######## cook_timer ########
Fig. 1: cook_timer, close-up of the layout
Region (35, 13) to (75, 53) um. Cells in grey, sequential cells in the stronger grey; small squares are vias.
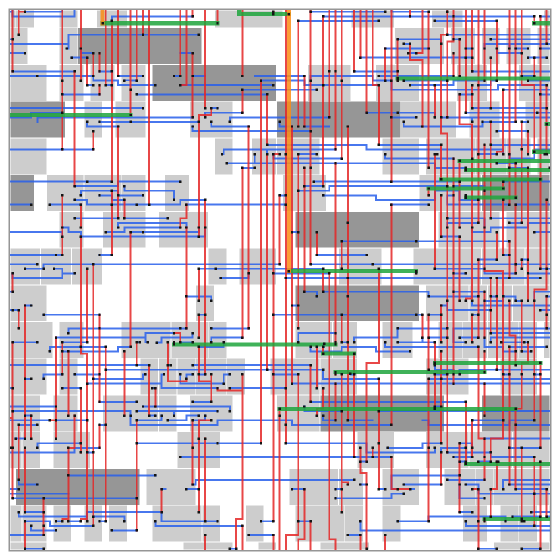
Fig. 2: cook_timer, wiring by layer
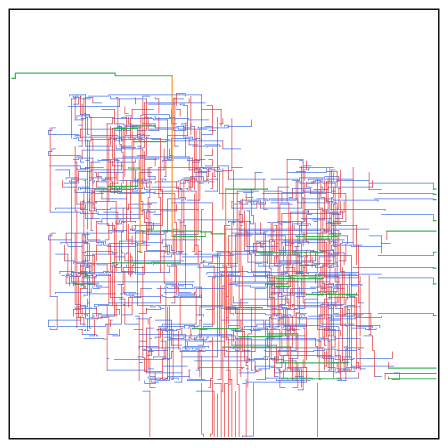
### src/rtl/microwave_pkg.sv
`default_nettype none
// +--------------------------------------------------------------------------+
// | Package   : microwave_pkg                                                |
// | Purpose   : Shared types for the microwave cooking timer: FSM states,    |
// |             BCD digit and packed mm:ss display word.                     |
// | Revision  : 1.0  initial release                                         |
// +--------------------------------------------------------------------------+
package microwave_pkg;

   typedef enum logic [1:0] {
      ENTRY = 2'd0,
      RUN   = 2'd1,
      HOLD  = 2'd2,
      DONE  = 2'd3
   } timer_state_t;

   typedef logic [3:0] bcd_t;

   typedef struct packed {
      bcd_t m10;
      bcd_t m1;
      bcd_t s10;
      bcd_t s1;
   } mmss_t;

   localparam mmss_t MMSS_ZERO = '0;

   // Digits above 9 on the keypad bus are treated as "no key".
   function automatic logic is_key_digit(input bcd_t d);
      return (d <= 4'd9);
   endfunction

endpackage
`default_nettype wire

### src/rtl/bcd_mmss_dec.sv
`default_nettype none
// +--------------------------------------------------------------------------+
// | Module    : bcd_mmss_dec                                                 |
// | Purpose   : Combinational one-second decrement of a BCD mm:ss word.      |
// |             Seconds digits above 59 are counted down as entered; only a  |
// |             borrow out of the seconds field reloads it to 59.            |
// | Ports     : time_i    [15:0] current {m10,m1,s10,s1}                     |
// |             time_o    [15:0] value one second later (0000 stays 0000)    |
// |             is_zero_o        time_o equals 00:00                         |
// | Revision  : 1.0  initial release                                         |
// +--------------------------------------------------------------------------+
module bcd_mmss_dec
   import microwave_pkg::*;
(
   input  logic [15:0] time_i,
   output logic [15:0] time_o,
   output logic        is_zero_o
);

   mmss_t cur_w;
   mmss_t nxt_w;

   always_comb begin
      cur_w = mmss_t'(time_i);
      nxt_w = cur_w;
      if (cur_w.s1 != 4'd0) begin
         nxt_w.s1 = cur_w.s1 - 4'd1;
      end else if (cur_w.s10 != 4'd0) begin
         nxt_w.s10 = cur_w.s10 - 4'd1;
         nxt_w.s1  = 4'd9;
      end else if (cur_w.m1 != 4'd0) begin
         nxt_w.m1  = cur_w.m1 - 4'd1;
         nxt_w.s10 = 4'd5;
         nxt_w.s1  = 4'd9;
      end else if (cur_w.m10 != 4'd0) begin
         nxt_w.m10 = cur_w.m10 - 4'd1;
         nxt_w.m1  = 4'd9;
         nxt_w.s10 = 4'd5;
         nxt_w.s1  = 4'd9;
      end
   end

   assign time_o    = nxt_w;
   assign is_zero_o = (nxt_w == MMSS_ZERO);

endmodule
`default_nettype wire

### src/rtl/cook_timer.sv
`default_nettype none
// +--------------------------------------------------------------------------+
// | Module    : cook_timer                                                   |
// | Purpose   : Minutes:seconds cooking timer. Keypad digits shift into the  |
// |             display, the time counts down one second per TICK_DIV clocks |
// |             while heat is asserted, and finish is raised at 00:00.       |
// | Ports     : clk        clock, rising edge                                |
// |             nrst       asynchronous active-low reset                     |
// |             key_valid  one-cycle strobe qualifying key_digit             |
// |             key_digit  BCD digit 0..9 (10..15 ignored)                   |
// |             clear      cancel: zero time, drop finish                    |
// |             heat       controller is cooking (count enable)              |
// |             finish     time expired (level, held until clear/key)        |
// |             has_time   display is not 00:00                              |
// |             disp       BCD {m10,m1,s10,s1}                               |
// | Revision  : 1.0  initial release                                         |
// +--------------------------------------------------------------------------+
module cook_timer
   import microwave_pkg::*;
#(
   parameter int TICK_DIV = 50_000_000
) (
   input  logic        clk,
   input  logic        nrst,
   input  logic        key_valid,
   input  logic [3:0]  key_digit,
   input  logic        clear,
   input  logic        heat,
   output logic        finish,
   output logic        has_time,
   output logic [15:0] disp
);

   localparam int            PW     = $clog2(TICK_DIV);
   localparam logic [PW-1:0] PS_MAX = PW'(TICK_DIV - 1);
   localparam logic [PW-1:0] PS_ONE = PW'(1);

   timer_state_t  state_q, state_d;
   mmss_t         disp_q,  disp_d;
   logic [PW-1:0] presc_q, presc_d;

   logic [15:0]   dec_time_w;
   logic          dec_zero_w;
   logic          key_ok_w;

   bcd_mmss_dec u_dec (
      .time_i    (disp_q),
      .time_o    (dec_time_w),
      .is_zero_o (dec_zero_w)
   );

   assign key_ok_w = key_valid && is_key_digit(key_digit);

   always_comb begin
      state_d = state_q;
      disp_d  = disp_q;
      presc_d = presc_q;

      if (clear) begin
         state_d = ENTRY;
         disp_d  = MMSS_ZERO;
         presc_d = '0;
      end else begin
         case (state_q)
            ENTRY: begin
               // The edge that sees heat already counts as the first
               // heated cycle of the first second.
               if (heat) begin
                  if (disp_q == MMSS_ZERO) begin
                     state_d = DONE;
                  end else begin
                     state_d = RUN;
                     presc_d = presc_q + PS_ONE;
                  end
               end else if (key_ok_w) begin
                  disp_d = mmss_t'({disp_q.m1, disp_q.s10, disp_q.s1, key_digit});
               end
            end
            RUN: begin
               // A pending tick is applied even if heat drops on this edge;
               // the HOLD transition happens after the decrement.
               if (presc_q == PS_MAX) begin
                  presc_d = '0;
                  disp_d  = mmss_t'(dec_time_w);
                  if (dec_zero_w) begin
                     state_d = DONE;
                  end else if (!heat) begin
                     state_d = HOLD;
                  end
               end else if (heat) begin
                  presc_d = presc_q + PS_ONE;
               end else begin
                  state_d = HOLD;
               end
            end
            HOLD: begin
               // HOLD is only entered with the prescaler below its wrap
               // value, so resuming can always advance it by one.
               if (heat) begin
                  state_d = RUN;
                  presc_d = presc_q + PS_ONE;
               end
            end
            DONE: begin
               disp_d = MMSS_ZERO;
               if (key_ok_w) begin
                  state_d = ENTRY;
                  disp_d  = mmss_t'({12'h000, key_digit});
               end
            end
            default: begin
               state_d = ENTRY;
               disp_d  = MMSS_ZERO;
               presc_d = '0;
            end
         endcase
      end
   end

   always_ff @(posedge clk or negedge nrst) begin
      if (!nrst) begin
         state_q <= ENTRY;
         disp_q  <= MMSS_ZERO;
         presc_q <= '0;
      end else begin
         state_q <= state_d;
         disp_q  <= disp_d;
         presc_q <= presc_d;
      end
   end

   assign finish   = (state_q == DONE);
   assign has_time = (disp_q != MMSS_ZERO);
   assign disp     = disp_q;

endmodule
`default_nettype wire

### config.mk
export PLATFORM = sky130hd
export DESIGN_NAME = cook_timer
export DESIGN_NICKNAME = d
export VERILOG_FILES = /design/src/rtl/microwave_pkg.sv /design/src/rtl/bcd_mmss_dec.sv /design/src/rtl/cook_timer.sv
export SDC_FILE = /design/constraint.sdc
export NUM_CORES = 1
export LEC_CHECK = 0
export CORE_MARGIN = 10
export CORE_UTILIZATION = 40
export DETAILED_ROUTE_END_ITERATION = 6
export PLACE_DENSITY_LB_ADDON = 0.3
export RECOVER_POWER = 100
export SYNTH_ARGS = -nofsm -noshare
export SYNTH_HDL_FRONTEND = slang
export SYNTH_SLANG_ARGS = --single-unit
### constraint.sdc
create_clock -name clk -period 3.9 [get_ports clk]
set_clock_uncertainty 0.2 [all_clocks]
set_input_delay 0.975 -clock clk [delete_from_list [all_inputs] [get_ports clk]]
set_output_delay 0.975 -clock clk [all_outputs]
set_load 0.1 [all_outputs]
==> reports/results.ini <==
[outcome]
status=finished with violations
violations=max-capacitance violations, max-slew violations

[power_and_ir_drop]
swShare_pct=51.0

[floorplanning]
ioPinCount=27
core-area_mm2=0.00785
fp_util_pct=41.7
placementRows=32

[synth]
post_synth_most_frequent_cells=dfrtp_1, nand2_1, a21oi_1, inv_1, nor2_1
logic_family=AND-OR/OR-AND gates
ys.flop_type=dfrtp_1
aoi_share_pct=30.1
topCellsByArea=dfrtp_1, o2bb2ai_1, a21oi_1
synth_warnings=0
edf_count=0

[cells_and_area]
combAreaFraction_pct=54.8
largest_reg_flops=26
largest_cell_class=logic gates

[clocking]
cts_resized=0

[global_route]
met3_usage_pct=2.38

[timing]
final_hold_viol_count=0
period_used_pct=92.8
drv_slew=45

[worst_hold_path]
worstHoldStart=presc_q[22]$_DFFE_PN0P_

[job]
cap_violations=1

[setup_path]
path_cells=inv_1 -> ha_1 -> or3b_1 -> buf_4 -> o41ai_1 -> a211o_2 -> a21oi_1 -> clkbuf_2 -> and3_1 -> a221o_1
critical_path.top_delay_family=AND-OR/OR-AND gates

[placement]
hpwl_um=6120

## Picture notes: Fig. 1
Key: red = met2; blue = met1; orange = met4; green = met3
Most frequent: inv_1 (10), a21oi_1 (10), dfrtp_1 (9). Netlist names of flops here include disp (6), presc_q (2). 121 logic cells have their middle in the window. Sequential cells in the window: 9.

## Picture notes: Fig. 2
Key: green = met3 [wire length 410 um]; blue = met1 [wire length 4,010 um]; orange = met4 [wire length 93.8 um]; red = met2 [wire length 4,200 um]
Total GRT Usage: 13.8%
DR WL/cell: 17.6 um
WL final: 8710 um
Vias: 3,023


######## chip8_program_loader ########
Fig. 3: chip8_program_loader, placed standard cells
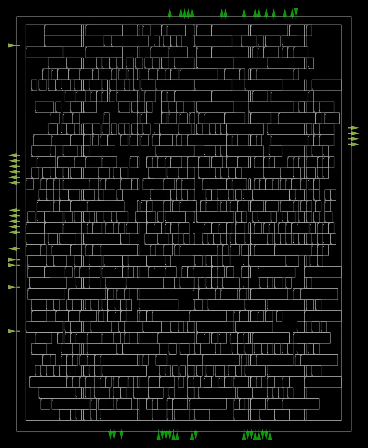
Fig. 4: chip8_program_loader, clock wires, drivers and flops
Bar = 20 um.
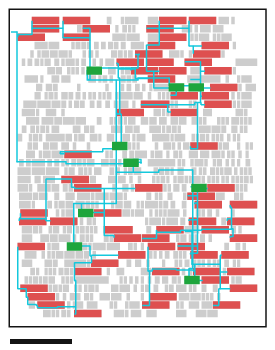
Fig. 5: chip8_program_loader, close-up of the layout
Region (21, 11) to (61, 51) um. Cells in grey, sequential cells in the stronger grey; small squares are vias.
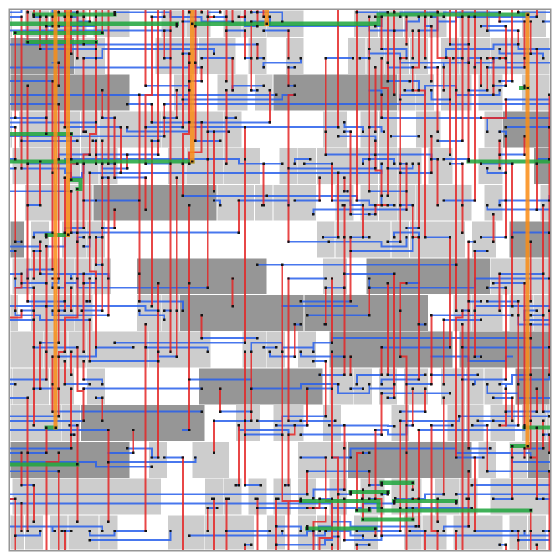
`src/rtl/chip8_program_loader.sv`:
```
// CHIP-8 program loader: on a flash request, copies the hex font and then the selected program
// from the library ROM into chip8 main memory while holding the processor off.
module chip8_program_loader #(
  parameter int unsigned NUM_PROGS  = 8,
  parameter int unsigned PROG_SEL_W = 3,
  parameter int unsigned LIB_ADDR_W = 16,
  parameter int unsigned SLOT_SIZE  = 4096,
  parameter logic [11:0] FONT_DEST  = 12'h050,
  parameter logic [11:0] PROG_DEST  = 12'h200
) (
  input  logic                  clk_in,
  input  logic                  rst_in,
  input  logic                  flash_in,
  input  logic [PROG_SEL_W-1:0] prog_sel_in,
  output logic [LIB_ADDR_W-1:0] lib_addr_out,
  output logic                  lib_en_out,
  input  logic [7:0]            lib_data_in,
  output logic [11:0]           mem_addr_out,
  output logic [7:0]            mem_data_out,
  output logic                  mem_we_out,
  output logic                  busy_out,
  output logic                  done_out,
  output logic                  error_out
);

  localparam logic [11:0] FontLast = 12'd79;
  localparam logic [15:0] LenMax   = 16'd3584;

  if (PROG_SEL_W != $clog2(NUM_PROGS)) begin : gen_sel_w_check
    $error("PROG_SEL_W must equal clog2(NUM_PROGS)");
  end

  typedef enum logic [2:0] {
    StIdle, StFont, StHdr, StLen, StCopy, StDrain, StDone
  } state_e;

  state_e                state_q, state_d;
  logic [PROG_SEL_W-1:0] sel_q, sel_d;
  logic [11:0]           cnt_q, cnt_d;
  logic [15:0]           len_q, len_d;
  logic [7:0]            len_hi_q, len_hi_d;
  logic                  error_q, error_d;

  // Write-tag pipe, aligned with the 2-cycle library read latency.
  logic                  v1_q, v2_q;
  logic [11:0]           dest1_q, dest2_q;
  logic                  issue;
  logic [11:0]           issue_dest;

  logic [LIB_ADDR_W-1:0] base;
  assign base = LIB_ADDR_W'((32'(sel_q) + 32'd1) * SLOT_SIZE);

  always_comb begin
    state_d      = state_q;
    sel_d        = sel_q;
    cnt_d        = cnt_q;
    len_d        = len_q;
    len_hi_d     = len_hi_q;
    error_d      = error_q;
    issue        = 1'b0;
    issue_dest   = '0;
    lib_en_out   = 1'b0;
    lib_addr_out = '0;

    unique case (state_q)
      StIdle: begin
        if (flash_in) begin
          sel_d   = prog_sel_in;
          error_d = 1'b0;
          cnt_d   = '0;
          state_d = StFont;
        end
      end
      StFont: begin
        lib_en_out   = 1'b1;
        lib_addr_out = LIB_ADDR_W'(cnt_q);
        issue        = 1'b1;
        issue_dest   = FONT_DEST + cnt_q;
        if (cnt_q == FontLast) begin
          cnt_d   = '0;
          state_d = StHdr;
        end else begin
          cnt_d = cnt_q + 12'd1;
        end
      end
      StHdr: begin
        // Header reads are untagged; their data is picked up by cycle position in StLen.
        lib_en_out   = 1'b1;
        lib_addr_out = base + LIB_ADDR_W'(cnt_q);
        if (cnt_q == 12'd1) begin
          cnt_d   = '0;
          state_d = StLen;
        end else begin
          cnt_d = cnt_q + 12'd1;
        end
      end
      StLen: begin
        if (cnt_q == 12'd0) begin
          len_hi_d = lib_data_in;
          cnt_d    = 12'd1;
        end else begin
          cnt_d = '0;
          len_d = {len_hi_q, lib_data_in};
          if (len_d > LenMax) begin
            error_d = 1'b1;
            state_d = StDrain;
          end else if (len_d == 16'd0) begin
            state_d = StDrain;
          end else begin
            state_d = StCopy;
          end
        end
      end
      StCopy: begin
        lib_en_out   = 1'b1;
        lib_addr_out = base + LIB_ADDR_W'(cnt_q) + LIB_ADDR_W'(2);
        issue        = 1'b1;
        issue_dest   = PROG_DEST + cnt_q;
        if (16'(cnt_q) == len_q - 16'd1) begin
          state_d = StDrain;
        end else begin
          cnt_d = cnt_q + 12'd1;
        end
      end
      StDrain: begin
        if (!v1_q && !v2_q) begin
          state_d = StDone;
        end
      end
      StDone: begin
        state_d = StIdle;
      end
      default: begin
        state_d = StIdle;
      end
    endcase
  end

  always_ff @(posedge clk_in or posedge rst_in) begin
    if (rst_in) begin
      state_q  <= StIdle;
      sel_q    <= '0;
      cnt_q    <= '0;
      len_q    <= '0;
      len_hi_q <= '0;
      error_q  <= 1'b0;
      v1_q     <= 1'b0;
      v2_q     <= 1'b0;
      dest1_q  <= '0;
      dest2_q  <= '0;
    end else begin
      state_q  <= state_d;
      sel_q    <= sel_d;
      cnt_q    <= cnt_d;
      len_q    <= len_d;
      len_hi_q <= len_hi_d;
      error_q  <= error_d;
      v1_q     <= issue;
      v2_q     <= v1_q;
      dest1_q  <= issue_dest;
      dest2_q  <= dest1_q;
    end
  end

  assign mem_we_out   = v2_q;
  assign mem_addr_out = v2_q ? dest2_q : 12'h000;
  assign mem_data_out = v2_q ? lib_data_in : 8'h00;
  assign busy_out     = (state_q != StIdle) && (state_q != StDone);
  assign done_out     = (state_q == StDone);
  assign error_out    = error_q;

endmodule

```
`config.mk`:
```
export PLATFORM = sky130hd
export DESIGN_NAME = chip8_program_loader
export DESIGN_NICKNAME = d
export VERILOG_FILES = /design/src/rtl/chip8_program_loader.sv
export SDC_FILE = /design/constraint.sdc
export NUM_CORES = 1
export LEC_CHECK = 0
export ABC_AREA = 1
export CORE_ASPECT_RATIO = 1.25
export CORE_MARGIN = 2
export CORE_UTILIZATION = 55
export CTS_CLUSTER_DIAMETER = 100
export CTS_CLUSTER_SIZE = 10
export DETAILED_ROUTE_END_ITERATION = 12
export PLACE_DENSITY = 0.79
export SKIP_CTS_REPAIR_TIMING = 1
export SLEW_MARGIN = 30
export SYNTH_ARGS = -nofsm -noshare
export SYNTH_HDL_FRONTEND = slang
export SYNTH_SLANG_ARGS = --single-unit
```
`constraint.sdc`:
```
create_clock -name clk_in -period 2.6 [get_ports clk_in]
set_clock_uncertainty 0.1 [all_clocks]
set_input_delay 0.52 -clock clk_in [delete_from_list [all_inputs] [get_ports clk_in]]
set_output_delay 0.52 -clock clk_in [all_outputs]
set_load 0.005 [all_outputs]
```
==> reports/results.ini <==
[outcome]
status=complete, no violations

[setup_path]
startpoint_type=flip-flop
rr_worst_depth=13
criticalPathCategory=reg -> out
worstReg2RegEnd=cnt_q[0]$_DFFE_PP0P_

[timing]
holdWs_ns=0.251
final_hold_viol_count=0
tightest_slew_ns=0.448
relSlewSlack_pct=70.1

[placement]
io_buffers=54

[synth]
synth_cell_types=35
topCellsByArea=dfrtp_1, nand2_1, inv_1
async_flop_share_pct=100
post_synth_most_frequent_cells=nand2_1, inv_1, dfrtp_1, o21ai_0, nor2_1
post_synth_fa_ha_maj_area_fraction_pct=2.92

[power_and_ir_drop]
internal-power_w=0.00294
p_per_area_mw_per_mm2=934

[floorplanning]
die_width_um=82.9
nWellTaps=95
die-area_mm2=0.00852
ioPinCount=55

[routing]
met3WireLength_um=650
wl_um=12000
drt-met1-wl_um=4790

[worst_hold_path]
holdPathEnd=dest2_q[8]$_DFF_PP0_

[clocking]
cts_max_level=3
root_buffer=clkbuf_8
clk_pin_slew_ns=0.07

[global_route]
top_usage_layer=met2
antenna_found_initial=0
globalRouteTotalUtil_pct=29.1

[cells_and_area]
num-nonclk-buffers=98

Notes on Fig. 3 above:
final instance count without filler cells: 792
# fillers: 624
sequential cell area share: 31.1%
FP Rows: 36
Final Util: 72.6%

Notes on Fig. 4 above:
Key: green = cells driving clock nets [count 9]; cyan = clock wires [length 907 um]; red = flip-flops [count 69]
There are 10 routed clock nets. Position of the flops: spread over the die.
Clk Latency, worst-skew pair: 0.36 ns
clock group share of total power: 19.6%
clk pwr: 0.00102 W

Notes on Fig. 5 above:
Key: orange = met4; green = met3; blue = met1; red = met2
Sequential cells in the window: 14. Most frequent: nand2_1 (47), inv_1 (24), nand3_1 (17). Netlist names of flops here include cnt_q (5), len_q (5), len_hi_q (2). 167 logic cells have their middle in the window.


######## c2hdl_call_sequencer_flat ########
Fig. 6: c2hdl_call_sequencer_flat, close-up of the layout
Region (76, 43) to (116, 83) um. Cells in grey, sequential cells in the stronger grey; small squares are vias.
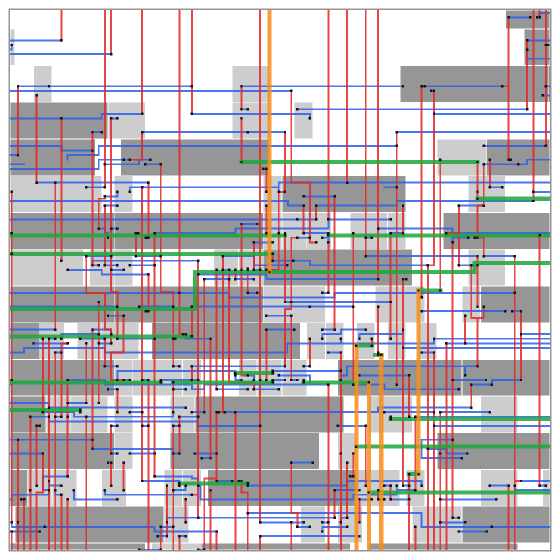
$ cat config.mk
export PLATFORM = sky130hd
export DESIGN_NAME = c2hdl_call_sequencer_flat
export DESIGN_NICKNAME = d
export VERILOG_FILES = /design/src/rtl/c2hdl_call_sequencer_pkg.sv /design/src/rtl/c2hdl_call_sequencer_if.sv /design/src/rtl/c2hdl_call_sequencer_fifo.sv /design/src/rtl/c2hdl_call_sequencer.sv /design/src/flat_wrapper.sv
export SDC_FILE = /design/constraint.sdc
export NUM_CORES = 1
export LEC_CHECK = 0
export ABC_AREA = 1
export CORE_ASPECT_RATIO = 1.1
export CORE_MARGIN = 3
export CORE_UTILIZATION = 50
export CTS_BUF_LIST = sky130_fd_sc_hd__clkbuf_4
export DETAILED_ROUTE_END_ITERATION = 12
export GPL_TIMING_DRIVEN = 0
export PLACE_DENSITY = 0.76
export RECOVER_POWER = 100
export SYNTH_ARGS = -nofsm -noshare
export SYNTH_HDL_FRONTEND = slang
export SYNTH_SLANG_ARGS = --single-unit
$ cat constraint.sdc
create_clock -name clk -period 4.9 [get_ports clk]
set_input_delay 1.47 -clock clk [delete_from_list [all_inputs] [get_ports clk]]
set_output_delay 1.47 -clock clk [all_outputs]
set_load 0.02 [all_outputs]
$ cat src/rtl/c2hdl_call_sequencer_pkg.sv
// Shared types for the c2hdl call sequencer: FSM states and the queued call command.
package c2hdl_seq_pkg;

  localparam int PCW  = 10;
  localparam int TAGW = 4;

  typedef enum logic [2:0] {
    IDLE,
    LOAD,
    LAUNCH,
    RUN,
    HOLD,
    DONE
  } state_t;

  typedef struct packed {
    logic [PCW-1:0]  pc;
    logic [31:0]     ra;
    logic [31:0]     a0;
    logic [TAGW-1:0] tag;
  } cmd_t;

endpackage

$ cat src/rtl/c2hdl_call_sequencer_if.sv
// Command, response and core-handshake signals of the call sequencer.
// master = sequencer side, slave = host glue plus generated core.
interface c2hdl_call_sequencer_if;
  import c2hdl_seq_pkg::*;

  logic            cmd_valid;
  logic            cmd_ready;
  logic [PCW-1:0]  cmd_pc;
  logic [31:0]     cmd_ra;
  logic [31:0]     cmd_a0;
  logic [TAGW-1:0] cmd_tag;
  logic [31:0]     cfg_sp;

  logic            rsp_valid;
  logic            rsp_ready;
  logic [TAGW-1:0] rsp_tag;
  logic [31:0]     rsp_a0;
  logic            rsp_err;

  logic            core_setb;
  logic [PCW-1:0]  core_pc0;
  logic [31:0]     core_ra0;
  logic [31:0]     core_a00;
  logic [31:0]     core_sp0;
  logic            core_idle;
  logic [31:0]     core_ret;

  logic            busy;
  logic [15:0]     calls_done;

  modport master (
    input  cmd_valid, cmd_pc, cmd_ra, cmd_a0, cmd_tag, cfg_sp, rsp_ready, core_idle, core_ret,
    output cmd_ready, rsp_valid, rsp_tag, rsp_a0, rsp_err,
    output core_setb, core_pc0, core_ra0, core_a00, core_sp0, busy, calls_done
  );

  modport slave (
    output cmd_valid, cmd_pc, cmd_ra, cmd_a0, cmd_tag, cfg_sp, rsp_ready, core_idle, core_ret,
    input  cmd_ready, rsp_valid, rsp_tag, rsp_a0, rsp_err,
    input  core_setb, core_pc0, core_ra0, core_a00, core_sp0, busy, calls_done
  );

endinterface

$ cat src/rtl/c2hdl_call_sequencer_fifo.sv
// Synchronous command FIFO (DEPTH a power of two); head visible combinationally on o_dat.
// Caller guarantees no push when full and no pop when empty.
module c2hdl_cmd_fifo
  import c2hdl_seq_pkg::*;
#(
  parameter int DEPTH = 4
) (
  input  logic clk,
  input  logic rstb,
  input  logic i_push,
  input  cmd_t i_dat,
  input  logic i_pop,
  output cmd_t o_dat,
  output logic o_full,
  output logic o_empty
);

  localparam int AW = $clog2(DEPTH);

  cmd_t          r_mem [DEPTH];
  logic [AW:0]   r_wr;
  logic [AW:0]   r_rd;

  // Pointers carry one extra wrap bit to tell full from empty.
  always_ff @(posedge clk or negedge rstb) begin
    if (!rstb) begin
      r_wr <= '0;
      r_rd <= '0;
    end else begin
      if (i_push) r_wr <= r_wr + (AW+1)'(1);
      if (i_pop)  r_rd <= r_rd + (AW+1)'(1);
    end
  end

  always_ff @(posedge clk) begin
    if (i_push) r_mem[r_wr[AW-1:0]] <= i_dat;
  end

  assign o_dat   = r_mem[r_rd[AW-1:0]];
  assign o_empty = (r_wr == r_rd);
  assign o_full  = (r_wr[AW] != r_rd[AW]) && (r_wr[AW-1:0] == r_rd[AW-1:0]);

endmodule

$ cat src/rtl/c2hdl_call_sequencer.sv
// Queues call commands and runs them one at a time on a c2hdl core via setb/idle; returns a0 + tag.
// Optional per-call watchdog enabled by defining SEQ_TIMEOUT_EN.
module c2hdl_call_sequencer
  import c2hdl_seq_pkg::*;
#(
  parameter int DEPTH     = 4,
  parameter int SETUP_CYC = 3,
  parameter int HOLD_CYC  = 3
`ifdef SEQ_TIMEOUT_EN
  ,
  parameter int TIMEOUT_CYC = 2**20
`endif
) (
  input logic                  clk,
  input logic                  rstb,
  c2hdl_call_sequencer_if.master bus
);

  localparam int CNT_MAX = (SETUP_CYC > HOLD_CYC) ? SETUP_CYC : HOLD_CYC;
  localparam int CNTW    = $clog2(CNT_MAX + 1);

  state_t          r_state;
  state_t          w_next;
  logic [CNTW-1:0] r_cnt;
  cmd_t            w_in;
  cmd_t            w_head;
  logic            w_full;
  logic            w_empty;
  logic            w_push;
  logic            w_pop;
  logic            w_cap;

  logic [PCW-1:0]  r_pc;
  logic [31:0]     r_ra;
  logic [31:0]     r_a0;
  logic [31:0]     r_sp;
  logic [TAGW-1:0] r_tag;
  logic            r_setb;
  logic            r_rsp_vld;
  logic [TAGW-1:0] r_rsp_tag;
  logic [31:0]     r_rsp_a0;
  logic [15:0]     r_calls_done;

`ifdef SEQ_TIMEOUT_EN
  localparam int WDW = $clog2(TIMEOUT_CYC + 1);
  logic [WDW-1:0]  r_wd;
  logic            w_tmo;
  logic            r_rsp_err;
`endif

  assign w_in   = '{pc: bus.cmd_pc, ra: bus.cmd_ra, a0: bus.cmd_a0, tag: bus.cmd_tag};
  assign w_push = bus.cmd_valid && !w_full;

  c2hdl_cmd_fifo #(.DEPTH(DEPTH)) u_fifo (
    .clk     (clk),
    .rstb    (rstb),
    .i_push  (w_push),
    .i_dat   (w_in),
    .i_pop   (w_pop),
    .o_dat   (w_head),
    .o_full  (w_full),
    .o_empty (w_empty)
  );

  always_comb begin
    w_next = r_state;
    w_pop  = 1'b0;
    w_cap  = 1'b0;
`ifdef SEQ_TIMEOUT_EN
    w_tmo  = 1'b0;
`endif
    case (r_state)
      IDLE:    if (!w_empty && !r_rsp_vld) begin
                 w_next = LOAD;
                 w_pop  = 1'b1;
               end
      LOAD:    if (r_cnt == CNTW'(SETUP_CYC - 1)) w_next = LAUNCH;
      LAUNCH:  if (!bus.core_idle) w_next = RUN;
      RUN:     if (bus.core_idle) begin
                 w_next = HOLD;
                 w_cap  = 1'b1;
               end
      HOLD:    if (r_cnt == CNTW'(HOLD_CYC - 1)) w_next = DONE;
      DONE:    if (bus.rsp_ready) w_next = IDLE;
      default: w_next = IDLE;
    endcase
`ifdef SEQ_TIMEOUT_EN
    // Watchdog overrides a same-cycle idle rise so the abort is deterministic.
    if ((r_state == LAUNCH || r_state == RUN) && r_wd == WDW'(TIMEOUT_CYC - 1)) begin
      w_next = DONE;
      w_cap  = 1'b0;
      w_tmo  = 1'b1;
    end
`endif
  end

  // setb and rsp_valid follow the next state so they switch with it, glitch-free.
  always_ff @(posedge clk or negedge rstb) begin
    if (!rstb) begin
      r_state      <= IDLE;
      r_cnt        <= '0;
      r_setb       <= 1'b0;
      r_rsp_vld    <= 1'b0;
      r_calls_done <= '0;
    end else begin
      r_state   <= w_next;
      r_setb    <= (w_next == LAUNCH) || (w_next == RUN) || (w_next == HOLD);
      r_rsp_vld <= (w_next == DONE);
      if (w_next != r_state)
        r_cnt <= '0;
      else if (r_state == LOAD || r_state == HOLD)
        r_cnt <= r_cnt + CNTW'(1);
      if (r_state == HOLD && w_next == DONE)
        r_calls_done <= r_calls_done + 16'd1;
    end
  end

  always_ff @(posedge clk or negedge rstb) begin
    if (!rstb) begin
      r_pc  <= '0;
      r_ra  <= '0;
      r_a0  <= '0;
      r_sp  <= '0;
      r_tag <= '0;
    end else if (w_pop) begin
      r_pc  <= w_head.pc;
      r_ra  <= w_head.ra;
      r_a0  <= w_head.a0;
      r_sp  <= bus.cfg_sp;
      r_tag <= w_head.tag;
    end
  end

  always_ff @(posedge clk or negedge rstb) begin
    if (!rstb) begin
      r_rsp_tag <= '0;
      r_rsp_a0  <= '0;
    end else if (w_cap) begin
      r_rsp_tag <= r_tag;
      r_rsp_a0  <= bus.core_ret;
    end
`ifdef SEQ_TIMEOUT_EN
    else if (w_tmo) begin
      r_rsp_tag <= r_tag;
      r_rsp_a0  <= '0;
    end
`endif
  end

`ifdef SEQ_TIMEOUT_EN
  always_ff @(posedge clk or negedge rstb) begin
    if (!rstb) begin
      r_wd      <= '0;
      r_rsp_err <= 1'b0;
    end else begin
      if (r_state == LAUNCH || r_state == RUN)
        r_wd <= r_wd + WDW'(1);
      else
        r_wd <= '0;
      if (w_cap)
        r_rsp_err <= 1'b0;
      else if (w_tmo)
        r_rsp_err <= 1'b1;
    end
  end
  assign bus.rsp_err = r_rsp_err;
`else
  assign bus.rsp_err = 1'b0;
`endif

  assign bus.cmd_ready  = !w_full;
  assign bus.rsp_valid  = r_rsp_vld;
  assign bus.rsp_tag    = r_rsp_tag;
  assign bus.rsp_a0     = r_rsp_a0;
  assign bus.core_setb  = r_setb;
  assign bus.core_pc0   = r_pc;
  assign bus.core_ra0   = r_ra;
  assign bus.core_a00   = r_a0;
  assign bus.core_sp0   = r_sp;
  assign bus.busy       = (r_state != IDLE) || !w_empty;
  assign bus.calls_done = r_calls_done;

endmodule

$ cat src/flat_wrapper.sv
// flat-port wrapper written by rule: the top's interface ports become plain ports
module c2hdl_call_sequencer_flat import c2hdl_seq_pkg::*;
#(
  parameter int DEPTH     = 4,
  parameter int SETUP_CYC = 3,
  parameter int HOLD_CYC  = 3

)
  (clk, rstb, bus_cmd_valid, bus_cmd_pc, bus_cmd_ra, bus_cmd_a0, bus_cmd_tag, bus_cfg_sp, bus_rsp_ready, bus_core_idle, bus_core_ret, bus_cmd_ready, bus_rsp_valid, bus_rsp_tag, bus_rsp_a0, bus_rsp_err, bus_core_setb, bus_core_pc0, bus_core_ra0, bus_core_a00, bus_core_sp0, bus_busy, bus_calls_done);
  c2hdl_call_sequencer_if bus_i ();
  input logic clk;
  input logic rstb;
  input wire logic [$bits(bus_i.cmd_valid)-1:0] bus_cmd_valid;
  input wire logic [$bits(bus_i.cmd_pc)-1:0] bus_cmd_pc;
  input wire logic [$bits(bus_i.cmd_ra)-1:0] bus_cmd_ra;
  input wire logic [$bits(bus_i.cmd_a0)-1:0] bus_cmd_a0;
  input wire logic [$bits(bus_i.cmd_tag)-1:0] bus_cmd_tag;
  input wire logic [$bits(bus_i.cfg_sp)-1:0] bus_cfg_sp;
  input wire logic [$bits(bus_i.rsp_ready)-1:0] bus_rsp_ready;
  input wire logic [$bits(bus_i.core_idle)-1:0] bus_core_idle;
  input wire logic [$bits(bus_i.core_ret)-1:0] bus_core_ret;
  output wire logic [$bits(bus_i.cmd_ready)-1:0] bus_cmd_ready;
  output wire logic [$bits(bus_i.rsp_valid)-1:0] bus_rsp_valid;
  output wire logic [$bits(bus_i.rsp_tag)-1:0] bus_rsp_tag;
  output wire logic [$bits(bus_i.rsp_a0)-1:0] bus_rsp_a0;
  output wire logic [$bits(bus_i.rsp_err)-1:0] bus_rsp_err;
  output wire logic [$bits(bus_i.core_setb)-1:0] bus_core_setb;
  output wire logic [$bits(bus_i.core_pc0)-1:0] bus_core_pc0;
  output wire logic [$bits(bus_i.core_ra0)-1:0] bus_core_ra0;
  output wire logic [$bits(bus_i.core_a00)-1:0] bus_core_a00;
  output wire logic [$bits(bus_i.core_sp0)-1:0] bus_core_sp0;
  output wire logic [$bits(bus_i.busy)-1:0] bus_busy;
  output wire logic [$bits(bus_i.calls_done)-1:0] bus_calls_done;
  assign bus_i.cmd_valid = bus_cmd_valid;
  assign bus_i.cmd_pc = bus_cmd_pc;
  assign bus_i.cmd_ra = bus_cmd_ra;
  assign bus_i.cmd_a0 = bus_cmd_a0;
  assign bus_i.cmd_tag = bus_cmd_tag;
  assign bus_i.cfg_sp = bus_cfg_sp;
  assign bus_i.rsp_ready = bus_rsp_ready;
  assign bus_i.core_idle = bus_core_idle;
  assign bus_i.core_ret = bus_core_ret;
  assign bus_cmd_ready = bus_i.cmd_ready;
  assign bus_rsp_valid = bus_i.rsp_valid;
  assign bus_rsp_tag = bus_i.rsp_tag;
  assign bus_rsp_a0 = bus_i.rsp_a0;
  assign bus_rsp_err = bus_i.rsp_err;
  assign bus_core_setb = bus_i.core_setb;
  assign bus_core_pc0 = bus_i.core_pc0;
  assign bus_core_ra0 = bus_i.core_ra0;
  assign bus_core_a00 = bus_i.core_a00;
  assign bus_core_sp0 = bus_i.core_sp0;
  assign bus_busy = bus_i.busy;
  assign bus_calls_done = bus_i.calls_done;
  c2hdl_call_sequencer #(.DEPTH(DEPTH), .SETUP_CYC(SETUP_CYC), .HOLD_CYC(HOLD_CYC)) u_core (.clk(clk), .rstb(rstb), .bus(bus_i));
endmodule
==> reports/results.ini <==
[setup_path]
path_cells=inv_2 -> buf_6 -> nand2_1 -> nand2_1 -> nand3_2 -> buf_4 -> or2_2 -> clkdlybuf4s50_1
worstSetupPathDepth=8
crit_start=u_core.u_fifo.r_rd[0]$_DFFE_PN0P_
criticalPathCategory=reg -> out
cp-endpoint=bus_busy

[routing]
postRouteAntennaNets=0
vias=13400
met3WireLength_um=4200
wl_per_cell_um=18.2

[global_route]
overflow=0

[floorplanning]
die_width_um=191

[cells_and_area]
drive_gt1_share_pct=12.9
multiInputGateArea_mm2=0.00449
regArea_mm2=0.0137

[outcome]
violations=max-capacitance violations, max-slew violations
status=finished with violations

[synth]
synth_area_mm2=0.0189

[timing]
drv_slew=206
tns_ns=0
fmax_ghz=0.220

[clocking]
clock_latency_ns=0.77
hold_buffers=0

[job]
cap_violations=7

[power_and_ir_drop]
peakVddDrop_mv=0.396

[worst_hold_path]
hp-class=reg -> reg

About Fig. 6:
Key: blue = met1; red = met2; orange = met4; green = met3
Most frequent: edfxtp_1 (19), nor2_1 (13), o21ai_0 (13). 81 logic cells have their middle in the window. Sequential cells in the window: 22. Netlist names of flops here include u_core.u_fifo.r_mem (19), u_core.u_fifo.r_rd (3).


######## gcd_job_sequencer_flat ########
Fig. 7: gcd_job_sequencer_flat, M3 wires
Bar = 20 um.
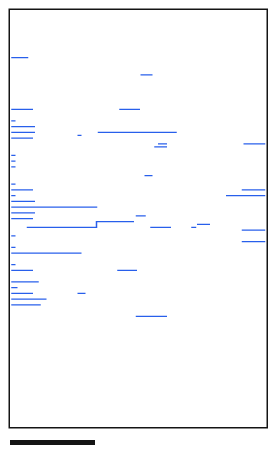
Fig. 8: gcd_job_sequencer_flat, placed standard cells
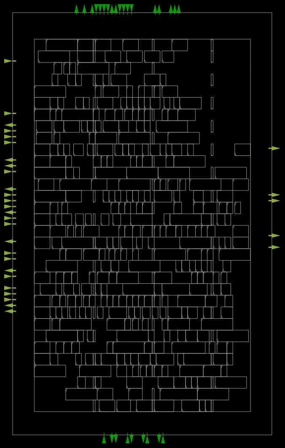
### config.mk
export PLATFORM = sky130hd
export DESIGN_NAME = gcd_job_sequencer_flat
export DESIGN_NICKNAME = d
export VERILOG_FILES = /design/src/rtl/gcd_job_sequencer_if.sv /design/src/rtl/gcd_job_sequencer.sv /design/src/flat_wrapper.sv
export SDC_FILE = /design/constraint.sdc
export NUM_CORES = 1
export LEC_CHECK = 0
export ABC_AREA = 1
export CORE_ASPECT_RATIO = 1.75
export CORE_MARGIN = 5
export CORE_UTILIZATION = 45
export DETAILED_ROUTE_END_ITERATION = 8
export GPL_TIMING_DRIVEN = 0
export MAX_ROUTING_LAYER = met4
export PLACE_DENSITY = 0.77
export SLEW_MARGIN = 20
export SYNTH_ARGS = -nofsm -noshare
export SYNTH_HDL_FRONTEND = slang
export SYNTH_SLANG_ARGS = --single-unit
### constraint.sdc
create_clock -name clk -period 1.95 [get_ports clk]
set_clock_uncertainty 0.05 [all_clocks]
set_input_delay 0.2925 -clock clk [delete_from_list [all_inputs] [get_ports clk]]
set_output_delay 0.2925 -clock clk [all_outputs]
set_load 0.02 [all_outputs]
### src/rtl/gcd_job_sequencer_if.sv
// gcd_job_sequencer_if: bundles the job handshake, result handshake and core
// operand/control signals of the GCD job sequencer.
// The slave modport is the sequencer's own view. The master modport is the view
// of everything around it: the job source, the result sink and the GCD core.
// Build option: GCD_CYCLE_COUNT_EN adds the out_cycles result field.
interface gcd_job_sequencer_if #(
    parameter int W = 8
);
    logic         in_valid;
    logic         in_ready;
    logic [W-1:0] in_x;
    logic [W-1:0] in_y;
    logic [W-1:0] core_x;
    logic [W-1:0] core_y;
    logic         core_load;
    logic         core_abort;
    logic         core_done;
    logic [W-1:0] core_gcd;
    logic         out_valid;
    logic         out_ready;
    logic [W-1:0] out_gcd;
    logic         out_err;
`ifdef GCD_CYCLE_COUNT_EN
    logic [15:0]  out_cycles;
`endif

    modport slave (
        input  in_valid,
        input  in_x,
        input  in_y,
        input  core_done,
        input  core_gcd,
        input  out_ready,
        output in_ready,
        output core_x,
        output core_y,
        output core_load,
        output core_abort,
        output out_valid,
        output out_gcd,
        output out_err
`ifdef GCD_CYCLE_COUNT_EN
        , output out_cycles
`endif
    );

    modport master (
        output in_valid,
        output in_x,
        output in_y,
        output core_done,
        output core_gcd,
        output out_ready,
        input  in_ready,
        input  core_x,
        input  core_y,
        input  core_load,
        input  core_abort,
        input  out_valid,
        input  out_gcd,
        input  out_err
`ifdef GCD_CYCLE_COUNT_EN
        , input out_cycles
`endif
    );
endinterface

### src/rtl/gcd_job_sequencer.sv
// gcd_job_sequencer: front-end for the GCD controller/datapath pair.
// Accepts an operand pair, holds it on the core operand bus, pulses the core
// load, waits for a fresh done level and returns the result over a valid/ready
// handshake. Zero operands bypass the core (gcd(0,n)=n). A job that runs
// TIMEOUT cycles past its load pulse is aborted and reported with out_err=1.
// Build option: GCD_CYCLE_COUNT_EN adds out_cycles, the number of cycles from
// the load cycle (exclusive) to the capture cycle (inclusive).
module gcd_job_sequencer #(
    parameter int W       = 8,
    parameter int TIMEOUT = 1024
) (
    input logic                clk,
    input logic                rst,
    gcd_job_sequencer_if.slave bus
);

    localparam int            CW       = $clog2(TIMEOUT + 1);
    localparam logic [CW-1:0] CNT_LAST = CW'(TIMEOUT - 1);

    typedef enum logic [2:0] {
        IDLE,
        LAUNCH,
        WAIT_CLR,
        WAIT_DONE,
        RESP
    } state_t;

    state_t        state_q;
    state_t        state_d;

    logic [CW-1:0] cnt_q;
    logic [W-1:0]  x_q;
    logic [W-1:0]  y_q;
    logic [W-1:0]  gcd_q;
    logic          err_q;

    logic          zero_op;
    logic          expire;
    logic          waiting;
    logic          accept;

    logic          in_ready_c;
    logic          out_valid_c;
    logic          load_c;
    logic          abort_c;
    logic          capture_c;

    // A pair containing a zero never reaches the core: its subtract loop would not terminate.
    assign zero_op = (bus.in_x == '0) || (bus.in_y == '0);

    // The counter is cleared in LAUNCH, so it holds k-2 in the k-th cycle after
    // the accept; expire marks the cycle in which it steps up to TIMEOUT.
    assign expire  = (cnt_q == CNT_LAST);
    assign waiting = (state_q == WAIT_CLR) || (state_q == WAIT_DONE);
    assign accept  = in_ready_c && bus.in_valid;

    // State register; rst drops any in-flight job without a result or abort pulse.
    always_ff @(posedge clk) begin
        if (rst) begin
            state_q <= IDLE;
        end else begin
            state_q <= state_d;
        end
    end

    // Next-state and control decode; handshake and core strobes all come from here.
    always_comb begin
        state_d     = state_q;
        in_ready_c  = 1'b0;
        out_valid_c = 1'b0;
        load_c      = 1'b0;
        abort_c     = 1'b0;
        capture_c   = 1'b0;
        case (state_q)
            IDLE: begin
                in_ready_c = 1'b1;
                if (bus.in_valid) begin
                    state_d = zero_op ? RESP : LAUNCH;
                end
            end
            LAUNCH: begin
                load_c  = 1'b1;
                state_d = WAIT_CLR;
            end
            WAIT_CLR: begin
                if (expire) begin
                    abort_c = 1'b1;
                    state_d = RESP;
                end else if (!bus.core_done) begin
                    state_d = WAIT_DONE;
                end
            end
            WAIT_DONE: begin
                if (bus.core_done) begin
                    capture_c = 1'b1;
                    state_d   = RESP;
                end else if (expire) begin
                    abort_c = 1'b1;
                    state_d = RESP;
                end
            end
            RESP: begin
                out_valid_c = 1'b1;
                if (bus.out_ready) begin
                    state_d = IDLE;
                end
            end
            default: begin
                state_d = IDLE;
            end
        endcase
    end

    // Operand, result and timeout registers; operands change only on an accept.
    always_ff @(posedge clk) begin
        if (rst) begin
            x_q   <= '0;
            y_q   <= '0;
            gcd_q <= '0;
            err_q <= 1'b0;
            cnt_q <= '0;
        end else begin
            if (accept) begin
                x_q <= bus.in_x;
                y_q <= bus.in_y;
                if (zero_op) begin
                    gcd_q <= bus.in_x | bus.in_y;
                    err_q <= 1'b0;
                end
            end
            if (load_c) begin
                cnt_q <= '0;
            end else if (waiting) begin
                cnt_q <= cnt_q + 1'b1;
            end
            if (capture_c) begin
                gcd_q <= bus.core_gcd;
                err_q <= 1'b0;
            end else if (abort_c) begin
                gcd_q <= '0;
                err_q <= 1'b1;
            end
        end
    end

`ifdef GCD_CYCLE_COUNT_EN
    logic [15:0] cyc_q;
    logic [15:0] cycles_q;
    logic [15:0] cyc_inc;

    assign cyc_inc = (cyc_q == 16'hFFFF) ? 16'hFFFF : cyc_q + 16'd1;

    // Saturating job-duration counter; the capture or abort cycle is included in the report.
    always_ff @(posedge clk) begin
        if (rst) begin
            cyc_q    <= '0;
            cycles_q <= '0;
        end else begin
            if (load_c) begin
                cyc_q <= '0;
            end else if (waiting) begin
                cyc_q <= cyc_inc;
            end
            if (accept && zero_op) begin
                cycles_q <= '0;
            end else if (capture_c || abort_c) begin
                cycles_q <= cyc_inc;
            end
        end
    end

    assign bus.out_cycles = cycles_q;
`endif

    assign bus.in_ready   = in_ready_c;
    assign bus.out_valid  = out_valid_c;
    assign bus.core_load  = load_c;
    assign bus.core_abort = abort_c;
    assign bus.core_x     = x_q;
    assign bus.core_y     = y_q;
    assign bus.out_gcd    = gcd_q;
    assign bus.out_err    = err_q;

    // Load and abort come from disjoint states, so they can never coincide.
    a_load_abort_exclusive: assert property (
        @(posedge clk) disable iff (rst) !(load_c && abort_c)
    );

    // A pending result must not change while the consumer stalls.
    a_result_held: assert property (
        @(posedge clk) disable iff (rst)
        (out_valid_c && !bus.out_ready) |=> ($stable(gcd_q) && $stable(err_q))
    );

    // The core operand bus only moves on an accepted pair.
    a_operands_held: assert property (
        @(posedge clk) disable iff (rst)
        !accept |=> ($stable(x_q) && $stable(y_q))
    );

endmodule

### src/flat_wrapper.sv
// flat-port wrapper written by rule: the top's interface ports become plain ports
module gcd_job_sequencer_flat 
#(
    parameter int W       = 8,
    parameter int TIMEOUT = 1024
)
  (clk, rst, bus_in_valid, bus_in_x, bus_in_y, bus_core_done, bus_core_gcd, bus_out_ready, bus_in_ready, bus_core_x, bus_core_y, bus_core_load, bus_core_abort, bus_out_valid, bus_out_gcd, bus_out_err);
  gcd_job_sequencer_if #(.W(W)) bus_i ();
  input logic clk;
  input logic rst;
  input wire logic [$bits(bus_i.in_valid)-1:0] bus_in_valid;
  input wire logic [$bits(bus_i.in_x)-1:0] bus_in_x;
  input wire logic [$bits(bus_i.in_y)-1:0] bus_in_y;
  input wire logic [$bits(bus_i.core_done)-1:0] bus_core_done;
  input wire logic [$bits(bus_i.core_gcd)-1:0] bus_core_gcd;
  input wire logic [$bits(bus_i.out_ready)-1:0] bus_out_ready;
  output wire logic [$bits(bus_i.in_ready)-1:0] bus_in_ready;
  output wire logic [$bits(bus_i.core_x)-1:0] bus_core_x;
  output wire logic [$bits(bus_i.core_y)-1:0] bus_core_y;
  output wire logic [$bits(bus_i.core_load)-1:0] bus_core_load;
  output wire logic [$bits(bus_i.core_abort)-1:0] bus_core_abort;
  output wire logic [$bits(bus_i.out_valid)-1:0] bus_out_valid;
  output wire logic [$bits(bus_i.out_gcd)-1:0] bus_out_gcd;
  output wire logic [$bits(bus_i.out_err)-1:0] bus_out_err;
  assign bus_i.in_valid = bus_in_valid;
  assign bus_i.in_x = bus_in_x;
  assign bus_i.in_y = bus_in_y;
  assign bus_i.core_done = bus_core_done;
  assign bus_i.core_gcd = bus_core_gcd;
  assign bus_i.out_ready = bus_out_ready;
  assign bus_in_ready = bus_i.in_ready;
  assign bus_core_x = bus_i.core_x;
  assign bus_core_y = bus_i.core_y;
  assign bus_core_load = bus_i.core_load;
  assign bus_core_abort = bus_i.core_abort;
  assign bus_out_valid = bus_i.out_valid;
  assign bus_out_gcd = bus_i.out_gcd;
  assign bus_out_err = bus_i.out_err;
  gcd_job_sequencer #(.W(W), .TIMEOUT(TIMEOUT)) u_core (.clk(clk), .rst(rst), .bus(bus_i));
endmodule
==> reports/results.ini <==
[cells_and_area]
design_area_mm2=0.00278
nonClkBufAreaFrac_pct=23.5
combAreaFraction_pct=38.6
logic_gates=215

[clocking]
cts_tree=built
clockBufferDepth=2

[placement]
hpwl_um=3940
io_buffers=57

[timing]
tightest_slew_ns=0.461
relSlewSlack_pct=69.3
period_used_pct=95.8

[floorplanning]
fp_util_pct=45.9

[setup_path]
cpMostUsedCell=nand3_4

[routing]
met3WireLength_um=230
wl_per_cell_um=12.0

[global_route]
antenna_found_initial=0
grt_pass1_vias=1989

[synth]
aoi_share_pct=8.60
topCellsByArea=dfxtp_1, nand2_1, nor2_1
ys.flop_type=dfxtp_1

[outcome]
status=complete, no violations

Notes on Fig. 7 above:
The longest straight run is 20.0 um. The layer carries 230 um of wire. The wires run mostly horizontal.
WL final: 4960 um
GR Util met3: 4.46%
Vias: 2,041

Notes on Fig. 8 above:
core area: 0.00440 mm^2
n_taps: 51
Flops: 39
sequential cell area share: 28.3%
FP Rows: 32


######## ctx_resp ########
**config.mk**
```make
export PLATFORM = sky130hd
export DESIGN_NAME = ctx_resp
export DESIGN_NICKNAME = d
export VERILOG_FILES = /design/src/rtl/ctx_resp.sv
export SDC_FILE = /design/constraint.sdc
export NUM_CORES = 1
export LEC_CHECK = 0
export CORE_MARGIN = 1
export CORE_UTILIZATION = 62
export DETAILED_ROUTE_END_ITERATION = 8
export HOLD_SLACK_MARGIN = 0.06
export PLACE_DENSITY_LB_ADDON = 0.25
export REMOVE_ABC_BUFFERS = 1
export SKIP_LAST_GASP = 1
export SYNTH_ARGS = -nofsm -noshare
export SYNTH_HDL_FRONTEND = slang
export SYNTH_SLANG_ARGS = --single-unit
```
**constraint.sdc**
```tcl
create_clock -name clk -period 4.95 [get_ports clk]
set_clock_uncertainty 0.2 [all_clocks]
set_input_delay 0.7425 -clock clk [delete_from_list [all_inputs] [get_ports clk]]
set_output_delay 0.7425 -clock clk [all_outputs]
set_load 0.03 [all_outputs]
```
**src/rtl/ctx_resp.sv**
```systemverilog
// CTX byte-stream responder: parses header + N data bytes, reduces them (SUM/XOR/MAX/ECHO).
// Optional mid-command idle abort is enabled by defining CTX_RESP_TIMEOUT_EN.
module ctx_resp #(
   parameter int MAX_LEN = 63,
   parameter int TIMEOUT = 16
) (
   input  logic       clk,
   input  logic       rst_n,
   input  logic       val,
   input  logic [7:0] in,
   output logic [7:0] out,
   output logic       out_val,
   output logic       busy
);

   if (MAX_LEN < 1 || MAX_LEN > 63) begin : g_bad_max_len
      $error("ctx_resp: MAX_LEN must be in 1..63");
   end
   if (TIMEOUT < 1 || TIMEOUT > 255) begin : g_bad_timeout
      $error("ctx_resp: TIMEOUT must be in 1..255");
   end

   typedef enum logic {IDLE, DATA} state_t;

   localparam logic [1:0] OP_SUM  = 2'b00;
   localparam logic [1:0] OP_XOR  = 2'b01;
   localparam logic [1:0] OP_MAX  = 2'b10;
   localparam logic [1:0] OP_ECHO = 2'b11;

   state_t     state_q, state_d;
   logic [1:0] op_q, op_d;
   logic [5:0] cnt_q, cnt_d;
   logic [7:0] acc_q, acc_d;
   logic [7:0] out_q, out_d;
   logic       out_val_q, out_val_d;
   logic [7:0] acc_next;

`ifdef CTX_RESP_TIMEOUT_EN
   logic [7:0] gap_q, gap_d;
`endif

   always_comb begin
      acc_next = acc_q;
      unique case (op_q)
         OP_SUM:  acc_next = acc_q + in;
         OP_XOR:  acc_next = acc_q ^ in;
         OP_MAX:  acc_next = (in > acc_q) ? in : acc_q;
         default: acc_next = acc_q;
      endcase
   end

   always_comb begin
      state_d   = state_q;
      op_d      = op_q;
      cnt_d     = cnt_q;
      acc_d     = acc_q;
      out_d     = out_q;
      out_val_d = 1'b0;
`ifdef CTX_RESP_TIMEOUT_EN
      gap_d     = 8'h00;
`endif
      unique case (state_q)
         IDLE: begin
            if (val) begin
               op_d  = in[7:6];
               cnt_d = in[5:0];
               acc_d = 8'h00;
               if (in[5:0] == 6'd0) begin
                  // Zero-length ECHO has nothing to pass through, so it is silent.
                  if (in[7:6] != OP_ECHO) begin
                     out_d     = 8'h00;
                     out_val_d = 1'b1;
                  end
               end else begin
                  state_d = DATA;
               end
            end
         end
         DATA: begin
            if (val) begin
               acc_d = acc_next;
               cnt_d = cnt_q - 6'd1;
               if (op_q == OP_ECHO) begin
                  out_d     = in;
                  out_val_d = 1'b1;
               end
               if (cnt_q == 6'd1) begin
                  state_d = IDLE;
                  if (op_q != OP_ECHO) begin
                     out_d     = acc_next;
                     out_val_d = 1'b1;
                  end
               end
            end
`ifdef CTX_RESP_TIMEOUT_EN
            else if (gap_q == 8'(TIMEOUT - 1)) begin
               state_d   = IDLE;
               acc_d     = 8'h00;
               cnt_d     = 6'd0;
               out_d     = 8'hEE;
               out_val_d = 1'b1;
            end else begin
               gap_d = gap_q + 8'd1;
            end
`endif
         end
         default: state_d = IDLE;
      endcase
   end

   always_ff @(posedge clk) begin
      if (!rst_n) begin
         state_q   <= IDLE;
         op_q      <= OP_SUM;
         cnt_q     <= 6'd0;
         acc_q     <= 8'h00;
         out_q     <= 8'h00;
         out_val_q <= 1'b0;
`ifdef CTX_RESP_TIMEOUT_EN
         gap_q     <= 8'h00;
`endif
      end else begin
         state_q   <= state_d;
         op_q      <= op_d;
         cnt_q     <= cnt_d;
         acc_q     <= acc_d;
         out_q     <= out_d;
         out_val_q <= out_val_d;
`ifdef CTX_RESP_TIMEOUT_EN
         gap_q     <= gap_d;
`endif
      end
   end

   assign out     = out_q;
   assign out_val = out_val_q;
   assign busy    = (state_q == DATA);

endmodule

```
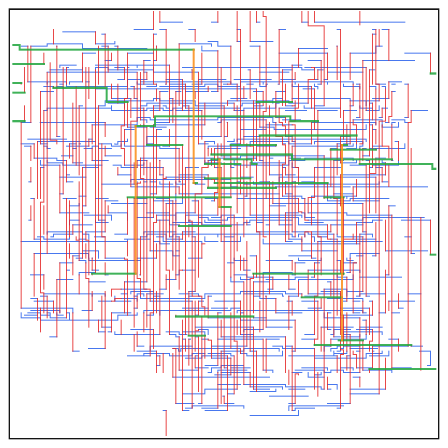
Fig. 9. Wiring by layer (ctx_resp).
Key: blue = met1 [wire length 2,200 um]; green = met3 [wire length 288 um]; red = met2 [wire length 2,550 um]; orange = met4 [wire length 74.8 um]
Vias: 2,050
DR WL/cell: 15.5 um
WL final: 5110 um
Total GRT Usage: 29.2%

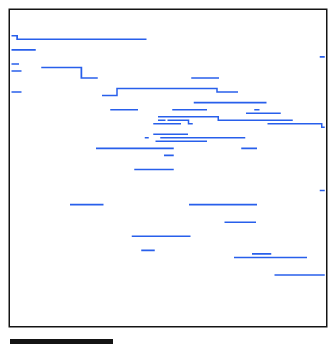
Fig. 10. M3 wires (ctx_resp).
Bar = 20 um.
The longest straight run is 24.8 um. The wires run mostly horizontal.
GR Util met3: 5.04%

==> reports/results.ini <==
[synth]
simple_gate_area_share_pct=16.9
synth_cell_types=55
logic_family=AND-OR/OR-AND gates
synth_top_area_share_pct=24.0
ys_area_mm2=0.00216
yosys_cells=274

[placement]
preCtsSetupSlack_ns=1.22
placed_area_mm2=0.00234
hpwl_um=3880

[setup_path]
critPathMaxFanout=7
worstSetupPathDepth=9
rr_worst_depth=9
startpoint_type=input port
worstReg2RegEnd=out[7]$_SDFFE_PN0P_
path_cells=clkdlybuf4s50_1 -> ha_1 -> nand2b_4 -> a2111o_1 -> a2111oi_2 -> or4b_1 -> o211ai_2 -> a221oi_2 -> a21o_1

[cells_and_area]
regArea_um2=520
fin_util_pct=70.7
seq_share_pct=22.1
multiInputGateArea_mm2=0.00146
nNonClkInverters=24

[power_and_ir_drop]
peakVddDrop_mv=0.141

[floorplanning]
fp.dieH_um=61.1
ioPinCount=21
fp_util_pct=64.9

[routing]
drt-met1-wl_um=2200
drtPass1Iterations=4
met3WireLength_um=287

[timing]
tns_ns=0
worst_slack_ns=1.60

[global_route]
met2_usage_pct=49.7
grt_pass1_wl_um=8030
overflow=0

[clocking]
cts_tree=built
hold_buffers=0
cts_resized=0

[outcome]
status=complete, no violations


######## state_dump_unit ########
**src/rtl/state_dump_unit.sv**
```systemverilog
// Purpose : after a program run, stream every GPR, then every data-memory word, out on a valid/ready port.
// Latency : start edge E -> busy at E+1 -> first word presented after E+1; registers 1/cycle, memory 1 per 2 cycles.
// Backpr. : a single output slot; while out_valid_o && !out_ready_i the slot holds and no new read is issued.
//
// Ports:
//   clk_i, rst_ni         clock (rising edge), asynchronous active-low reset
//   start_i               begin a dump (only honoured in IDLE, not during the done cycle)
//   busy_o, done_o        dump in progress / one-cycle completion pulse
//   rf_addr_o, rf_data_i  register-file read port (combinational data)
//   dm_addr_o, dm_rd_en_o, dm_data_i  data-memory read port (data the cycle after dm_rd_en_o)
//   out_valid_o, out_ready_i, out_data_o, out_is_mem_o, out_last_o  dumped word stream
module state_dump_unit #(
    parameter int CPU_DATA_WIDTH              = 32,
    parameter int REGISTER_FILE_ADDRESS_WIDTH = 5,
    parameter int DATA_ADDRESS_WIDTH          = 6
) (
    input  logic                                   clk_i,
    input  logic                                   rst_ni,
    input  logic                                   start_i,
    output logic                                   busy_o,
    output logic                                   done_o,
    output logic [REGISTER_FILE_ADDRESS_WIDTH-1:0] rf_addr_o,
    input  logic [CPU_DATA_WIDTH-1:0]              rf_data_i,
    output logic [DATA_ADDRESS_WIDTH-1:0]          dm_addr_o,
    output logic                                   dm_rd_en_o,
    input  logic [CPU_DATA_WIDTH-1:0]              dm_data_i,
    output logic                                   out_valid_o,
    input  logic                                   out_ready_i,
    output logic [CPU_DATA_WIDTH-1:0]              out_data_o,
    output logic                                   out_is_mem_o,
    output logic                                   out_last_o
);

    localparam int RFW = REGISTER_FILE_ADDRESS_WIDTH;
    localparam int DAW = DATA_ADDRESS_WIDTH;
    localparam int DW  = CPU_DATA_WIDTH;

    typedef enum logic [2:0] {
        S_IDLE,
        S_REG,
        S_MEM_REQ,
        S_MEM_WAIT,
        S_DRAIN
    } state_t;

    state_t          state_q, state_d;
    logic            busy_q, busy_d;
    logic            done_q, done_d;
    // One bit wider than the address: the MSB flags that the last entry was read.
    logic [RFW:0]    rf_cnt_q, rf_cnt_d;
    logic [DAW:0]    dm_cnt_q, dm_cnt_d;
    logic            valid_q, valid_d;
    logic [DW-1:0]   data_q, data_d;
    logic            is_mem_q, is_mem_d;
    logic            last_q, last_d;
    logic            dm_rd_en;

    logic            slot_free;
    logic            xfer;
    logic [RFW:0]    rf_cnt_nxt;
    logic [DAW:0]    dm_cnt_nxt;

    // The slot may be refilled on the same edge its current word leaves.
    assign xfer       = valid_q & out_ready_i;
    assign slot_free  = ~valid_q | out_ready_i;
    assign rf_cnt_nxt = rf_cnt_q + 1'b1;
    assign dm_cnt_nxt = dm_cnt_q + 1'b1;

    always_comb begin
        state_d  = state_q;
        busy_d   = busy_q;
        done_d   = 1'b0;
        rf_cnt_d = rf_cnt_q;
        dm_cnt_d = dm_cnt_q;
        valid_d  = valid_q;
        data_d   = data_q;
        is_mem_d = is_mem_q;
        last_d   = last_q;
        dm_rd_en = 1'b0;

        if (xfer) begin
            valid_d = 1'b0;
        end

        case (state_q)
            S_IDLE: begin
                // done_q marks the completion cycle, during which start is ignored.
                if (start_i && !done_q) begin
                    state_d  = S_REG;
                    busy_d   = 1'b1;
                    rf_cnt_d = '0;
                    dm_cnt_d = '0;
                end
            end
            S_REG: begin
                if (slot_free) begin
                    data_d   = rf_data_i;
                    valid_d  = 1'b1;
                    is_mem_d = 1'b0;
                    last_d   = 1'b0;
                    rf_cnt_d = rf_cnt_nxt;
                    if (rf_cnt_nxt[RFW]) begin
                        state_d = S_MEM_REQ;
                    end
                end
            end
            S_MEM_REQ: begin
                // Only read when the returning word is guaranteed a free slot.
                if (slot_free) begin
                    dm_rd_en = 1'b1;
                    state_d  = S_MEM_WAIT;
                end
            end
            S_MEM_WAIT: begin
                // The slot was free when the read was issued, so it is empty now.
                data_d   = dm_data_i;
                valid_d  = 1'b1;
                is_mem_d = 1'b1;
                last_d   = (dm_cnt_q[DAW-1:0] == {DAW{1'b1}});
                dm_cnt_d = dm_cnt_nxt;
                state_d  = dm_cnt_nxt[DAW] ? S_DRAIN : S_MEM_REQ;
            end
            S_DRAIN: begin
                if (xfer) begin
                    state_d = S_IDLE;
                    done_d  = 1'b1;
                    busy_d  = 1'b0;
                    last_d  = 1'b0;
                end
            end
            default: begin
                state_d = S_IDLE;
            end
        endcase
    end

    always_ff @(posedge clk_i or negedge rst_ni) begin
        if (!rst_ni) begin
            state_q  <= S_IDLE;
            busy_q   <= 1'b0;
            done_q   <= 1'b0;
            rf_cnt_q <= '0;
            dm_cnt_q <= '0;
            valid_q  <= 1'b0;
            data_q   <= '0;
            is_mem_q <= 1'b0;
            last_q   <= 1'b0;
        end else begin
            state_q  <= state_d;
            busy_q   <= busy_d;
            done_q   <= done_d;
            rf_cnt_q <= rf_cnt_d;
            dm_cnt_q <= dm_cnt_d;
            valid_q  <= valid_d;
            data_q   <= data_d;
            is_mem_q <= is_mem_d;
            last_q   <= last_d;
        end
    end

    assign busy_o       = busy_q;
    assign done_o       = done_q;
    assign rf_addr_o    = rf_cnt_q[RFW-1:0];
    assign dm_addr_o    = dm_cnt_q[DAW-1:0];
    assign dm_rd_en_o   = dm_rd_en;
    assign out_valid_o  = valid_q;
    assign out_data_o   = data_q;
    assign out_is_mem_o = is_mem_q;
    assign out_last_o   = last_q;

endmodule

```
**config.mk**
```make
export PLATFORM = sky130hd
export DESIGN_NAME = state_dump_unit
export DESIGN_NICKNAME = d
export VERILOG_FILES = /design/src/rtl/state_dump_unit.sv
export SDC_FILE = /design/constraint.sdc
export NUM_CORES = 1
export LEC_CHECK = 0
export CAP_MARGIN = 20
export CORE_MARGIN = 5
export CORE_UTILIZATION = 42
export DETAILED_ROUTE_END_ITERATION = 7
export PLACE_DENSITY = 0.81
export SLEW_MARGIN = 40
export SYNTH_ARGS = -nofsm -noshare
export SYNTH_HDL_FRONTEND = slang
export SYNTH_SLANG_ARGS = --single-unit
```
**constraint.sdc**
```tcl
create_clock -name clk_i -period 2.55 [get_ports clk_i]
set_clock_uncertainty 0.15 [all_clocks]
set_input_delay 0.255 -clock clk_i [delete_from_list [all_inputs] [get_ports clk_i]]
set_output_delay 0.255 -clock clk_i [all_outputs]
set_load 0.01 [all_outputs]
```
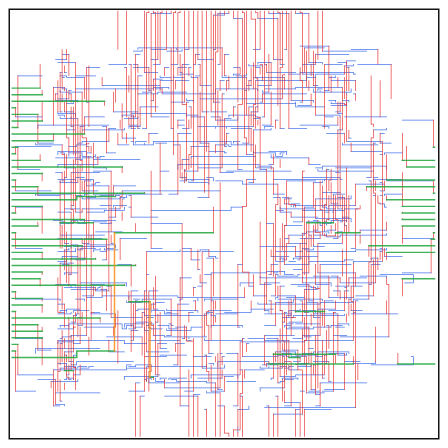
Fig. 11. Wiring by layer (state_dump_unit).
Key: blue = met1 [wire length 2,830 um]; red = met2 [wire length 3,650 um]; green = met3 [wire length 575 um]; orange = met4 [wire length 40.1 um]
Total GRT Usage: 18.4%
Vias: 2,435

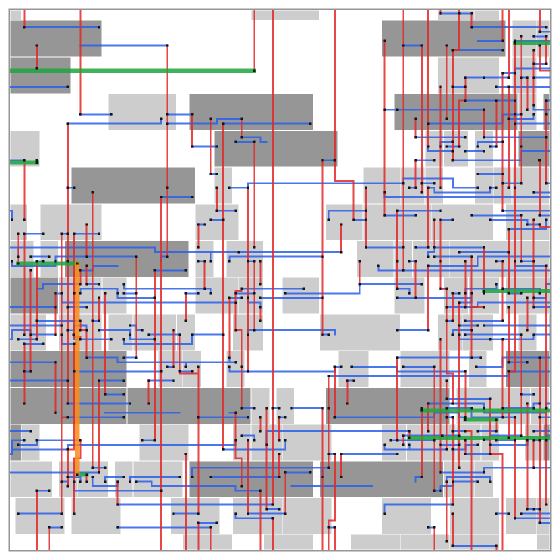
Fig. 12. Close-up of the layout (state_dump_unit).
Region (24, 7) to (64, 47) um. Cells in grey, sequential cells in the stronger grey; small squares are vias.
Key: red = met2; orange = met4; green = met3; blue = met1
101 logic cells have their middle in the window. Most frequent: nand2_1 (16), dfrtp_1 (13), clkdlybuf4s50_1 (13). Netlist names of flops here include rf_cnt_q (6), out_data_o (3), dm_cnt_q (2). Sequential cells in the window: 13.

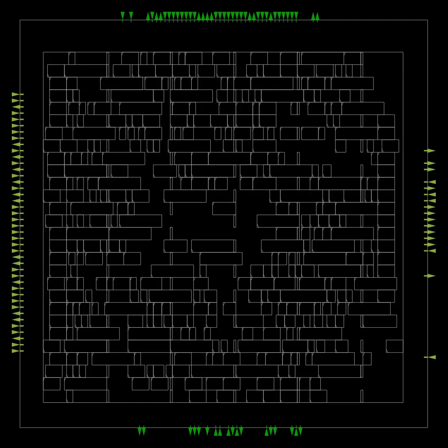
Fig. 13. Placed standard cells (state_dump_unit).
Final Util: 64.6%
core area: 0.00596 mm^2
FP Rows: 28
sequential cell area share: 34.5%
n_taps: 75

==> reports/results.ini <==
[cells_and_area]
multiInputGateArea_mm2=0.00109
flop-count=53

[setup_path]
cp.arrival_ns=1.73
cp-end-kind=primary output
critPathMaxFanout=18

[routing]
drt-met1-wl_um=2830
wl_per_cell_um=14.9
drc=0
drt-initial-drc-count=62

[timing]
fmax_ghz=0.468
grt_setup_unrepaired=no
relSlewSlack_pct=58.5

[synth]
postSynthAreaPerCell_um2=8.65

[clocking]
clk_pin_slew_ns=0.09
cts_buffers=5
clock_latency_ns=0.29

[power_and_ir_drop]
p_clk_share_pct=11.2

[outcome]
status=complete, no violations

[job]
cap_violations=0

[global_route]
grt_max_degree=31

[worst_hold_path]
worstHoldStart=out_is_mem_o$_DFFE_PN0P_


######## mult_acc16 ########
Fig. 14: mult_acc16, M3 wires
Bar = 50 um.
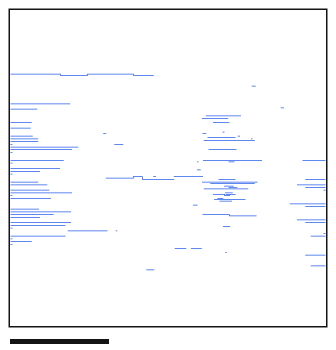
Fig. 15: mult_acc16, clock wires, drivers and flops
Bar = 50 um.
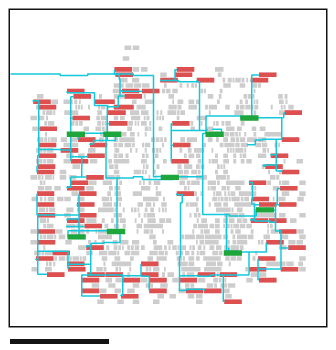
===== src/rtl/mult_acc16_pkg.sv =====
// Shared definitions for the shift-and-add multiply-accumulate block.
package mult_acc16_pkg;
  localparam int MA_WIDTH = 16;
  localparam int MA_CNT_W = 4;

  typedef enum logic [1:0] {
    S_IDLE = 2'd0,
    S_CALC = 2'd1,
    S_DONE = 2'd2
  } state_t;
endpackage


===== src/rtl/mult_control.sv =====
// Sequencer for mult_acc16: IDLE/CALC/DONE FSM plus the iteration counter.
module mult_control
  import mult_acc16_pkg::*;
#(
  parameter int WIDTH = MA_WIDTH,
  parameter int CNT_W = MA_CNT_W
) (
  input  logic             clk,
  input  logic             reset_a,
  input  logic             start,
  output logic             load,
  output logic             step,
  output logic             finish,
  output logic             busy,
  output logic [CNT_W-1:0] cnt
);
  localparam logic [CNT_W-1:0] LAST = CNT_W'(WIDTH - 1);

  state_t state;

  assign load   = (state == S_IDLE) && start;
  assign step   = (state == S_CALC);
  assign finish = (state == S_DONE);

  always_ff @(posedge clk or negedge reset_a) begin
    if (!reset_a) begin
      state <= S_IDLE;
      cnt   <= '0;
      busy  <= 1'b0;
    end else begin
      case (state)
        S_IDLE: if (start) begin
          state <= S_CALC;
          cnt   <= '0;
          busy  <= 1'b1;
        end
        // Always WIDTH iterations, even when the remaining multiplier bits are zero
        S_CALC: begin
          cnt <= cnt + CNT_W'(1);
          if (cnt == LAST) state <= S_DONE;
        end
        S_DONE: begin
          state <= S_IDLE;
          cnt   <= '0;
          busy  <= 1'b0;
        end
        default: begin
          state <= S_IDLE;
          cnt   <= '0;
          busy  <= 1'b0;
        end
      endcase
    end
  end
endmodule


===== src/rtl/mult_acc16.sv =====
// Sequential unsigned multiply-accumulate: result = multiplicand*multiplier + addend.
module mult_acc16
  import mult_acc16_pkg::*;
#(
  parameter int WIDTH = MA_WIDTH,
  parameter int CNT_W = MA_CNT_W
) (
  input  logic             clk,
  input  logic             reset_a,
  input  logic             start,
  input  logic [WIDTH-1:0] multiplicand,
  input  logic [WIDTH-1:0] multiplier,
  input  logic [WIDTH-1:0] addend,
  output logic [WIDTH-1:0] result,
  output logic             done,
  output logic             busy,
  output logic             overflow
);
  logic             load, step, finish;
  logic [CNT_W-1:0] cnt;
  logic [WIDTH-1:0] a_reg, b_reg;
  logic [2*WIDTH-1:0] acc;

  mult_control #(.WIDTH(WIDTH), .CNT_W(CNT_W)) u_ctrl (
    .clk    (clk),
    .reset_a(reset_a),
    .start  (start),
    .load   (load),
    .step   (step),
    .finish (finish),
    .busy   (busy),
    .cnt    (cnt)
  );

  // 2*WIDTH accumulator cannot wrap, so the high half is an exact overflow flag
  always_ff @(posedge clk or negedge reset_a) begin
    if (!reset_a) begin
      a_reg    <= '0;
      b_reg    <= '0;
      acc      <= '0;
      result   <= '0;
      overflow <= 1'b0;
      done     <= 1'b0;
    end else begin
      if (load) begin
        a_reg <= multiplicand;
        b_reg <= multiplier;
        acc   <= {{WIDTH{1'b0}}, addend};
      end
      if (step) begin
        if (b_reg[0]) acc <= acc + ({{WIDTH{1'b0}}, a_reg} << cnt);
        b_reg <= b_reg >> 1;
      end
      done <= finish;
      if (finish) begin
        result   <= acc[WIDTH-1:0];
        overflow <= |acc[2*WIDTH-1:WIDTH];
      end
    end
  end
endmodule

===== config.mk =====
export PLATFORM = sky130hd
export DESIGN_NAME = mult_acc16
export DESIGN_NICKNAME = d
export VERILOG_FILES = /design/src/rtl/mult_acc16_pkg.sv /design/src/rtl/mult_control.sv /design/src/rtl/mult_acc16.sv
export SDC_FILE = /design/constraint.sdc
export NUM_CORES = 1
export LEC_CHECK = 0
export CELL_PAD_IN_SITES_DETAIL_PLACEMENT = 0
export CELL_PAD_IN_SITES_GLOBAL_PLACEMENT = 2
export CORE_MARGIN = 10
export CORE_UTILIZATION = 32
export DETAILED_ROUTE_END_ITERATION = 8
export GPL_TIMING_DRIVEN = 0
export PLACE_DENSITY = 0.83
export REMOVE_ABC_BUFFERS = 1
export SYNTH_ARGS = -nofsm -noshare
export SYNTH_HDL_FRONTEND = slang
export SYNTH_HIERARCHICAL = 1
export SYNTH_SLANG_ARGS = --single-unit

===== constraint.sdc =====
create_clock -name clk -period 3.6 [get_ports clk]
set_input_delay 0.9 -clock clk [delete_from_list [all_inputs] [get_ports clk]]
set_output_delay 0.9 -clock clk [all_outputs]
set_load 0.02 [all_outputs]

==> reports/results.ini <==
[cells_and_area]
largest_reg_flops=32
clockNetworkAreaShare_pct=3.84
nNonClkInverters=14

[clocking]
clk_pin_slew_ns=0.07
root_buffer=clkbuf_16
cts_tree=built
cts_max_level=3

[routing]
vias_per_cell=5.20
drtPass1Iterations=4

[setup_path]
worstSetupPathDepth=14
critPathMaxFanout=14

[global_route]
globalRouteTotalUtil_pct=13.7
grt_max_degree=52

[synth]
topCellsByArea=dfrtp_1, mux2_2, mux2i_1
postSynthAreaPerCell_um2=8.91
ys_sh_mux_pct=14.4
edf_count=0

[floorplanning]
die-area_mm2=0.0253

[timing]
tightest_slew_ns=1.04

[power_and_ir_drop]
power_w=0.00920
powerComb_w=0.00634

[job]
cap_violations=0

[outcome]
status=complete, no violations

## Picture notes: Fig. 14
76 nets have wire on it. The wires run mostly horizontal. The longest straight run is 33.8 um. The layer holds 6.1% of the routed length.
WL final: 18,100 um
Vias: 5,388
GR Util met3: 4.29%

## Picture notes: Fig. 15
Key: red = flip-flops [count 89]; green = cells driving clock nets [count 9]; cyan = clock wires [length 1,360 um]
There are 10 routed clock nets.
clock group share of total power: 10.9%
Layout Skew: 0.00726 ns
clk pwr: 0.00100 W
Clk Latency, worst-skew pair: 0.36 ns


######## systolic_skew_feeder ########
### src/rtl/systolic_skew_feeder.sv
// systolic_skew_feeder: left-edge transmitter for the systolic PE array.
// Accepts one ROWS-wide activation vector per handshake. Row r of each vector
// reaches the array r cycles after row 0. Every driven element carries a valid
// tag, and done pulses once the tile's last element is on the bottom row.
// Optional build macro SKEW_FEEDER_BUBBLE_CNT_EN adds a saturating bubble_cnt
// output. It counts FEED cycles in which no vector was offered.
//
// state | meaning
// IDLE  | no tile in progress; ready for the first vector of a tile
// FEED  | tile in progress; vectors or bubbles enter the skew pipeline
// FLUSH | last vector taken; waiting for it to reach the bottom row
module systolic_skew_feeder #(
    parameter int ROWS = 4,
    parameter int DW   = 8
) (
    input  logic                 clk,
    input  logic                 rst,
    input  logic                 in_valid,
    output logic                 in_ready,
    input  logic [ROWS*DW-1:0]   in_data,
    input  logic                 in_last,
    output logic [ROWS*DW-1:0]   d_out,
    output logic [ROWS-1:0]      d_valid,
    output logic                 busy,
    output logic                 done
`ifdef SKEW_FEEDER_BUBBLE_CNT_EN
    ,
    output logic [15:0]          bubble_cnt
`endif
);

    typedef enum logic [1:0] {IDLE, FEED, FLUSH} state_t;

    state_t stateQ, stateD;
    logic   accept;
    logic   lastSr [0:ROWS-1];

    assign accept = in_valid & in_ready;

    // Per-row skew: r delay stages plus the output register. A non-accept
    // cycle loads a zero bubble, so data is zero wherever valid is low.
    for (genvar r = 0; r < ROWS; r++) begin : gRow
        logic [DW-1:0] dataSr  [0:r];
        logic          validSr [0:r];

        // Shift this row's element and its valid tag one stage per cycle
        always_ff @(posedge clk or posedge rst) begin
            if (rst) begin
                for (int k = 0; k <= r; k++) begin
                    dataSr[k]  <= '0;
                    validSr[k] <= 1'b0;
                end
            end else begin
                dataSr[0]  <= accept ? in_data[r*DW +: DW] : '0;
                validSr[0] <= accept;
                for (int k = 1; k <= r; k++) begin
                    dataSr[k]  <= dataSr[k-1];
                    validSr[k] <= validSr[k-1];
                end
            end
        end

        assign d_out[r*DW +: DW] = dataSr[r];
        assign d_valid[r]        = validSr[r];
    end

    // The last tag follows the bottom row's element down its delay line
    always_ff @(posedge clk or posedge rst) begin
        if (rst) begin
            for (int k = 0; k < ROWS; k++) begin
                lastSr[k] <= 1'b0;
            end
        end else begin
            lastSr[0] <= accept & in_last;
            for (int k = 1; k < ROWS; k++) begin
                lastSr[k] <= lastSr[k-1];
            end
        end
    end

    assign done = lastSr[ROWS-1];

    // State register
    always_ff @(posedge clk or posedge rst) begin
        if (rst) begin
            stateQ <= IDLE;
        end else begin
            stateQ <= stateD;
        end
    end

    // Next state and handshake/status outputs
    always_comb begin
        stateD   = stateQ;
        in_ready = 1'b1;
        busy     = 1'b1;
        case (stateQ)
            IDLE: begin
                busy = 1'b0;
                if (accept) begin
                    stateD = in_last ? FLUSH : FEED;
                end
            end
            FEED: begin
                if (accept && in_last) begin
                    stateD = FLUSH;
                end
            end
            FLUSH: begin
                in_ready = 1'b0;
                if (done) begin
                    stateD = IDLE;
                end
            end
            default: begin
                stateD = IDLE;
            end
        endcase
    end

`ifdef SKEW_FEEDER_BUBBLE_CNT_EN
    // Count starved FEED cycles. Restart at each tile start and saturate.
    always_ff @(posedge clk or posedge rst) begin
        if (rst) begin
            bubble_cnt <= '0;
        end else if (stateQ == IDLE && accept) begin
            bubble_cnt <= '0;
        end else if (stateQ == FEED && !in_valid && bubble_cnt != 16'hFFFF) begin
            bubble_cnt <= bubble_cnt + 16'd1;
        end
    end
`endif

endmodule

### config.mk
export PLATFORM = sky130hd
export DESIGN_NAME = systolic_skew_feeder
export DESIGN_NICKNAME = d
export VERILOG_FILES = /design/src/rtl/systolic_skew_feeder.sv
export SDC_FILE = /design/constraint.sdc
export NUM_CORES = 1
export LEC_CHECK = 0
export CORE_MARGIN = 1.5
export CORE_UTILIZATION = 35
export CTS_CLUSTER_DIAMETER = 120
export DETAILED_ROUTE_END_ITERATION = 7
export GPL_TIMING_DRIVEN = 0
export HOLD_SLACK_MARGIN = 0.08
export PLACE_DENSITY_LB_ADDON = 0.3
export SYNTH_ARGS = -nofsm -noshare
export SYNTH_HDL_FRONTEND = slang
export SYNTH_SLANG_ARGS = --single-unit
### constraint.sdc
create_clock -name clk -period 4.35 [get_ports clk]
set_input_delay 0.435 -clock clk [delete_from_list [all_inputs] [get_ports clk]]
set_output_delay 0.435 -clock clk [all_outputs]
set_load 0.01 [all_outputs]
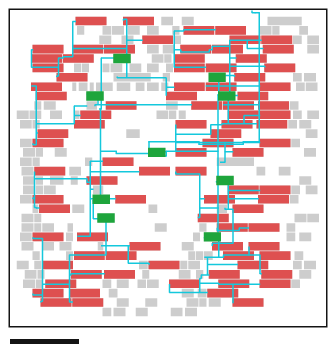
Fig. 16. Clock wires, drivers and flops (systolic_skew_feeder).
Bar = 20 um.
Key: red = flip-flops [count 90]; green = cells driving clock nets [count 9]; cyan = clock wires [length 959 um]
Position of the flops: spread over the die. There are 10 routed clock nets.
Clk Latency, worst-skew pair: 0.34 ns
clock group share of total power: 33.2%
Layout Skew: 0.00854 ns
clk pwr: 0.000612 W

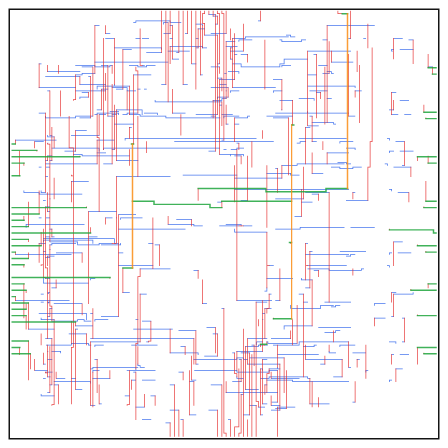
Fig. 17. Wiring by layer (systolic_skew_feeder).
Key: blue = met1 [wire length 1,550 um]; red = met2 [wire length 2,020 um]; green = met3 [wire length 275 um]; orange = met4 [wire length 105 um]
WL final: 3950 um
Vias: 1,400

==> reports/results.ini <==
[cells_and_area]
nNetsFinal=284
n_clock_buffer=9
design_area_mm2=0.00387
logic_gates=40

[routing]
drt-initial-drc-count=22
postRouteAntennaNets=0
vias_per_cell=3.94
drtPass1Iterations=4
wl_per_cell_um=11.1

[timing]
relSlewSlack_pct=72.0

[setup_path]
critPathMaxFanout=10
rrSetupSlack_ns=3.32
worstSetupPathDepth=3
cp-end-kind=primary output
reg2reg_from=stateQ[0]$_DFFE_PP0P_
worstReg2RegEnd=gRow[1].dataSr[13]$_DFF_PP0_
startpoint_type=flip-flop

[synth]
async_flop_share_pct=100
synth_cell_types=15
topCellsByArea=dfrtp_1, and3_1, buf_4
synth_top_cell_by_count=dfrtp_1
post_synth_most_frequent_cells=dfrtp_1, and3_1, buf_4, buf_6, clkbuf_2

[power_and_ir_drop]
power_w=0.00184
seq_power_w=0.000956
top_power_group=sequential cells

[global_route]
grt_max_degree=58
top_usage_layer=met2

[outcome]
status=complete, no violations

[clocking]
clk_pin_slew_ns=0.08


######## seq_subtractor ########
### config.mk
export PLATFORM = sky130hd
export DESIGN_NAME = seq_subtractor
export DESIGN_NICKNAME = d
export VERILOG_FILES = /design/src/rtl/arith_pkg.sv /design/src/rtl/fs_wbit.sv /design/src/rtl/seq_subtractor.sv
export SDC_FILE = /design/constraint.sdc
export NUM_CORES = 1
export LEC_CHECK = 0
export CAP_MARGIN = 20
export CORE_MARGIN = 5
export CORE_UTILIZATION = 30
export CTS_CLUSTER_SIZE = 28
export DETAILED_ROUTE_END_ITERATION = 7
export PLACE_DENSITY = 0.53
export REMOVE_ABC_BUFFERS = 1
export SETUP_SLACK_MARGIN = 0.2
export SLEW_MARGIN = 10
export SYNTH_ARGS = -nofsm -noshare
export SYNTH_HDL_FRONTEND = slang
export SYNTH_SLANG_ARGS = --single-unit
### constraint.sdc
create_clock -name clk -period 3.75 [get_ports clk]
set_input_delay 0.375 -clock clk [delete_from_list [all_inputs] [get_ports clk]]
set_output_delay 0.375 -clock clk [all_outputs]
set_load 0.02 [all_outputs]
### src/rtl/arith_pkg.sv
// arith_pkg: shared FSM state type and constant helpers for the arithmetic library
package arith_pkg;
  typedef enum logic {IDLE, RUN} state_t;
  function automatic int clog2(input int v);
    int r = 1;
    while ((1 << r) < v) r++;
    return r;
  endfunction
endpackage

### src/rtl/fs_wbit.sv
// fs_wbit: combinational W-bit ripple-borrow subtractor built from full-subtractor cells
module fs_wbit #(
  parameter int W = 4
) (
  input  logic [W-1:0] x,
  input  logic [W-1:0] y,
  input  logic         b_in,
  output logic [W-1:0] d,
  output logic         b_out
);
  logic br;
  // borrow ripples from bit 0 upward through each full-subtractor cell
  always_comb begin
    d = '0;
    br = b_in;
    for (int i = 0; i < W; i++) begin
      d[i] = x[i] ^ y[i] ^ br;
      br = (~x[i] & y[i]) | (~(x[i] ^ y[i]) & br);
    end
    b_out = br;
  end
endmodule

### src/rtl/seq_subtractor.sv
// seq_subtractor: digit-serial x - y - b_in, W bits per clock through a narrow borrow slice
module seq_subtractor
  import arith_pkg::*;
#(
  parameter int N = 32,
  parameter int W = 4
) (
  input  logic         clk,
  input  logic         rst_n,
  input  logic         start,
  input  logic [N-1:0] x,
  input  logic [N-1:0] y,
  input  logic         b_in,
  output logic         busy,
  output logic         done,
  output logic [N-1:0] d,
  output logic         b_out,
  output logic         ovf
);
  localparam int D  = N / W;
  localparam int CW = clog2(D);
  if (N % W != 0) begin : g_bad_width
    $error("seq_subtractor: N must be a multiple of W");
  end
  state_t         state_q, state_d;
  logic [CW-1:0]  cnt_q, cnt_d;
  logic [N-1:0]   xs_q, xs_d, ys_q, ys_d, d_q, d_d;
  logic           br_q, br_d, xsgn_q, xsgn_d, ysgn_q, ysgn_d;
  logic           done_q, done_d, bo_q, bo_d, ovf_q, ovf_d;
  logic [W-1:0]   dig;
  logic           bw;
  fs_wbit #(.W(W)) u_fs (
    .x    (xs_q[W-1:0]),
    .y    (ys_q[W-1:0]),
    .b_in (br_q),
    .d    (dig),
    .b_out(bw)
  );
  // accept a start in IDLE, then consume one digit per cycle; flags settle on the final digit
  always_comb begin
    state_d = state_q;
    cnt_d = cnt_q;
    xs_d = xs_q;
    ys_d = ys_q;
    d_d = d_q;
    br_d = br_q;
    xsgn_d = xsgn_q;
    ysgn_d = ysgn_q;
    bo_d = bo_q;
    ovf_d = ovf_q;
    done_d = 1'b0;
    if (state_q == IDLE) begin
      if (start) begin
        state_d = RUN;
        cnt_d = '0;
        xs_d = x;
        ys_d = y;
        br_d = b_in;
        xsgn_d = x[N-1];
        ysgn_d = y[N-1];
      end
    end else begin
      xs_d = xs_q >> W;
      ys_d = ys_q >> W;
      d_d = (d_q >> W) | (N'(dig) << (N - W));
      br_d = bw;
      cnt_d = cnt_q + CW'(1);
      if (cnt_q == CW'(D - 1)) begin
        state_d = IDLE;
        done_d = 1'b1;
        bo_d = bw;
        ovf_d = (xsgn_q != ysgn_q) && (dig[W-1] != xsgn_q);
      end
    end
  end
  // state and datapath registers; reset aborts any run without a done pulse
  always_ff @(posedge clk or negedge rst_n) begin
    if (!rst_n) begin
      state_q <= IDLE;
      cnt_q <= '0;
      xs_q <= '0;
      ys_q <= '0;
      d_q <= '0;
      br_q <= 1'b0;
      xsgn_q <= 1'b0;
      ysgn_q <= 1'b0;
      done_q <= 1'b0;
      bo_q <= 1'b0;
      ovf_q <= 1'b0;
    end else begin
      state_q <= state_d;
      cnt_q <= cnt_d;
      xs_q <= xs_d;
      ys_q <= ys_d;
      d_q <= d_d;
      br_q <= br_d;
      xsgn_q <= xsgn_d;
      ysgn_q <= ysgn_d;
      done_q <= done_d;
      bo_q <= bo_d;
      ovf_q <= ovf_d;
    end
  end
  assign busy = (state_q == RUN);
  assign done = done_q;
  assign d = d_q;
  assign b_out = bo_q;
  assign ovf = ovf_q;
endmodule

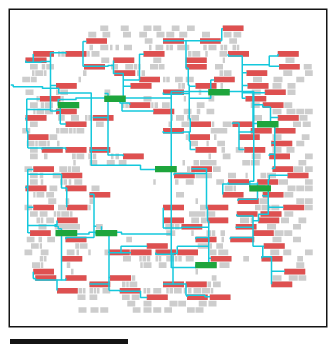
Fig. 18. Clock wires, drivers and flops (seq_subtractor).
Bar = 50 um.
Key: cyan = clock wires [length 1,480 um]; green = cells driving clock nets [count 9]; red = flip-flops [count 106]
There are 10 routed clock nets. Position of the flops: spread over the die.
clk pwr: 0.000977 W
clock group share of total power: 20.6%
Clk Latency, worst-skew pair: 0.35 ns

==> reports/results.ini <==
[setup_path]
crit_start=br_q$_DFFE_PN0P_
rrSetupSlack_ns=1.13
critical_path.top_delay_family=adder cells
cpMostUsedCell=fa_1
critPathMaxStageDelay_ns=0.46

[cells_and_area]
regArea_mm2=0.00266
largest_cell_class=flip-flops and latches
flop-count=106
fillCellCount=1454
syn2layout_area_growth_pct=30.9

[synth]
aoi_share_pct=6.67
synth_warnings=0
ys.flop_type=dfrtp_1
logic_family=multiplexers
post_synth_most_frequent_cells=dfrtp_1, mux2i_1, nand2_1, o21ai_0, mux2_2
ys_ff=106
synth_area_mm2=0.00463
ys_area_mm2=0.00463

[power_and_ir_drop]
powerComb_w=0.00183
p_leak_nw=2.73
p_per_area_mw_per_mm2=782

[placement]
place.gp.congestion=0.699
placedCellCount=652

[clocking]
cts_resized=0

[routing]
vias_per_cell=4.49
met3WireLength_um=692
vias=3002
drc=0

[timing]
worst_slack_ns=1.13
period_used_pct=69.9
final_hold_viol_count=0
skew_ns=0.00952

[global_route]
met3_usage_pct=4.50
grt_max_degree=96
globalRouteTotalUtil_pct=11.3
met1_usage_pct=15.3
grt_pass1_vias=3079

[outcome]
status=complete, no violations

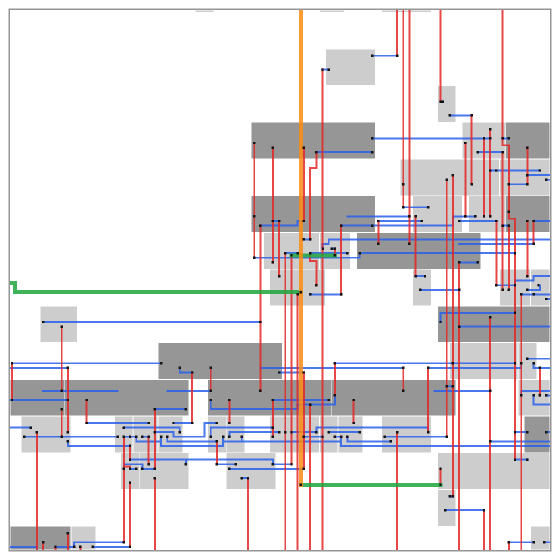
Fig. 19. Close-up of the layout (seq_subtractor).
Region (47, 20) to (87, 60) um. Cells in grey, sequential cells in the stronger grey; small squares are vias.
Key: red = met2; blue = met1; green = met3; orange = met4
42 logic cells have their middle in the window. Netlist names of flops here include xs_q (2), ys_q (2). Sequential cells in the window: 8. Most frequent: dfrtp_1 (8), mux2i_1 (6).


######## axis_upsize ########
Fig. 20: axis_upsize, M3 wires
Bar = 20 um.
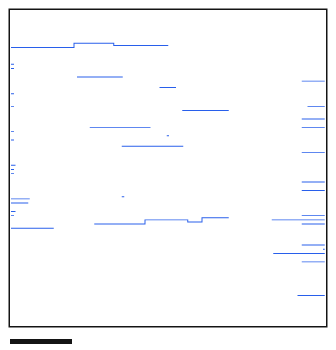
==> config.mk <==
export PLATFORM = sky130hd
export DESIGN_NAME = axis_upsize
export DESIGN_NICKNAME = d
export VERILOG_FILES = /design/src/rtl/axis_upsize.sv
export VERILOG_INCLUDE_DIRS = /design/src /design/src/rtl
export SDC_FILE = /design/constraint.sdc
export NUM_CORES = 1
export LEC_CHECK = 0
export CELL_PAD_IN_SITES_DETAIL_PLACEMENT = 1
export CELL_PAD_IN_SITES_GLOBAL_PLACEMENT = 2
export CORE_MARGIN = 5
export CORE_UTILIZATION = 39
export DETAILED_ROUTE_END_ITERATION = 8
export PLACE_DENSITY_LB_ADDON = 0.12
export RECOVER_POWER = 50
export SLEW_MARGIN = 15
export SYNTH_ARGS = -nofsm -noshare
export SYNTH_HDL_FRONTEND = slang
export SYNTH_SLANG_ARGS = --single-unit
==> constraint.sdc <==
create_clock -name clk -period 4.2 [get_ports clk]
set_input_delay 0.63 -clock clk [delete_from_list [all_inputs] [get_ports clk]]
set_output_delay 0.63 -clock clk [all_outputs]
set_load 0.02 [all_outputs]
==> src/rtl/axis_upsize_defines.sv <==
// Shared defines for the AXI-Stream width-conversion blocks.
`ifndef AXIS_UPSIZE_DEFINES_SV
`define AXIS_UPSIZE_DEFINES_SV
`define AXIS_RST_EDGE(rst) negedge rst
`endif

==> src/rtl/axis_upsize.sv <==
// AXI-Stream upsizer: packs RATIO narrow beats into one wide beat, slot 0 in the LSBs.
// A short packet (tlast before the word is full) flushes early with upper slots zeroed.
`include "axis_upsize_defines.sv"

module axis_upsize #(
  parameter int S_DATA_WIDTH = 8,
  parameter int RATIO        = 4,
  parameter int USER_WIDTH   = 1,
  localparam int S_KEEP_WIDTH = S_DATA_WIDTH / 8,
  localparam int M_DATA_WIDTH = S_DATA_WIDTH * RATIO,
  localparam int M_KEEP_WIDTH = S_KEEP_WIDTH * RATIO
) (
  input  logic                    clk,
  input  logic                    rstn,
  input  logic                    rstn_local,
  input  logic [S_DATA_WIDTH-1:0] s_axis_tdata,
  input  logic [S_KEEP_WIDTH-1:0] s_axis_tkeep,
  input  logic                    s_axis_tvalid,
  output logic                    s_axis_tready,
  input  logic                    s_axis_tlast,
  input  logic [USER_WIDTH-1:0]   s_axis_tuser,
  output logic [M_DATA_WIDTH-1:0] m_axis_tdata,
  output logic [M_KEEP_WIDTH-1:0] m_axis_tkeep,
  output logic                    m_axis_tvalid,
  input  logic                    m_axis_tready,
  output logic                    m_axis_tlast,
  output logic [USER_WIDTH-1:0]   m_axis_tuser
);

  localparam int IDX_W = $clog2(RATIO);

  logic [IDX_W-1:0]        idx;
  logic [S_DATA_WIDTH-1:0] acc_data [RATIO-1];
  logic [S_KEEP_WIDTH-1:0] acc_keep [RATIO-1];
  logic [USER_WIDTH-1:0]   acc_user;

  logic                    accept;
  logic                    complete;
  logic [M_DATA_WIDTH-1:0] word_data;
  logic [M_KEEP_WIDTH-1:0] word_keep;
  logic [USER_WIDTH-1:0]   word_user;

  // Ready depends only on the output register, so a held word back-pressures every beat.
  assign s_axis_tready = !m_axis_tvalid || m_axis_tready;
  assign accept        = s_axis_tvalid && s_axis_tready;
  assign complete      = accept && (s_axis_tlast || (idx == IDX_W'(RATIO - 1)));

  always_comb begin
    word_data = '0;
    word_keep = '0;
    for (int i = 0; i < RATIO - 1; i++) begin
      if (i < int'(idx)) begin
        word_data[i*S_DATA_WIDTH +: S_DATA_WIDTH] = acc_data[i];
        word_keep[i*S_KEEP_WIDTH +: S_KEEP_WIDTH] = acc_keep[i];
      end
    end
    word_data[int'(idx)*S_DATA_WIDTH +: S_DATA_WIDTH] = s_axis_tdata;
    word_keep[int'(idx)*S_KEEP_WIDTH +: S_KEEP_WIDTH] = s_axis_tkeep;
    word_user = (idx == '0) ? s_axis_tuser : acc_user;
  end

  always_ff @(posedge clk or `AXIS_RST_EDGE(rstn)) begin
    if (!rstn) begin
      idx           <= '0;
      acc_user      <= '0;
      m_axis_tvalid <= 1'b0;
      m_axis_tdata  <= '0;
      m_axis_tkeep  <= '0;
      m_axis_tlast  <= 1'b0;
      m_axis_tuser  <= '0;
      for (int i = 0; i < RATIO - 1; i++) begin
        acc_data[i] <= '0;
        acc_keep[i] <= '0;
      end
    end else if (!rstn_local) begin
      idx           <= '0;
      m_axis_tvalid <= 1'b0;
    end else if (complete) begin
      // Loading a new word also covers the case where the old one is taken this cycle.
      m_axis_tdata  <= word_data;
      m_axis_tkeep  <= word_keep;
      m_axis_tuser  <= word_user;
      m_axis_tlast  <= s_axis_tlast;
      m_axis_tvalid <= 1'b1;
      idx           <= '0;
    end else begin
      if (accept) begin
        acc_data[idx] <= s_axis_tdata;
        acc_keep[idx] <= s_axis_tkeep;
        if (idx == '0) acc_user <= s_axis_tuser;
        idx <= idx + 1'b1;
      end
      if (m_axis_tvalid && m_axis_tready) m_axis_tvalid <= 1'b0;
    end
  end

endmodule

==> reports/results.ini <==
[outcome]
violations=max-capacitance violations, max-slew violations
status=finished with violations

[timing]
drv_slew=34
skew_ns=0.0121
period_used_pct=64.4
final-setup-viol-count=0
worst_slack_ns=1.49

[clocking]
cts_tree=built
root_buffer=clkbuf_8

[worst_hold_path]
hp-class=reg -> reg

[cells_and_area]
top_register=m_axis_tdata
n_clock_buffer=13

[floorplanning]
core-area_mm2=0.00826
fp_util_pct=40.2

[setup_path]
cpMaxStageDelayCell=clkdlybuf4s50_1
cp.arrival_ns=2.08

[power_and_ir_drop]
p_leak_nw=1.94
pg_clk_w=0.000612

[job]
cap_violations=1

[synth]
edf_count=0
post_synth_most_frequent_cells=dfrtp_1, mux2_2, mux2_4, a22o_1, inv_1

About Fig. 20:
The wires run mostly horizontal. The longest straight run is 20.2 um.
Vias: 2,149
GR Util met3: 5.19%
WL final: 7510 um


######## fact_ctrl_flat ########
Fig. 21: fact_ctrl_flat, wiring by layer
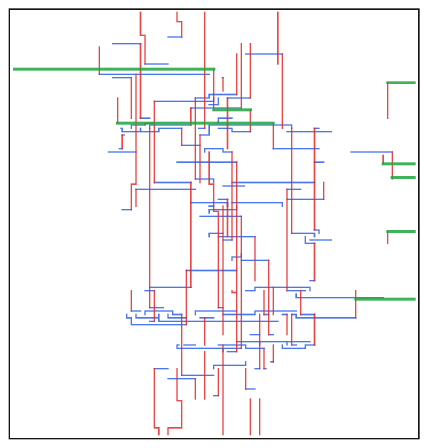
Fig. 22: fact_ctrl_flat, signal metal coverage by tile
8 x 9 tiles, from dark purple (low) to yellow (high), scaled to the fullest tile. Values are wire area over tile area, all layers added.
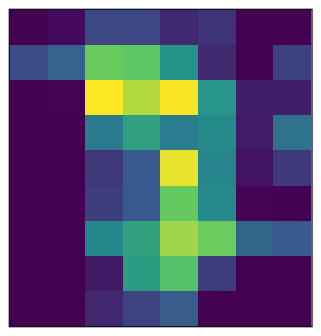
Fig. 23: fact_ctrl_flat, M3 wires
Bar = 10 um.
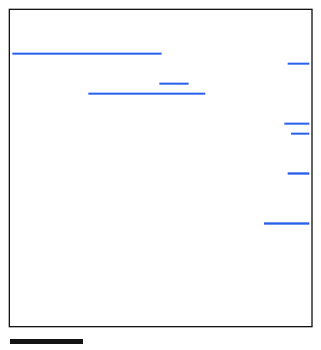
### config.mk
export PLATFORM = sky130hd
export DESIGN_NAME = fact_ctrl_flat
export DESIGN_NICKNAME = d
export VERILOG_FILES = /design/src/rtl/fact_pkg.sv /design/src/rtl/fact_if.sv /design/src/rtl/fact_ctrl.sv /design/src/flat_wrapper.sv
export SDC_FILE = /design/constraint.sdc
export NUM_CORES = 1
export LEC_CHECK = 0
export ABC_AREA = 1
export CAP_MARGIN = 5
export CORE_AREA = 2 2 39 41
export CTS_CLUSTER_SIZE = 12
export DETAILED_ROUTE_END_ITERATION = 8
export DIE_AREA = 0 0 41 43
export DONT_BUFFER_PORTS = 1
export GPL_TIMING_DRIVEN = 0
export PLACE_DENSITY = 0.42
export SLEW_MARGIN = 15
export SYNTH_ARGS = -nofsm -noshare
export SYNTH_HDL_FRONTEND = slang
export SYNTH_SLANG_ARGS = --single-unit
### constraint.sdc
create_clock -name clk -period 1 [get_ports clk]
set_input_delay 0.1 -clock clk [delete_from_list [all_inputs] [get_ports clk]]
set_output_delay 0.1 -clock clk [all_outputs]
set_load 0.05 [all_outputs]
### src/rtl/fact_pkg.sv
// Shared types and constants for the factorial control unit.
package fact_pkg;

    localparam int unsigned STATE_W       = 3;
    localparam int unsigned MAX_N_DEFAULT = 12;
    localparam int unsigned PROD_W        = 32;

    typedef enum logic [STATE_W-1:0] {
        S_IDLE  = 3'd0,
        S_LOAD  = 3'd1,
        S_CHECK = 3'd2,
        S_MULT  = 3'd3,
        S_DONE  = 3'd4,
        S_ERR   = 3'd5
    } state_t;

    typedef struct packed {
        logic ld_count;
        logic cnt_en;
        logic ld_reg;
        logic sel_init;
        logic busy;
        logic done;
        logic err;
    } ctrl_out_t;

    // Moore output decode; unknown encodings decode to all-zero like IDLE.
    function automatic ctrl_out_t decode(input state_t s);
        ctrl_out_t o;
        o = '0;
        case (s)
            S_LOAD: begin
                o.ld_count = 1'b1;
                o.ld_reg   = 1'b1;
                o.sel_init = 1'b1;
                o.busy     = 1'b1;
            end
            S_CHECK: o.busy = 1'b1;
            S_MULT: begin
                o.ld_reg = 1'b1;
                o.cnt_en = 1'b1;
                o.busy   = 1'b1;
            end
            S_DONE:  o.done = 1'b1;
            S_ERR:   o.err  = 1'b1;
            default: o = '0;
        endcase
        return o;
    endfunction

endpackage

### src/rtl/fact_if.sv
// Handshake and datapath-control bundle between the wrapper and fact_ctrl.
interface fact_if #(
    parameter int unsigned N_W = 4
);
    logic           go;
    logic [N_W-1:0] n;
    logic           gt_one;
    logic           ld_count;
    logic           cnt_en;
    logic           ld_reg;
    logic           sel_init;
    logic           busy;
    logic           done;
    logic           err;

    modport master (
        output go, n, gt_one,
        input  ld_count, cnt_en, ld_reg, sel_init, busy, done, err
    );

    modport slave (
        input  go, n, gt_one,
        output ld_count, cnt_en, ld_reg, sel_init, busy, done, err
    );
endinterface

### src/rtl/fact_ctrl.sv
// Moore FSM sequencing the factorial counter, product register and mux.
module fact_ctrl
    import fact_pkg::*;
#(
    parameter int unsigned N_W   = 4,
    parameter int unsigned MAX_N = MAX_N_DEFAULT
) (
    input  logic  clk,
    input  logic  rst_n,
    fact_if.slave bus
);

    state_t         state;
    state_t         state_next;
    ctrl_out_t      out_q;
    ctrl_out_t      out_next;
    logic [N_W-1:0] n_val;
    logic           too_big;

    assign n_val   = bus.n;
    assign too_big = 32'(n_val) > 32'(MAX_N);

    // State and output registers; outputs track the decode of the next state.
    always_ff @(posedge clk) begin
        if (!rst_n) begin
            state <= S_IDLE;
            out_q <= '0;
        end else begin
            state <= state_next;
            out_q <= out_next;
        end
    end

    always_comb begin
        state_next = state;
        case (state)
            S_IDLE: begin
                if (bus.go) state_next = too_big ? S_ERR : S_LOAD;
            end
            S_LOAD:  state_next = S_CHECK;
            S_CHECK: state_next = bus.gt_one ? S_MULT : S_DONE;
            S_MULT:  state_next = S_CHECK;
            S_DONE:  if (!bus.go) state_next = S_IDLE;
            S_ERR:   if (!bus.go) state_next = S_IDLE;
            default: state_next = S_IDLE;
        endcase
        out_next = decode(state_next);
    end

    assign bus.ld_count = out_q.ld_count;
    assign bus.cnt_en   = out_q.cnt_en;
    assign bus.ld_reg   = out_q.ld_reg;
    assign bus.sel_init = out_q.sel_init;
    assign bus.busy     = out_q.busy;
    assign bus.done     = out_q.done;
    assign bus.err      = out_q.err;

endmodule
### src/flat_wrapper.sv
// flat-port wrapper written by rule: the top's interface ports become plain ports
module fact_ctrl_flat import fact_pkg::*;
#(
    parameter int unsigned N_W   = 4,
    parameter int unsigned MAX_N = MAX_N_DEFAULT
)
  (clk, rst_n, bus_go, bus_n, bus_gt_one, bus_ld_count, bus_cnt_en, bus_ld_reg, bus_sel_init, bus_busy, bus_done, bus_err);
  fact_if #(.N_W(N_W)) bus_i ();
  input  logic clk;
  input  logic rst_n;
  input wire logic [$bits(bus_i.go)-1:0] bus_go;
  input wire logic [$bits(bus_i.n)-1:0] bus_n;
  input wire logic [$bits(bus_i.gt_one)-1:0] bus_gt_one;
  output wire logic [$bits(bus_i.ld_count)-1:0] bus_ld_count;
  output wire logic [$bits(bus_i.cnt_en)-1:0] bus_cnt_en;
  output wire logic [$bits(bus_i.ld_reg)-1:0] bus_ld_reg;
  output wire logic [$bits(bus_i.sel_init)-1:0] bus_sel_init;
  output wire logic [$bits(bus_i.busy)-1:0] bus_busy;
  output wire logic [$bits(bus_i.done)-1:0] bus_done;
  output wire logic [$bits(bus_i.err)-1:0] bus_err;
  assign bus_i.go = bus_go;
  assign bus_i.n = bus_n;
  assign bus_i.gt_one = bus_gt_one;
  assign bus_ld_count = bus_i.ld_count;
  assign bus_cnt_en = bus_i.cnt_en;
  assign bus_ld_reg = bus_i.ld_reg;
  assign bus_sel_init = bus_i.sel_init;
  assign bus_busy = bus_i.busy;
  assign bus_done = bus_i.done;
  assign bus_err = bus_i.err;
  fact_ctrl #(.N_W(N_W), .MAX_N(MAX_N)) u_core (.clk(clk), .rst_n(rst_n), .bus(bus_i));
endmodule
==> reports/results.ini <==
[setup_path]
criticalPathCategory=reg -> out
cp-endpoint=bus_err
cp-end-kind=primary output

[cells_and_area]
n_clock_buffer=4
final_cells=75
largest_reg_flops=3
seq_share_pct=40.0
lay_top_count=nor2_1
regArea_um2=193
nonClkBufAreaFrac_pct=7.27
flop-count=9

[synth]
synth_top_area_share_pct=46.6
synth_area_um2=387
syn_nets=61
post_synth_fa_ha_maj_area_fraction_pct=0
post_synth_most_frequent_cells=nor2_1, dfxtp_1, nand2_1, nand2_2, inv_1
yosysSeqAreaShare_pct=46.6
logic_family=simple AND/OR/NAND/NOR gates
synth_cells=53
ys_sh_xor_pct=0
simple_gate_area_share_pct=42.1

[clocking]
cts_resized=7
clockBufferDepth=2
clock_sinks=9
cts_max_level=1

[routing]
drtPass1Iterations=3
met3WireLength_um=55
dr.max_layer_used=met3
drt-initial-drc-count=6
drc=0

[global_route]
top_usage_layer=met2

[power_and_ir_drop]
p_seq_share_pct=53.4
p_per_area_mw_per_mm2=1820
power_w=0.000875
p_leak_nw=0.226
power_frac_comb_pct=16.4

[timing]
skew_ns=0.00287
min_period_ns=0.967
drv_slew=0
period_used_pct=96.7

[outcome]
status=complete, no violations

[worst_hold_path]
hp-class=in -> reg

[job]
cap_violations=0

Notes on Fig. 21 above:
Key: red = met2 [wire length 374 um]; green = met3 [wire length 55.8 um]; blue = met1 [wire length 292 um]
Total GRT Usage: 11.5%
DR WL/cell: 9.61 um
Vias: 318
WL final: 721 um

Notes on Fig. 22 above:
21% of the tiles are over half the peak. The mean over all tiles is 0.066. The emptiest ninth of the die: bottom left. The densest ninth of the die: top middle. 35% of the tiles are nearly empty. The fullest tile reaches 0.25.

Notes on Fig. 23 above:
The longest straight run is 20.0 um. The wires run mostly horizontal. 7 nets have wire on it. The layer holds 7.7% of the routed length.
GR Util met3: 9.42%


######## cdb_arbiter ########
$ cat src/rtl/cdb_arbiter.sv
// Round-robin common data bus arbiter: one registered broadcast per cycle from NUM_FU channels.
// Optional statistics counters are enabled with `define CDB_STATS_EN.
module cdb_arbiter #(
   parameter int unsigned NUM_FU   = 4,
   parameter int unsigned DATA_W   = 32,
   parameter int unsigned ROB_IX_W = 3,
   parameter int unsigned FU_ID_W  = (NUM_FU > 1) ? $clog2(NUM_FU) : 1
) (
   input  logic                         clk_in,
   input  logic                         rst_in,
   input  logic [NUM_FU-1:0]            fu_valid_in,
   input  logic [NUM_FU*DATA_W-1:0]     fu_data_in,
   input  logic [NUM_FU*ROB_IX_W-1:0]   fu_rob_ix_in,
   output logic [NUM_FU-1:0]            fu_read_out,
   input  logic                         flush_in,
   output logic                         cdb_valid_out,
   output logic [DATA_W-1:0]            cdb_value_out,
   output logic [ROB_IX_W-1:0]          cdb_rob_ix_out,
`ifdef CDB_STATS_EN
   output logic [15:0]                  stat_bcast_out,
   output logic [15:0]                  stat_conflict_out,
`endif
   output logic [FU_ID_W-1:0]           cdb_fu_id_out
);

   logic [DATA_W-1:0]   data_arr [NUM_FU];
   logic [ROB_IX_W-1:0] rob_arr  [NUM_FU];
   logic [FU_ID_W-1:0]  rr_ptr;
   logic [FU_ID_W-1:0]  grant_id;
   logic                grant_any;
   logic [31:0]         scan_ch;
   logic [FU_ID_W-1:0]  scan_id;

   for (genvar k = 0; k < NUM_FU; k++) begin : g_unpack
      assign data_arr[k] = fu_data_in[k*DATA_W +: DATA_W];
      assign rob_arr[k]  = fu_rob_ix_in[k*ROB_IX_W +: ROB_IX_W];
   end

   // Scan from rr_ptr upward with wrap; the first valid channel wins.
   always_comb begin
      grant_any   = 1'b0;
      grant_id    = '0;
      scan_ch     = '0;
      scan_id     = '0;
      fu_read_out = '0;
      for (int unsigned i = 0; i < NUM_FU; i++) begin
         scan_ch = (32'(rr_ptr) + i) % NUM_FU;
         scan_id = FU_ID_W'(scan_ch);
         if (!grant_any && fu_valid_in[scan_id]) begin
            grant_any = 1'b1;
            grant_id  = scan_id;
         end
      end
      if (flush_in || rst_in) begin
         grant_any = 1'b0;
      end
      if (grant_any) begin
         fu_read_out[grant_id] = 1'b1;
      end
   end

   always_ff @(posedge clk_in or posedge rst_in) begin
      if (rst_in) begin
         cdb_valid_out  <= 1'b0;
         cdb_value_out  <= '0;
         cdb_rob_ix_out <= '0;
         cdb_fu_id_out  <= '0;
         rr_ptr         <= '0;
      end else begin
         cdb_valid_out <= grant_any;
         if (grant_any) begin
            cdb_value_out  <= data_arr[grant_id];
            cdb_rob_ix_out <= rob_arr[grant_id];
            cdb_fu_id_out  <= grant_id;
            rr_ptr         <= (grant_id == FU_ID_W'(NUM_FU - 1)) ? '0 : grant_id + FU_ID_W'(1);
         end
      end
   end

`ifdef CDB_STATS_EN
   logic [15:0] stat_bcast_q;
   logic [15:0] stat_conflict_q;

   always_ff @(posedge clk_in or posedge rst_in) begin
      if (rst_in) begin
         stat_bcast_q    <= '0;
         stat_conflict_q <= '0;
      end else begin
         if (grant_any && (stat_bcast_q != '1)) begin
            stat_bcast_q <= stat_bcast_q + 16'd1;
         end
         if (!flush_in && ($countones(fu_valid_in) >= 2) && (stat_conflict_q != '1)) begin
            stat_conflict_q <= stat_conflict_q + 16'd1;
         end
      end
   end

   assign stat_bcast_out    = stat_bcast_q;
   assign stat_conflict_out = stat_conflict_q;
`endif

endmodule
$ cat config.mk
export PLATFORM = sky130hd
export DESIGN_NAME = cdb_arbiter
export DESIGN_NICKNAME = d
export VERILOG_FILES = /design/src/rtl/cdb_arbiter.sv
export SDC_FILE = /design/constraint.sdc
export NUM_CORES = 1
export LEC_CHECK = 0
export CORE_AREA = 3 3 89 83
export CTS_BUF_LIST = sky130_fd_sc_hd__clkbuf_8
export CTS_CLUSTER_SIZE = 8
export DETAILED_ROUTE_END_ITERATION = 12
export DIE_AREA = 0 0 92 86
export PLACE_DENSITY = 0.86
export SLEW_MARGIN = 0
export SYNTH_ARGS = -nofsm -noshare
export SYNTH_HDL_FRONTEND = slang
export SYNTH_SLANG_ARGS = --single-unit
export TNS_END_PERCENT = 30
$ cat constraint.sdc
create_clock -name clk_in -period 4.4 [get_ports clk_in]
set_input_delay 0.44 -clock clk_in [delete_from_list [all_inputs] [get_ports clk_in]]
set_output_delay 0.44 -clock clk_in [all_outputs]
set_load 0.01 [all_outputs]
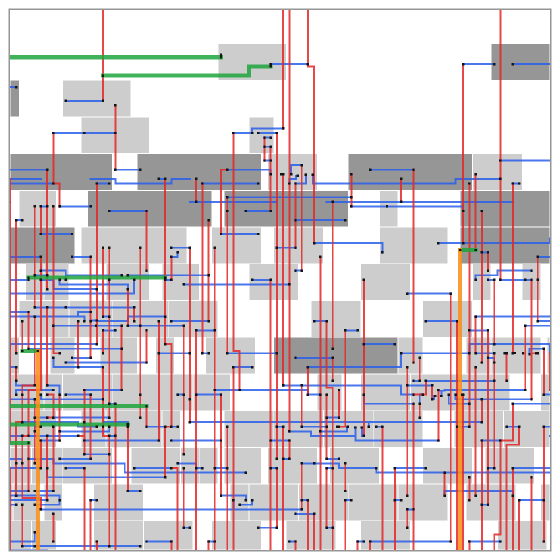
Fig. 24. Close-up of the layout (cdb_arbiter).
Region (26, 6) to (66, 46) um. Cells in grey, sequential cells in the stronger grey; small squares are vias.
Key: red = met2; blue = met1; orange = met4; green = met3
Sequential cells in the window: 9. Netlist names of flops here include cdb_value_out (4), cdb_fu_id_out (2), rr_ptr (2). 89 logic cells have their middle in the window. Most frequent: clkdlybuf4s50_1 (32), dfrtp_1 (9), nand2_1 (5).

==> reports/results.ini <==
[outcome]
status=complete, no violations

[global_route]
grt_max_degree=41
met2_usage_pct=40.5
grt_pass1_wl_um=13700
met1_usage_pct=23.2
grt_pass1_vias=2823

[synth]
simple_gate_area_share_pct=4.59
synth_cell_types=30
synth_top_area_share_pct=43.2
synth_top_cell_by_count=dfrtp_1
aoi_share_pct=27.3
ys_ff=40
post_synth_most_frequent_cells=dfrtp_1, mux2i_1, a222oi_1, o21ai_1
synth_area_mm2=0.00231

[routing]
dr.max_layer_used=met4
vias_per_cell=5.42
wl_met2_um=4770
wl_um=8620

[power_and_ir_drop]
peakVddDrop_mv=0.177
seq_power_w=0.000563
p_switching_w=0.000504

[setup_path]
crit_start=fu_valid_in[2]
cp-end-kind=primary output
critPathMaxStageDelay_ns=0.53
critical_path.top_delay_family=buffers and inverters
worstPathRequired_ns=3.96
cp-endpoint=fu_read_out[0]
cpMostUsedCell=clkdlybuf4s50_1

[clocking]
cts_resized=0
clock_latency_ns=0.28
clock_sinks=40

[timing]
fmax_ghz=0.318
min_period_ns=3.14
final_hold_viol_count=0
holdWs_ns=0.487

[floorplanning]
die_width_um=92

[worst_hold_path]
holdPathEnd=cdb_fu_id_out[1]$_DFFE_PP0P_
worstHoldStart=cdb_fu_id_out[1]$_DFFE_PP0P_

[cells_and_area]
drive_gt1_share_pct=4.45
logic_gates=138
final_cells=472
syn2layout_area_growth_pct=83.6
seq_share_pct=23.6

[placement]
place.gp.congestion=0.828

[job]
warnings=26


######## sum_uart_sequencer_flat ########
Fig. 25: sum_uart_sequencer_flat, M3 wires
Bar = 20 um.
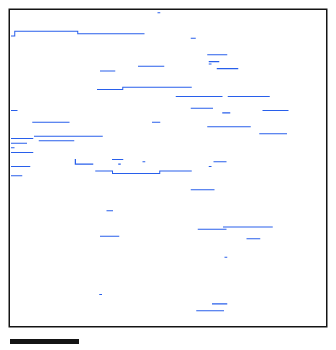
Fig. 26: sum_uart_sequencer_flat, wiring by layer
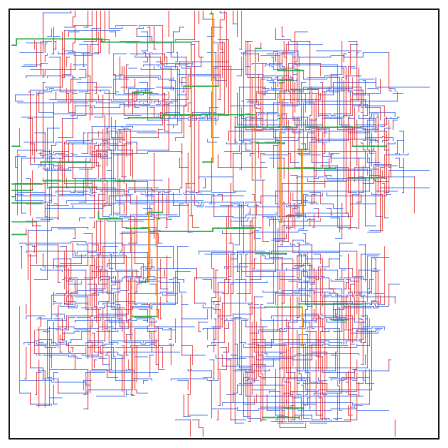
File: config.mk
export PLATFORM = sky130hd
export DESIGN_NAME = sum_uart_sequencer_flat
export DESIGN_NICKNAME = d
export VERILOG_FILES = /design/src/rtl/sum_uart_sequencer_if.sv /design/src/rtl/sum_uart_sequencer.sv /design/src/flat_wrapper.sv
export SDC_FILE = /design/constraint.sdc
export NUM_CORES = 1
export LEC_CHECK = 0
export CAP_MARGIN = 10
export CORE_UTILIZATION = 56
export CTS_BUF_LIST = sky130_fd_sc_hd__clkbuf_8
export CTS_CLUSTER_DIAMETER = 100
export DETAILED_ROUTE_END_ITERATION = 6
export PLACE_DENSITY = 0.79
export SLEW_MARGIN = 20
export SYNTH_ARGS = -nofsm -noshare
export SYNTH_HDL_FRONTEND = slang
export SYNTH_SLANG_ARGS = --single-unit
File: constraint.sdc
create_clock -name clk -period 2.4 [get_ports clk]
set_input_delay 0.24 -clock clk [delete_from_list [all_inputs] [get_ports clk]]
set_output_delay 0.24 -clock clk [all_outputs]
set_load 0.02 [all_outputs]
File: src/rtl/sum_uart_sequencer_if.sv
`timescale 1ns/1ps
`default_nettype none
// ============================================================================
//  Module      : sum_uart_sequencer_if
//  Description : Byte handshake between the sum sequencer and a UART
//                transmitter. The master offers tx_data with tx_start held
//                until the transmitter answers with a rising tx_busy.
//  Revision    : 1.0  initial release
// ============================================================================
interface sum_uart_sequencer_if;
  logic [7:0] tx_data;
  logic       tx_start;
  logic       tx_busy;

  modport master (output tx_data, output tx_start, input tx_busy);
  modport slave  (input tx_data, input tx_start, output tx_busy);
endinterface
`default_nettype wire

File: src/rtl/sum_uart_sequencer.sv
`timescale 1ns/1ps
`default_nettype none
// ============================================================================
//  Module      : sum_uart_sequencer
//  Description : Debounces three pushbuttons, strobes operands A/B into an
//                external 2x4 latch, and on "send" transmits the 5-bit sum
//                q_a+q_b as two ASCII hex digits followed by CR over a
//                start/busy UART handshake.
//  Revision    : 1.0  initial release
// ============================================================================
module sum_uart_sequencer #(
  parameter int DEBOUNCE_CYCLES = 50000
) (
  input  logic                        clk,
  input  logic                        reset_n,
  input  logic                        btn_a_n,
  input  logic                        btn_b_n,
  input  logic                        btn_send_n,
  input  logic [3:0]                  q_a,
  input  logic [3:0]                  q_b,
  output logic                        save_a_n,
  output logic                        save_b_n,
  sum_uart_sequencer_if.master        uart,
  output logic                        a_valid,
  output logic                        b_valid,
  output logic                        busy,
  output logic                        err
);

  localparam int               CNT_W      = $clog2(DEBOUNCE_CYCLES + 1);
  localparam logic [CNT_W-1:0] C_RUN_DONE = CNT_W'(DEBOUNCE_CYCLES);

  localparam logic [2:0] S_IDLE = 3'd0;
  localparam logic [2:0] S_LOAD = 3'd1;
  localparam logic [2:0] S_REQ  = 3'd2;
  localparam logic [2:0] S_ACK  = 3'd3;
  localparam logic [2:0] S_WAIT = 3'd4;

  // bit 0 = A, bit 1 = B, bit 2 = send
  logic [2:0] w_btn_raw;
  logic [2:0] w_press;

  assign w_btn_raw = {btn_send_n, btn_b_n, btn_a_n};

  // --------------------------------------------------------------------------
  // Per-button synchronizer, run-length debouncer and press detector.
  // A button is only "armed" once a released level has been accepted after
  // reset, so a button held through reset never produces a press.
  // --------------------------------------------------------------------------
  for (genvar i = 0; i < 3; i++) begin : g_btn
    logic             sync1_q;
    logic             sync2_q;
    logic             last_q;
    logic             deb_q;
    logic             prev_q;
    logic             armed_q;
    logic [CNT_W-1:0] cnt_q;
    logic [CNT_W-1:0] w_run;

    // length of the current run of identical synchronized samples, saturating
    always_comb begin
      if (sync2_q != last_q) begin
        w_run = CNT_W'(1);
      end else if (cnt_q == C_RUN_DONE) begin
        w_run = cnt_q;
      end else begin
        w_run = cnt_q + CNT_W'(1);
      end
    end

    // synchronize, count the run, accept the level once the run is long enough
    always_ff @(posedge clk) begin
      if (!reset_n) begin
        sync1_q <= 1'b1;
        sync2_q <= 1'b1;
        last_q  <= 1'b1;
        deb_q   <= 1'b1;
        prev_q  <= 1'b1;
        armed_q <= 1'b0;
        cnt_q   <= '0;
      end else begin
        sync1_q <= w_btn_raw[i];
        sync2_q <= sync1_q;
        last_q  <= sync2_q;
        cnt_q   <= w_run;
        prev_q  <= deb_q;
        if (w_run == C_RUN_DONE) begin
          deb_q <= sync2_q;
          if (sync2_q) begin
            armed_q <= 1'b1;
          end
        end
      end
    end

    assign w_press[i] = armed_q & prev_q & ~deb_q;
  end

  logic w_ev_a;
  logic w_ev_b;
  logic w_ev_send;

  assign w_ev_a    = w_press[0];
  assign w_ev_b    = w_press[1];
  assign w_ev_send = w_press[2];

  // --------------------------------------------------------------------------
  // Sequencer state and datapath
  // --------------------------------------------------------------------------
  logic [2:0] state_q,   state_d;
  logic [1:0] idx_q,     idx_d;
  logic [4:0] sum_q,     sum_d;
  logic [7:0] tx_data_q, tx_data_d;
  logic       a_valid_q, a_valid_d;
  logic       b_valid_q, b_valid_d;
  logic       save_a_q,  save_a_d;
  logic       save_b_q,  save_b_d;
  logic       err_q,     err_d;
  logic [7:0] w_tx_byte;

  // ASCII byte for the current index: high digit, low hex digit, then CR
  always_comb begin
    case (idx_q)
      2'd0:    w_tx_byte = {7'b0011000, sum_q[4]};
      2'd1:    w_tx_byte = (sum_q[3:0] <= 4'd9) ? (8'h30 + {4'h0, sum_q[3:0]})
                                                : (8'h37 + {4'h0, sum_q[3:0]});
      default: w_tx_byte = 8'h0D;
    endcase
  end

  // state register plus all sequencer registers
  always_ff @(posedge clk) begin
    if (!reset_n) begin
      state_q   <= S_IDLE;
      idx_q     <= 2'd0;
      sum_q     <= 5'd0;
      tx_data_q <= 8'h00;
      a_valid_q <= 1'b0;
      b_valid_q <= 1'b0;
      save_a_q  <= 1'b0;
      save_b_q  <= 1'b0;
      err_q     <= 1'b0;
    end else begin
      state_q   <= state_d;
      idx_q     <= idx_d;
      sum_q     <= sum_d;
      tx_data_q <= tx_data_d;
      a_valid_q <= a_valid_d;
      b_valid_q <= b_valid_d;
      save_a_q  <= save_a_d;
      save_b_q  <= save_b_d;
      err_q     <= err_d;
    end
  end

  // next-state: button events are only honoured in IDLE, everything else is
  // the three-byte request/acknowledge/wait loop
  always_comb begin
    state_d   = state_q;
    idx_d     = idx_q;
    sum_d     = sum_q;
    tx_data_d = tx_data_q;
    a_valid_d = a_valid_q;
    b_valid_d = b_valid_q;
    save_a_d  = 1'b0;
    save_b_d  = 1'b0;
    err_d     = 1'b0;
    case (state_q)
      S_IDLE: begin
        save_a_d = w_ev_a;
        save_b_d = w_ev_b;
        if (w_ev_a) a_valid_d = 1'b1;
        if (w_ev_b) b_valid_d = 1'b1;
        // a save in the same cycle takes priority and swallows the send
        if (w_ev_send && !w_ev_a && !w_ev_b) begin
          if (a_valid_q && b_valid_q) begin
            state_d = S_LOAD;
          end else begin
            err_d = 1'b1;
          end
        end
      end
      S_LOAD: begin
        sum_d   = {1'b0, q_a} + {1'b0, q_b};
        idx_d   = 2'd0;
        state_d = S_REQ;
      end
      S_REQ: begin
        if (!uart.tx_busy) begin
          tx_data_d = w_tx_byte;
          state_d   = S_ACK;
        end
      end
      S_ACK: begin
        if (uart.tx_busy) begin
          state_d = S_WAIT;
        end
      end
      S_WAIT: begin
        if (!uart.tx_busy) begin
          if (idx_q == 2'd2) begin
            state_d = S_IDLE;
          end else begin
            idx_d   = idx_q + 2'd1;
            state_d = S_REQ;
          end
        end
      end
      default: state_d = S_IDLE;
    endcase
  end

  // outputs: strobes are active-low views of the registered pulses
  always_comb begin
    save_a_n      = ~save_a_q;
    save_b_n      = ~save_b_q;
    err           = err_q;
    a_valid       = a_valid_q;
    b_valid       = b_valid_q;
    busy          = (state_q != S_IDLE);
    uart.tx_start = (state_q == S_ACK);
    uart.tx_data  = tx_data_q;
  end

endmodule
`default_nettype wire

File: src/flat_wrapper.sv
// flat-port wrapper written by rule: the top's interface ports become plain ports
module sum_uart_sequencer_flat 
#(
  parameter int DEBOUNCE_CYCLES = 50000
)
  (clk, reset_n, btn_a_n, btn_b_n, btn_send_n, q_a, q_b, save_a_n, save_b_n, a_valid, b_valid, busy, err, uart_tx_data, uart_tx_start, uart_tx_busy);
  sum_uart_sequencer_if uart_i ();
  input  logic clk;
  input  logic reset_n;
  input  logic btn_a_n;
  input  logic btn_b_n;
  input  logic btn_send_n;
  input  logic [3:0] q_a;
  input  logic [3:0] q_b;
  output logic save_a_n;
  output logic save_b_n;
  output logic a_valid;
  output logic b_valid;
  output logic busy;
  output logic err;
  output wire logic [$bits(uart_i.tx_data)-1:0] uart_tx_data;
  output wire logic [$bits(uart_i.tx_start)-1:0] uart_tx_start;
  input wire logic [$bits(uart_i.tx_busy)-1:0] uart_tx_busy;
  assign uart_tx_data = uart_i.tx_data;
  assign uart_tx_start = uart_i.tx_start;
  assign uart_i.tx_busy = uart_tx_busy;
  sum_uart_sequencer #(.DEBOUNCE_CYCLES(DEBOUNCE_CYCLES)) u_core (.clk(clk), .reset_n(reset_n), .btn_a_n(btn_a_n), .btn_b_n(btn_b_n), .btn_send_n(btn_send_n), .q_a(q_a), .q_b(q_b), .save_a_n(save_a_n), .save_b_n(save_b_n), .uart(uart_i), .a_valid(a_valid), .b_valid(b_valid), .busy(busy), .err(err));
endmodule
==> reports/results.ini <==
[timing]
grt_setup_unrepaired=yes
final-setup-viol-count=1
fmax_ghz=0.400
worst_slack_ns=-0.0985
tightest_slew_ns=0.544

[cells_and_area]
syn2layout_area_growth_pct=18.3
num-nonclk-buffers=63
drive_gt1_share_pct=11.4
multiInputGateArea_mm2=0.00268
top_register=u_core.g_btn.cnt_q
fillCellCount=603

[worst_hold_path]
holdPathEnd=u_core.g_btn[0].sync2_q$_SDFF_PN1_
hold_depth=1

[routing]
drtPass1Iterations=4

[global_route]
grt_max_degree=22
met2_usage_pct=40.0
overflow=0

[power_and_ir_drop]
p_seq_share_pct=52.8
powerComb_w=0.000197
p_leak_nw=1.99

[outcome]
violations=negative setup slack
status=finished with violations

[synth]
simple_gate_area_share_pct=31.5
synth_warnings=0
syn_nets=573
logic_family=simple AND/OR/NAND/NOR gates

[floorplanning]
fp.dieH_um=92.3

[clocking]
root_buffer=clkbuf_8

[setup_path]
cp-endpoint=u_core.g_btn[2].deb_q$_SDFFE_PN1N_
cp-end-kind=flip-flop
worstPathRequired_ns=2.65

About Fig. 25:
The longest straight run is 20.0 um. The layer holds 3.2% of the routed length. The layer carries 322 um of wire. 31 nets have wire on it.
Vias: 3,954
GR Util met3: 3.73%
WL final: 10,000 um

About Fig. 26:
Key: green = met3 [wire length 322 um]; orange = met4 [wire length 239 um]; blue = met1 [wire length 4,590 um]; red = met2 [wire length 4,880 um]
Total GRT Usage: 24.4%
DR WL/cell: 14.3 um



==> notes/layouts.md <==
Pictures saved along the way, in no particular order.

Clock wires, drivers and flops.
Bar = 20 um.
panel A
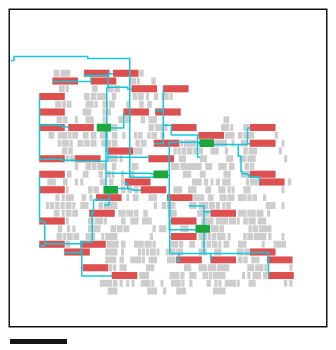
panel B
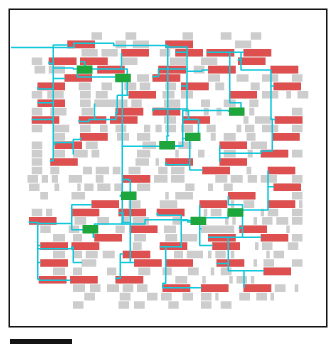
panel C
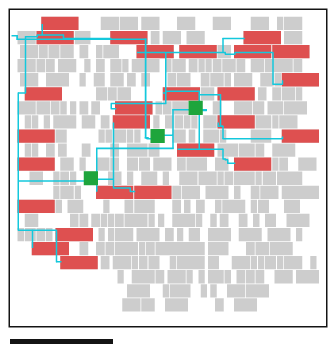
panel D
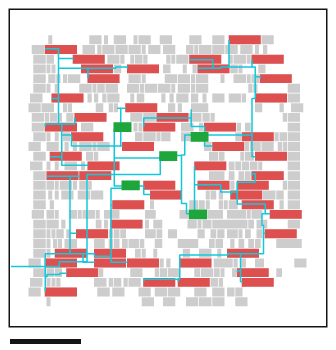
panel E
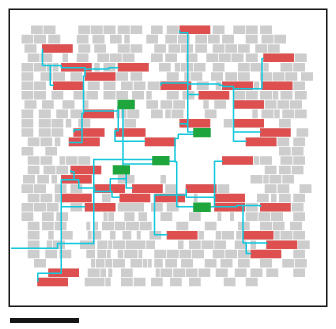
panel F
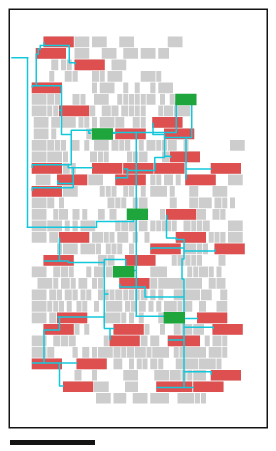
The one with the most sequential cells is panel B.
The one with the smallest die is panel C.
Panel A is cook_timer.
Panel C is ctx_resp.
Panel E is cdb_arbiter.
Panel D is state_dump_unit.
Panel B is axis_upsize.
Panel F is gcd_job_sequencer_flat.

Key to panel B:
Key: red = flip-flops [count 69]; cyan = clock wires [length 936 um]; green = cells driving clock nets [count 9]
There are 10 routed clock nets.


==> layout pictures side by side <==
Wiring by layer.
shot_01.png
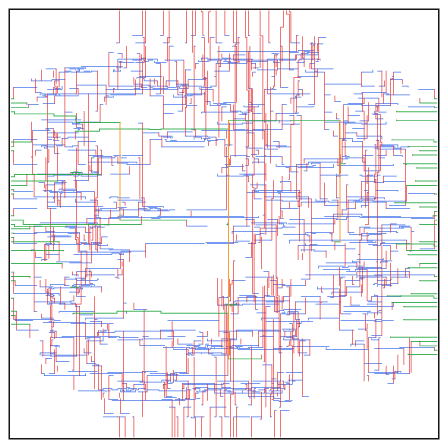
shot_02.png
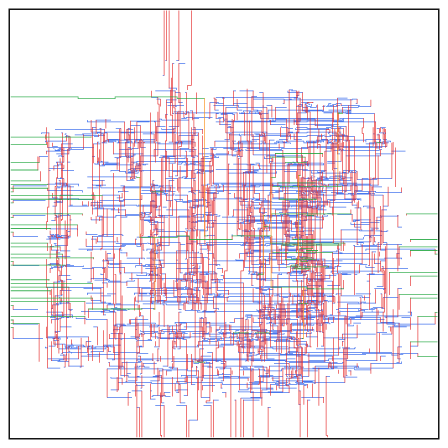
shot_03.png
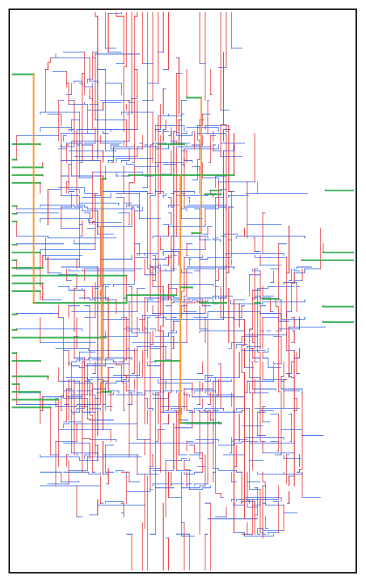
shot_04.png
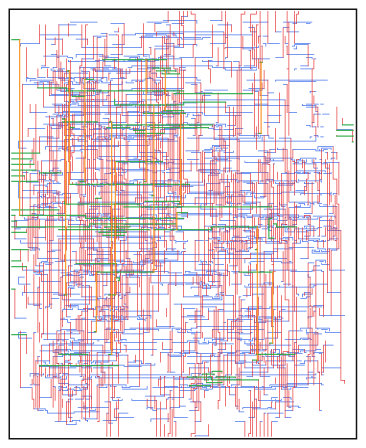
shot_05.png
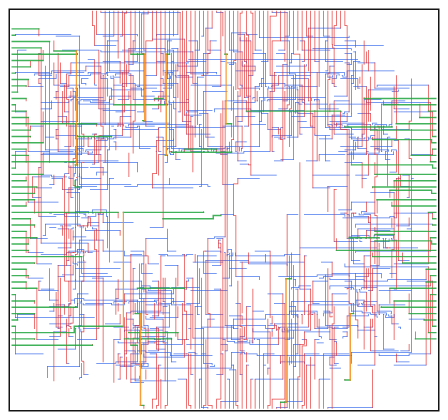
shot_06.png
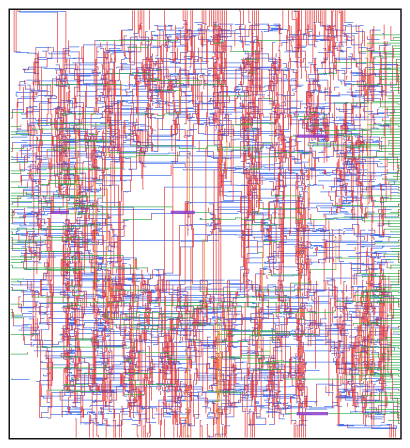
shot_04.png -> chip8_program_loader
shot_03.png -> gcd_job_sequencer_flat
shot_06.png -> c2hdl_call_sequencer_flat
shot_05.png -> cdb_arbiter
shot_02.png -> mult_acc16
shot_01.png -> seq_subtractor
Of these, least wire: shot_03.png
Of these, most wire: shot_06.png

Power figures rest on the tool's default switching activity, not on a simulated workload.
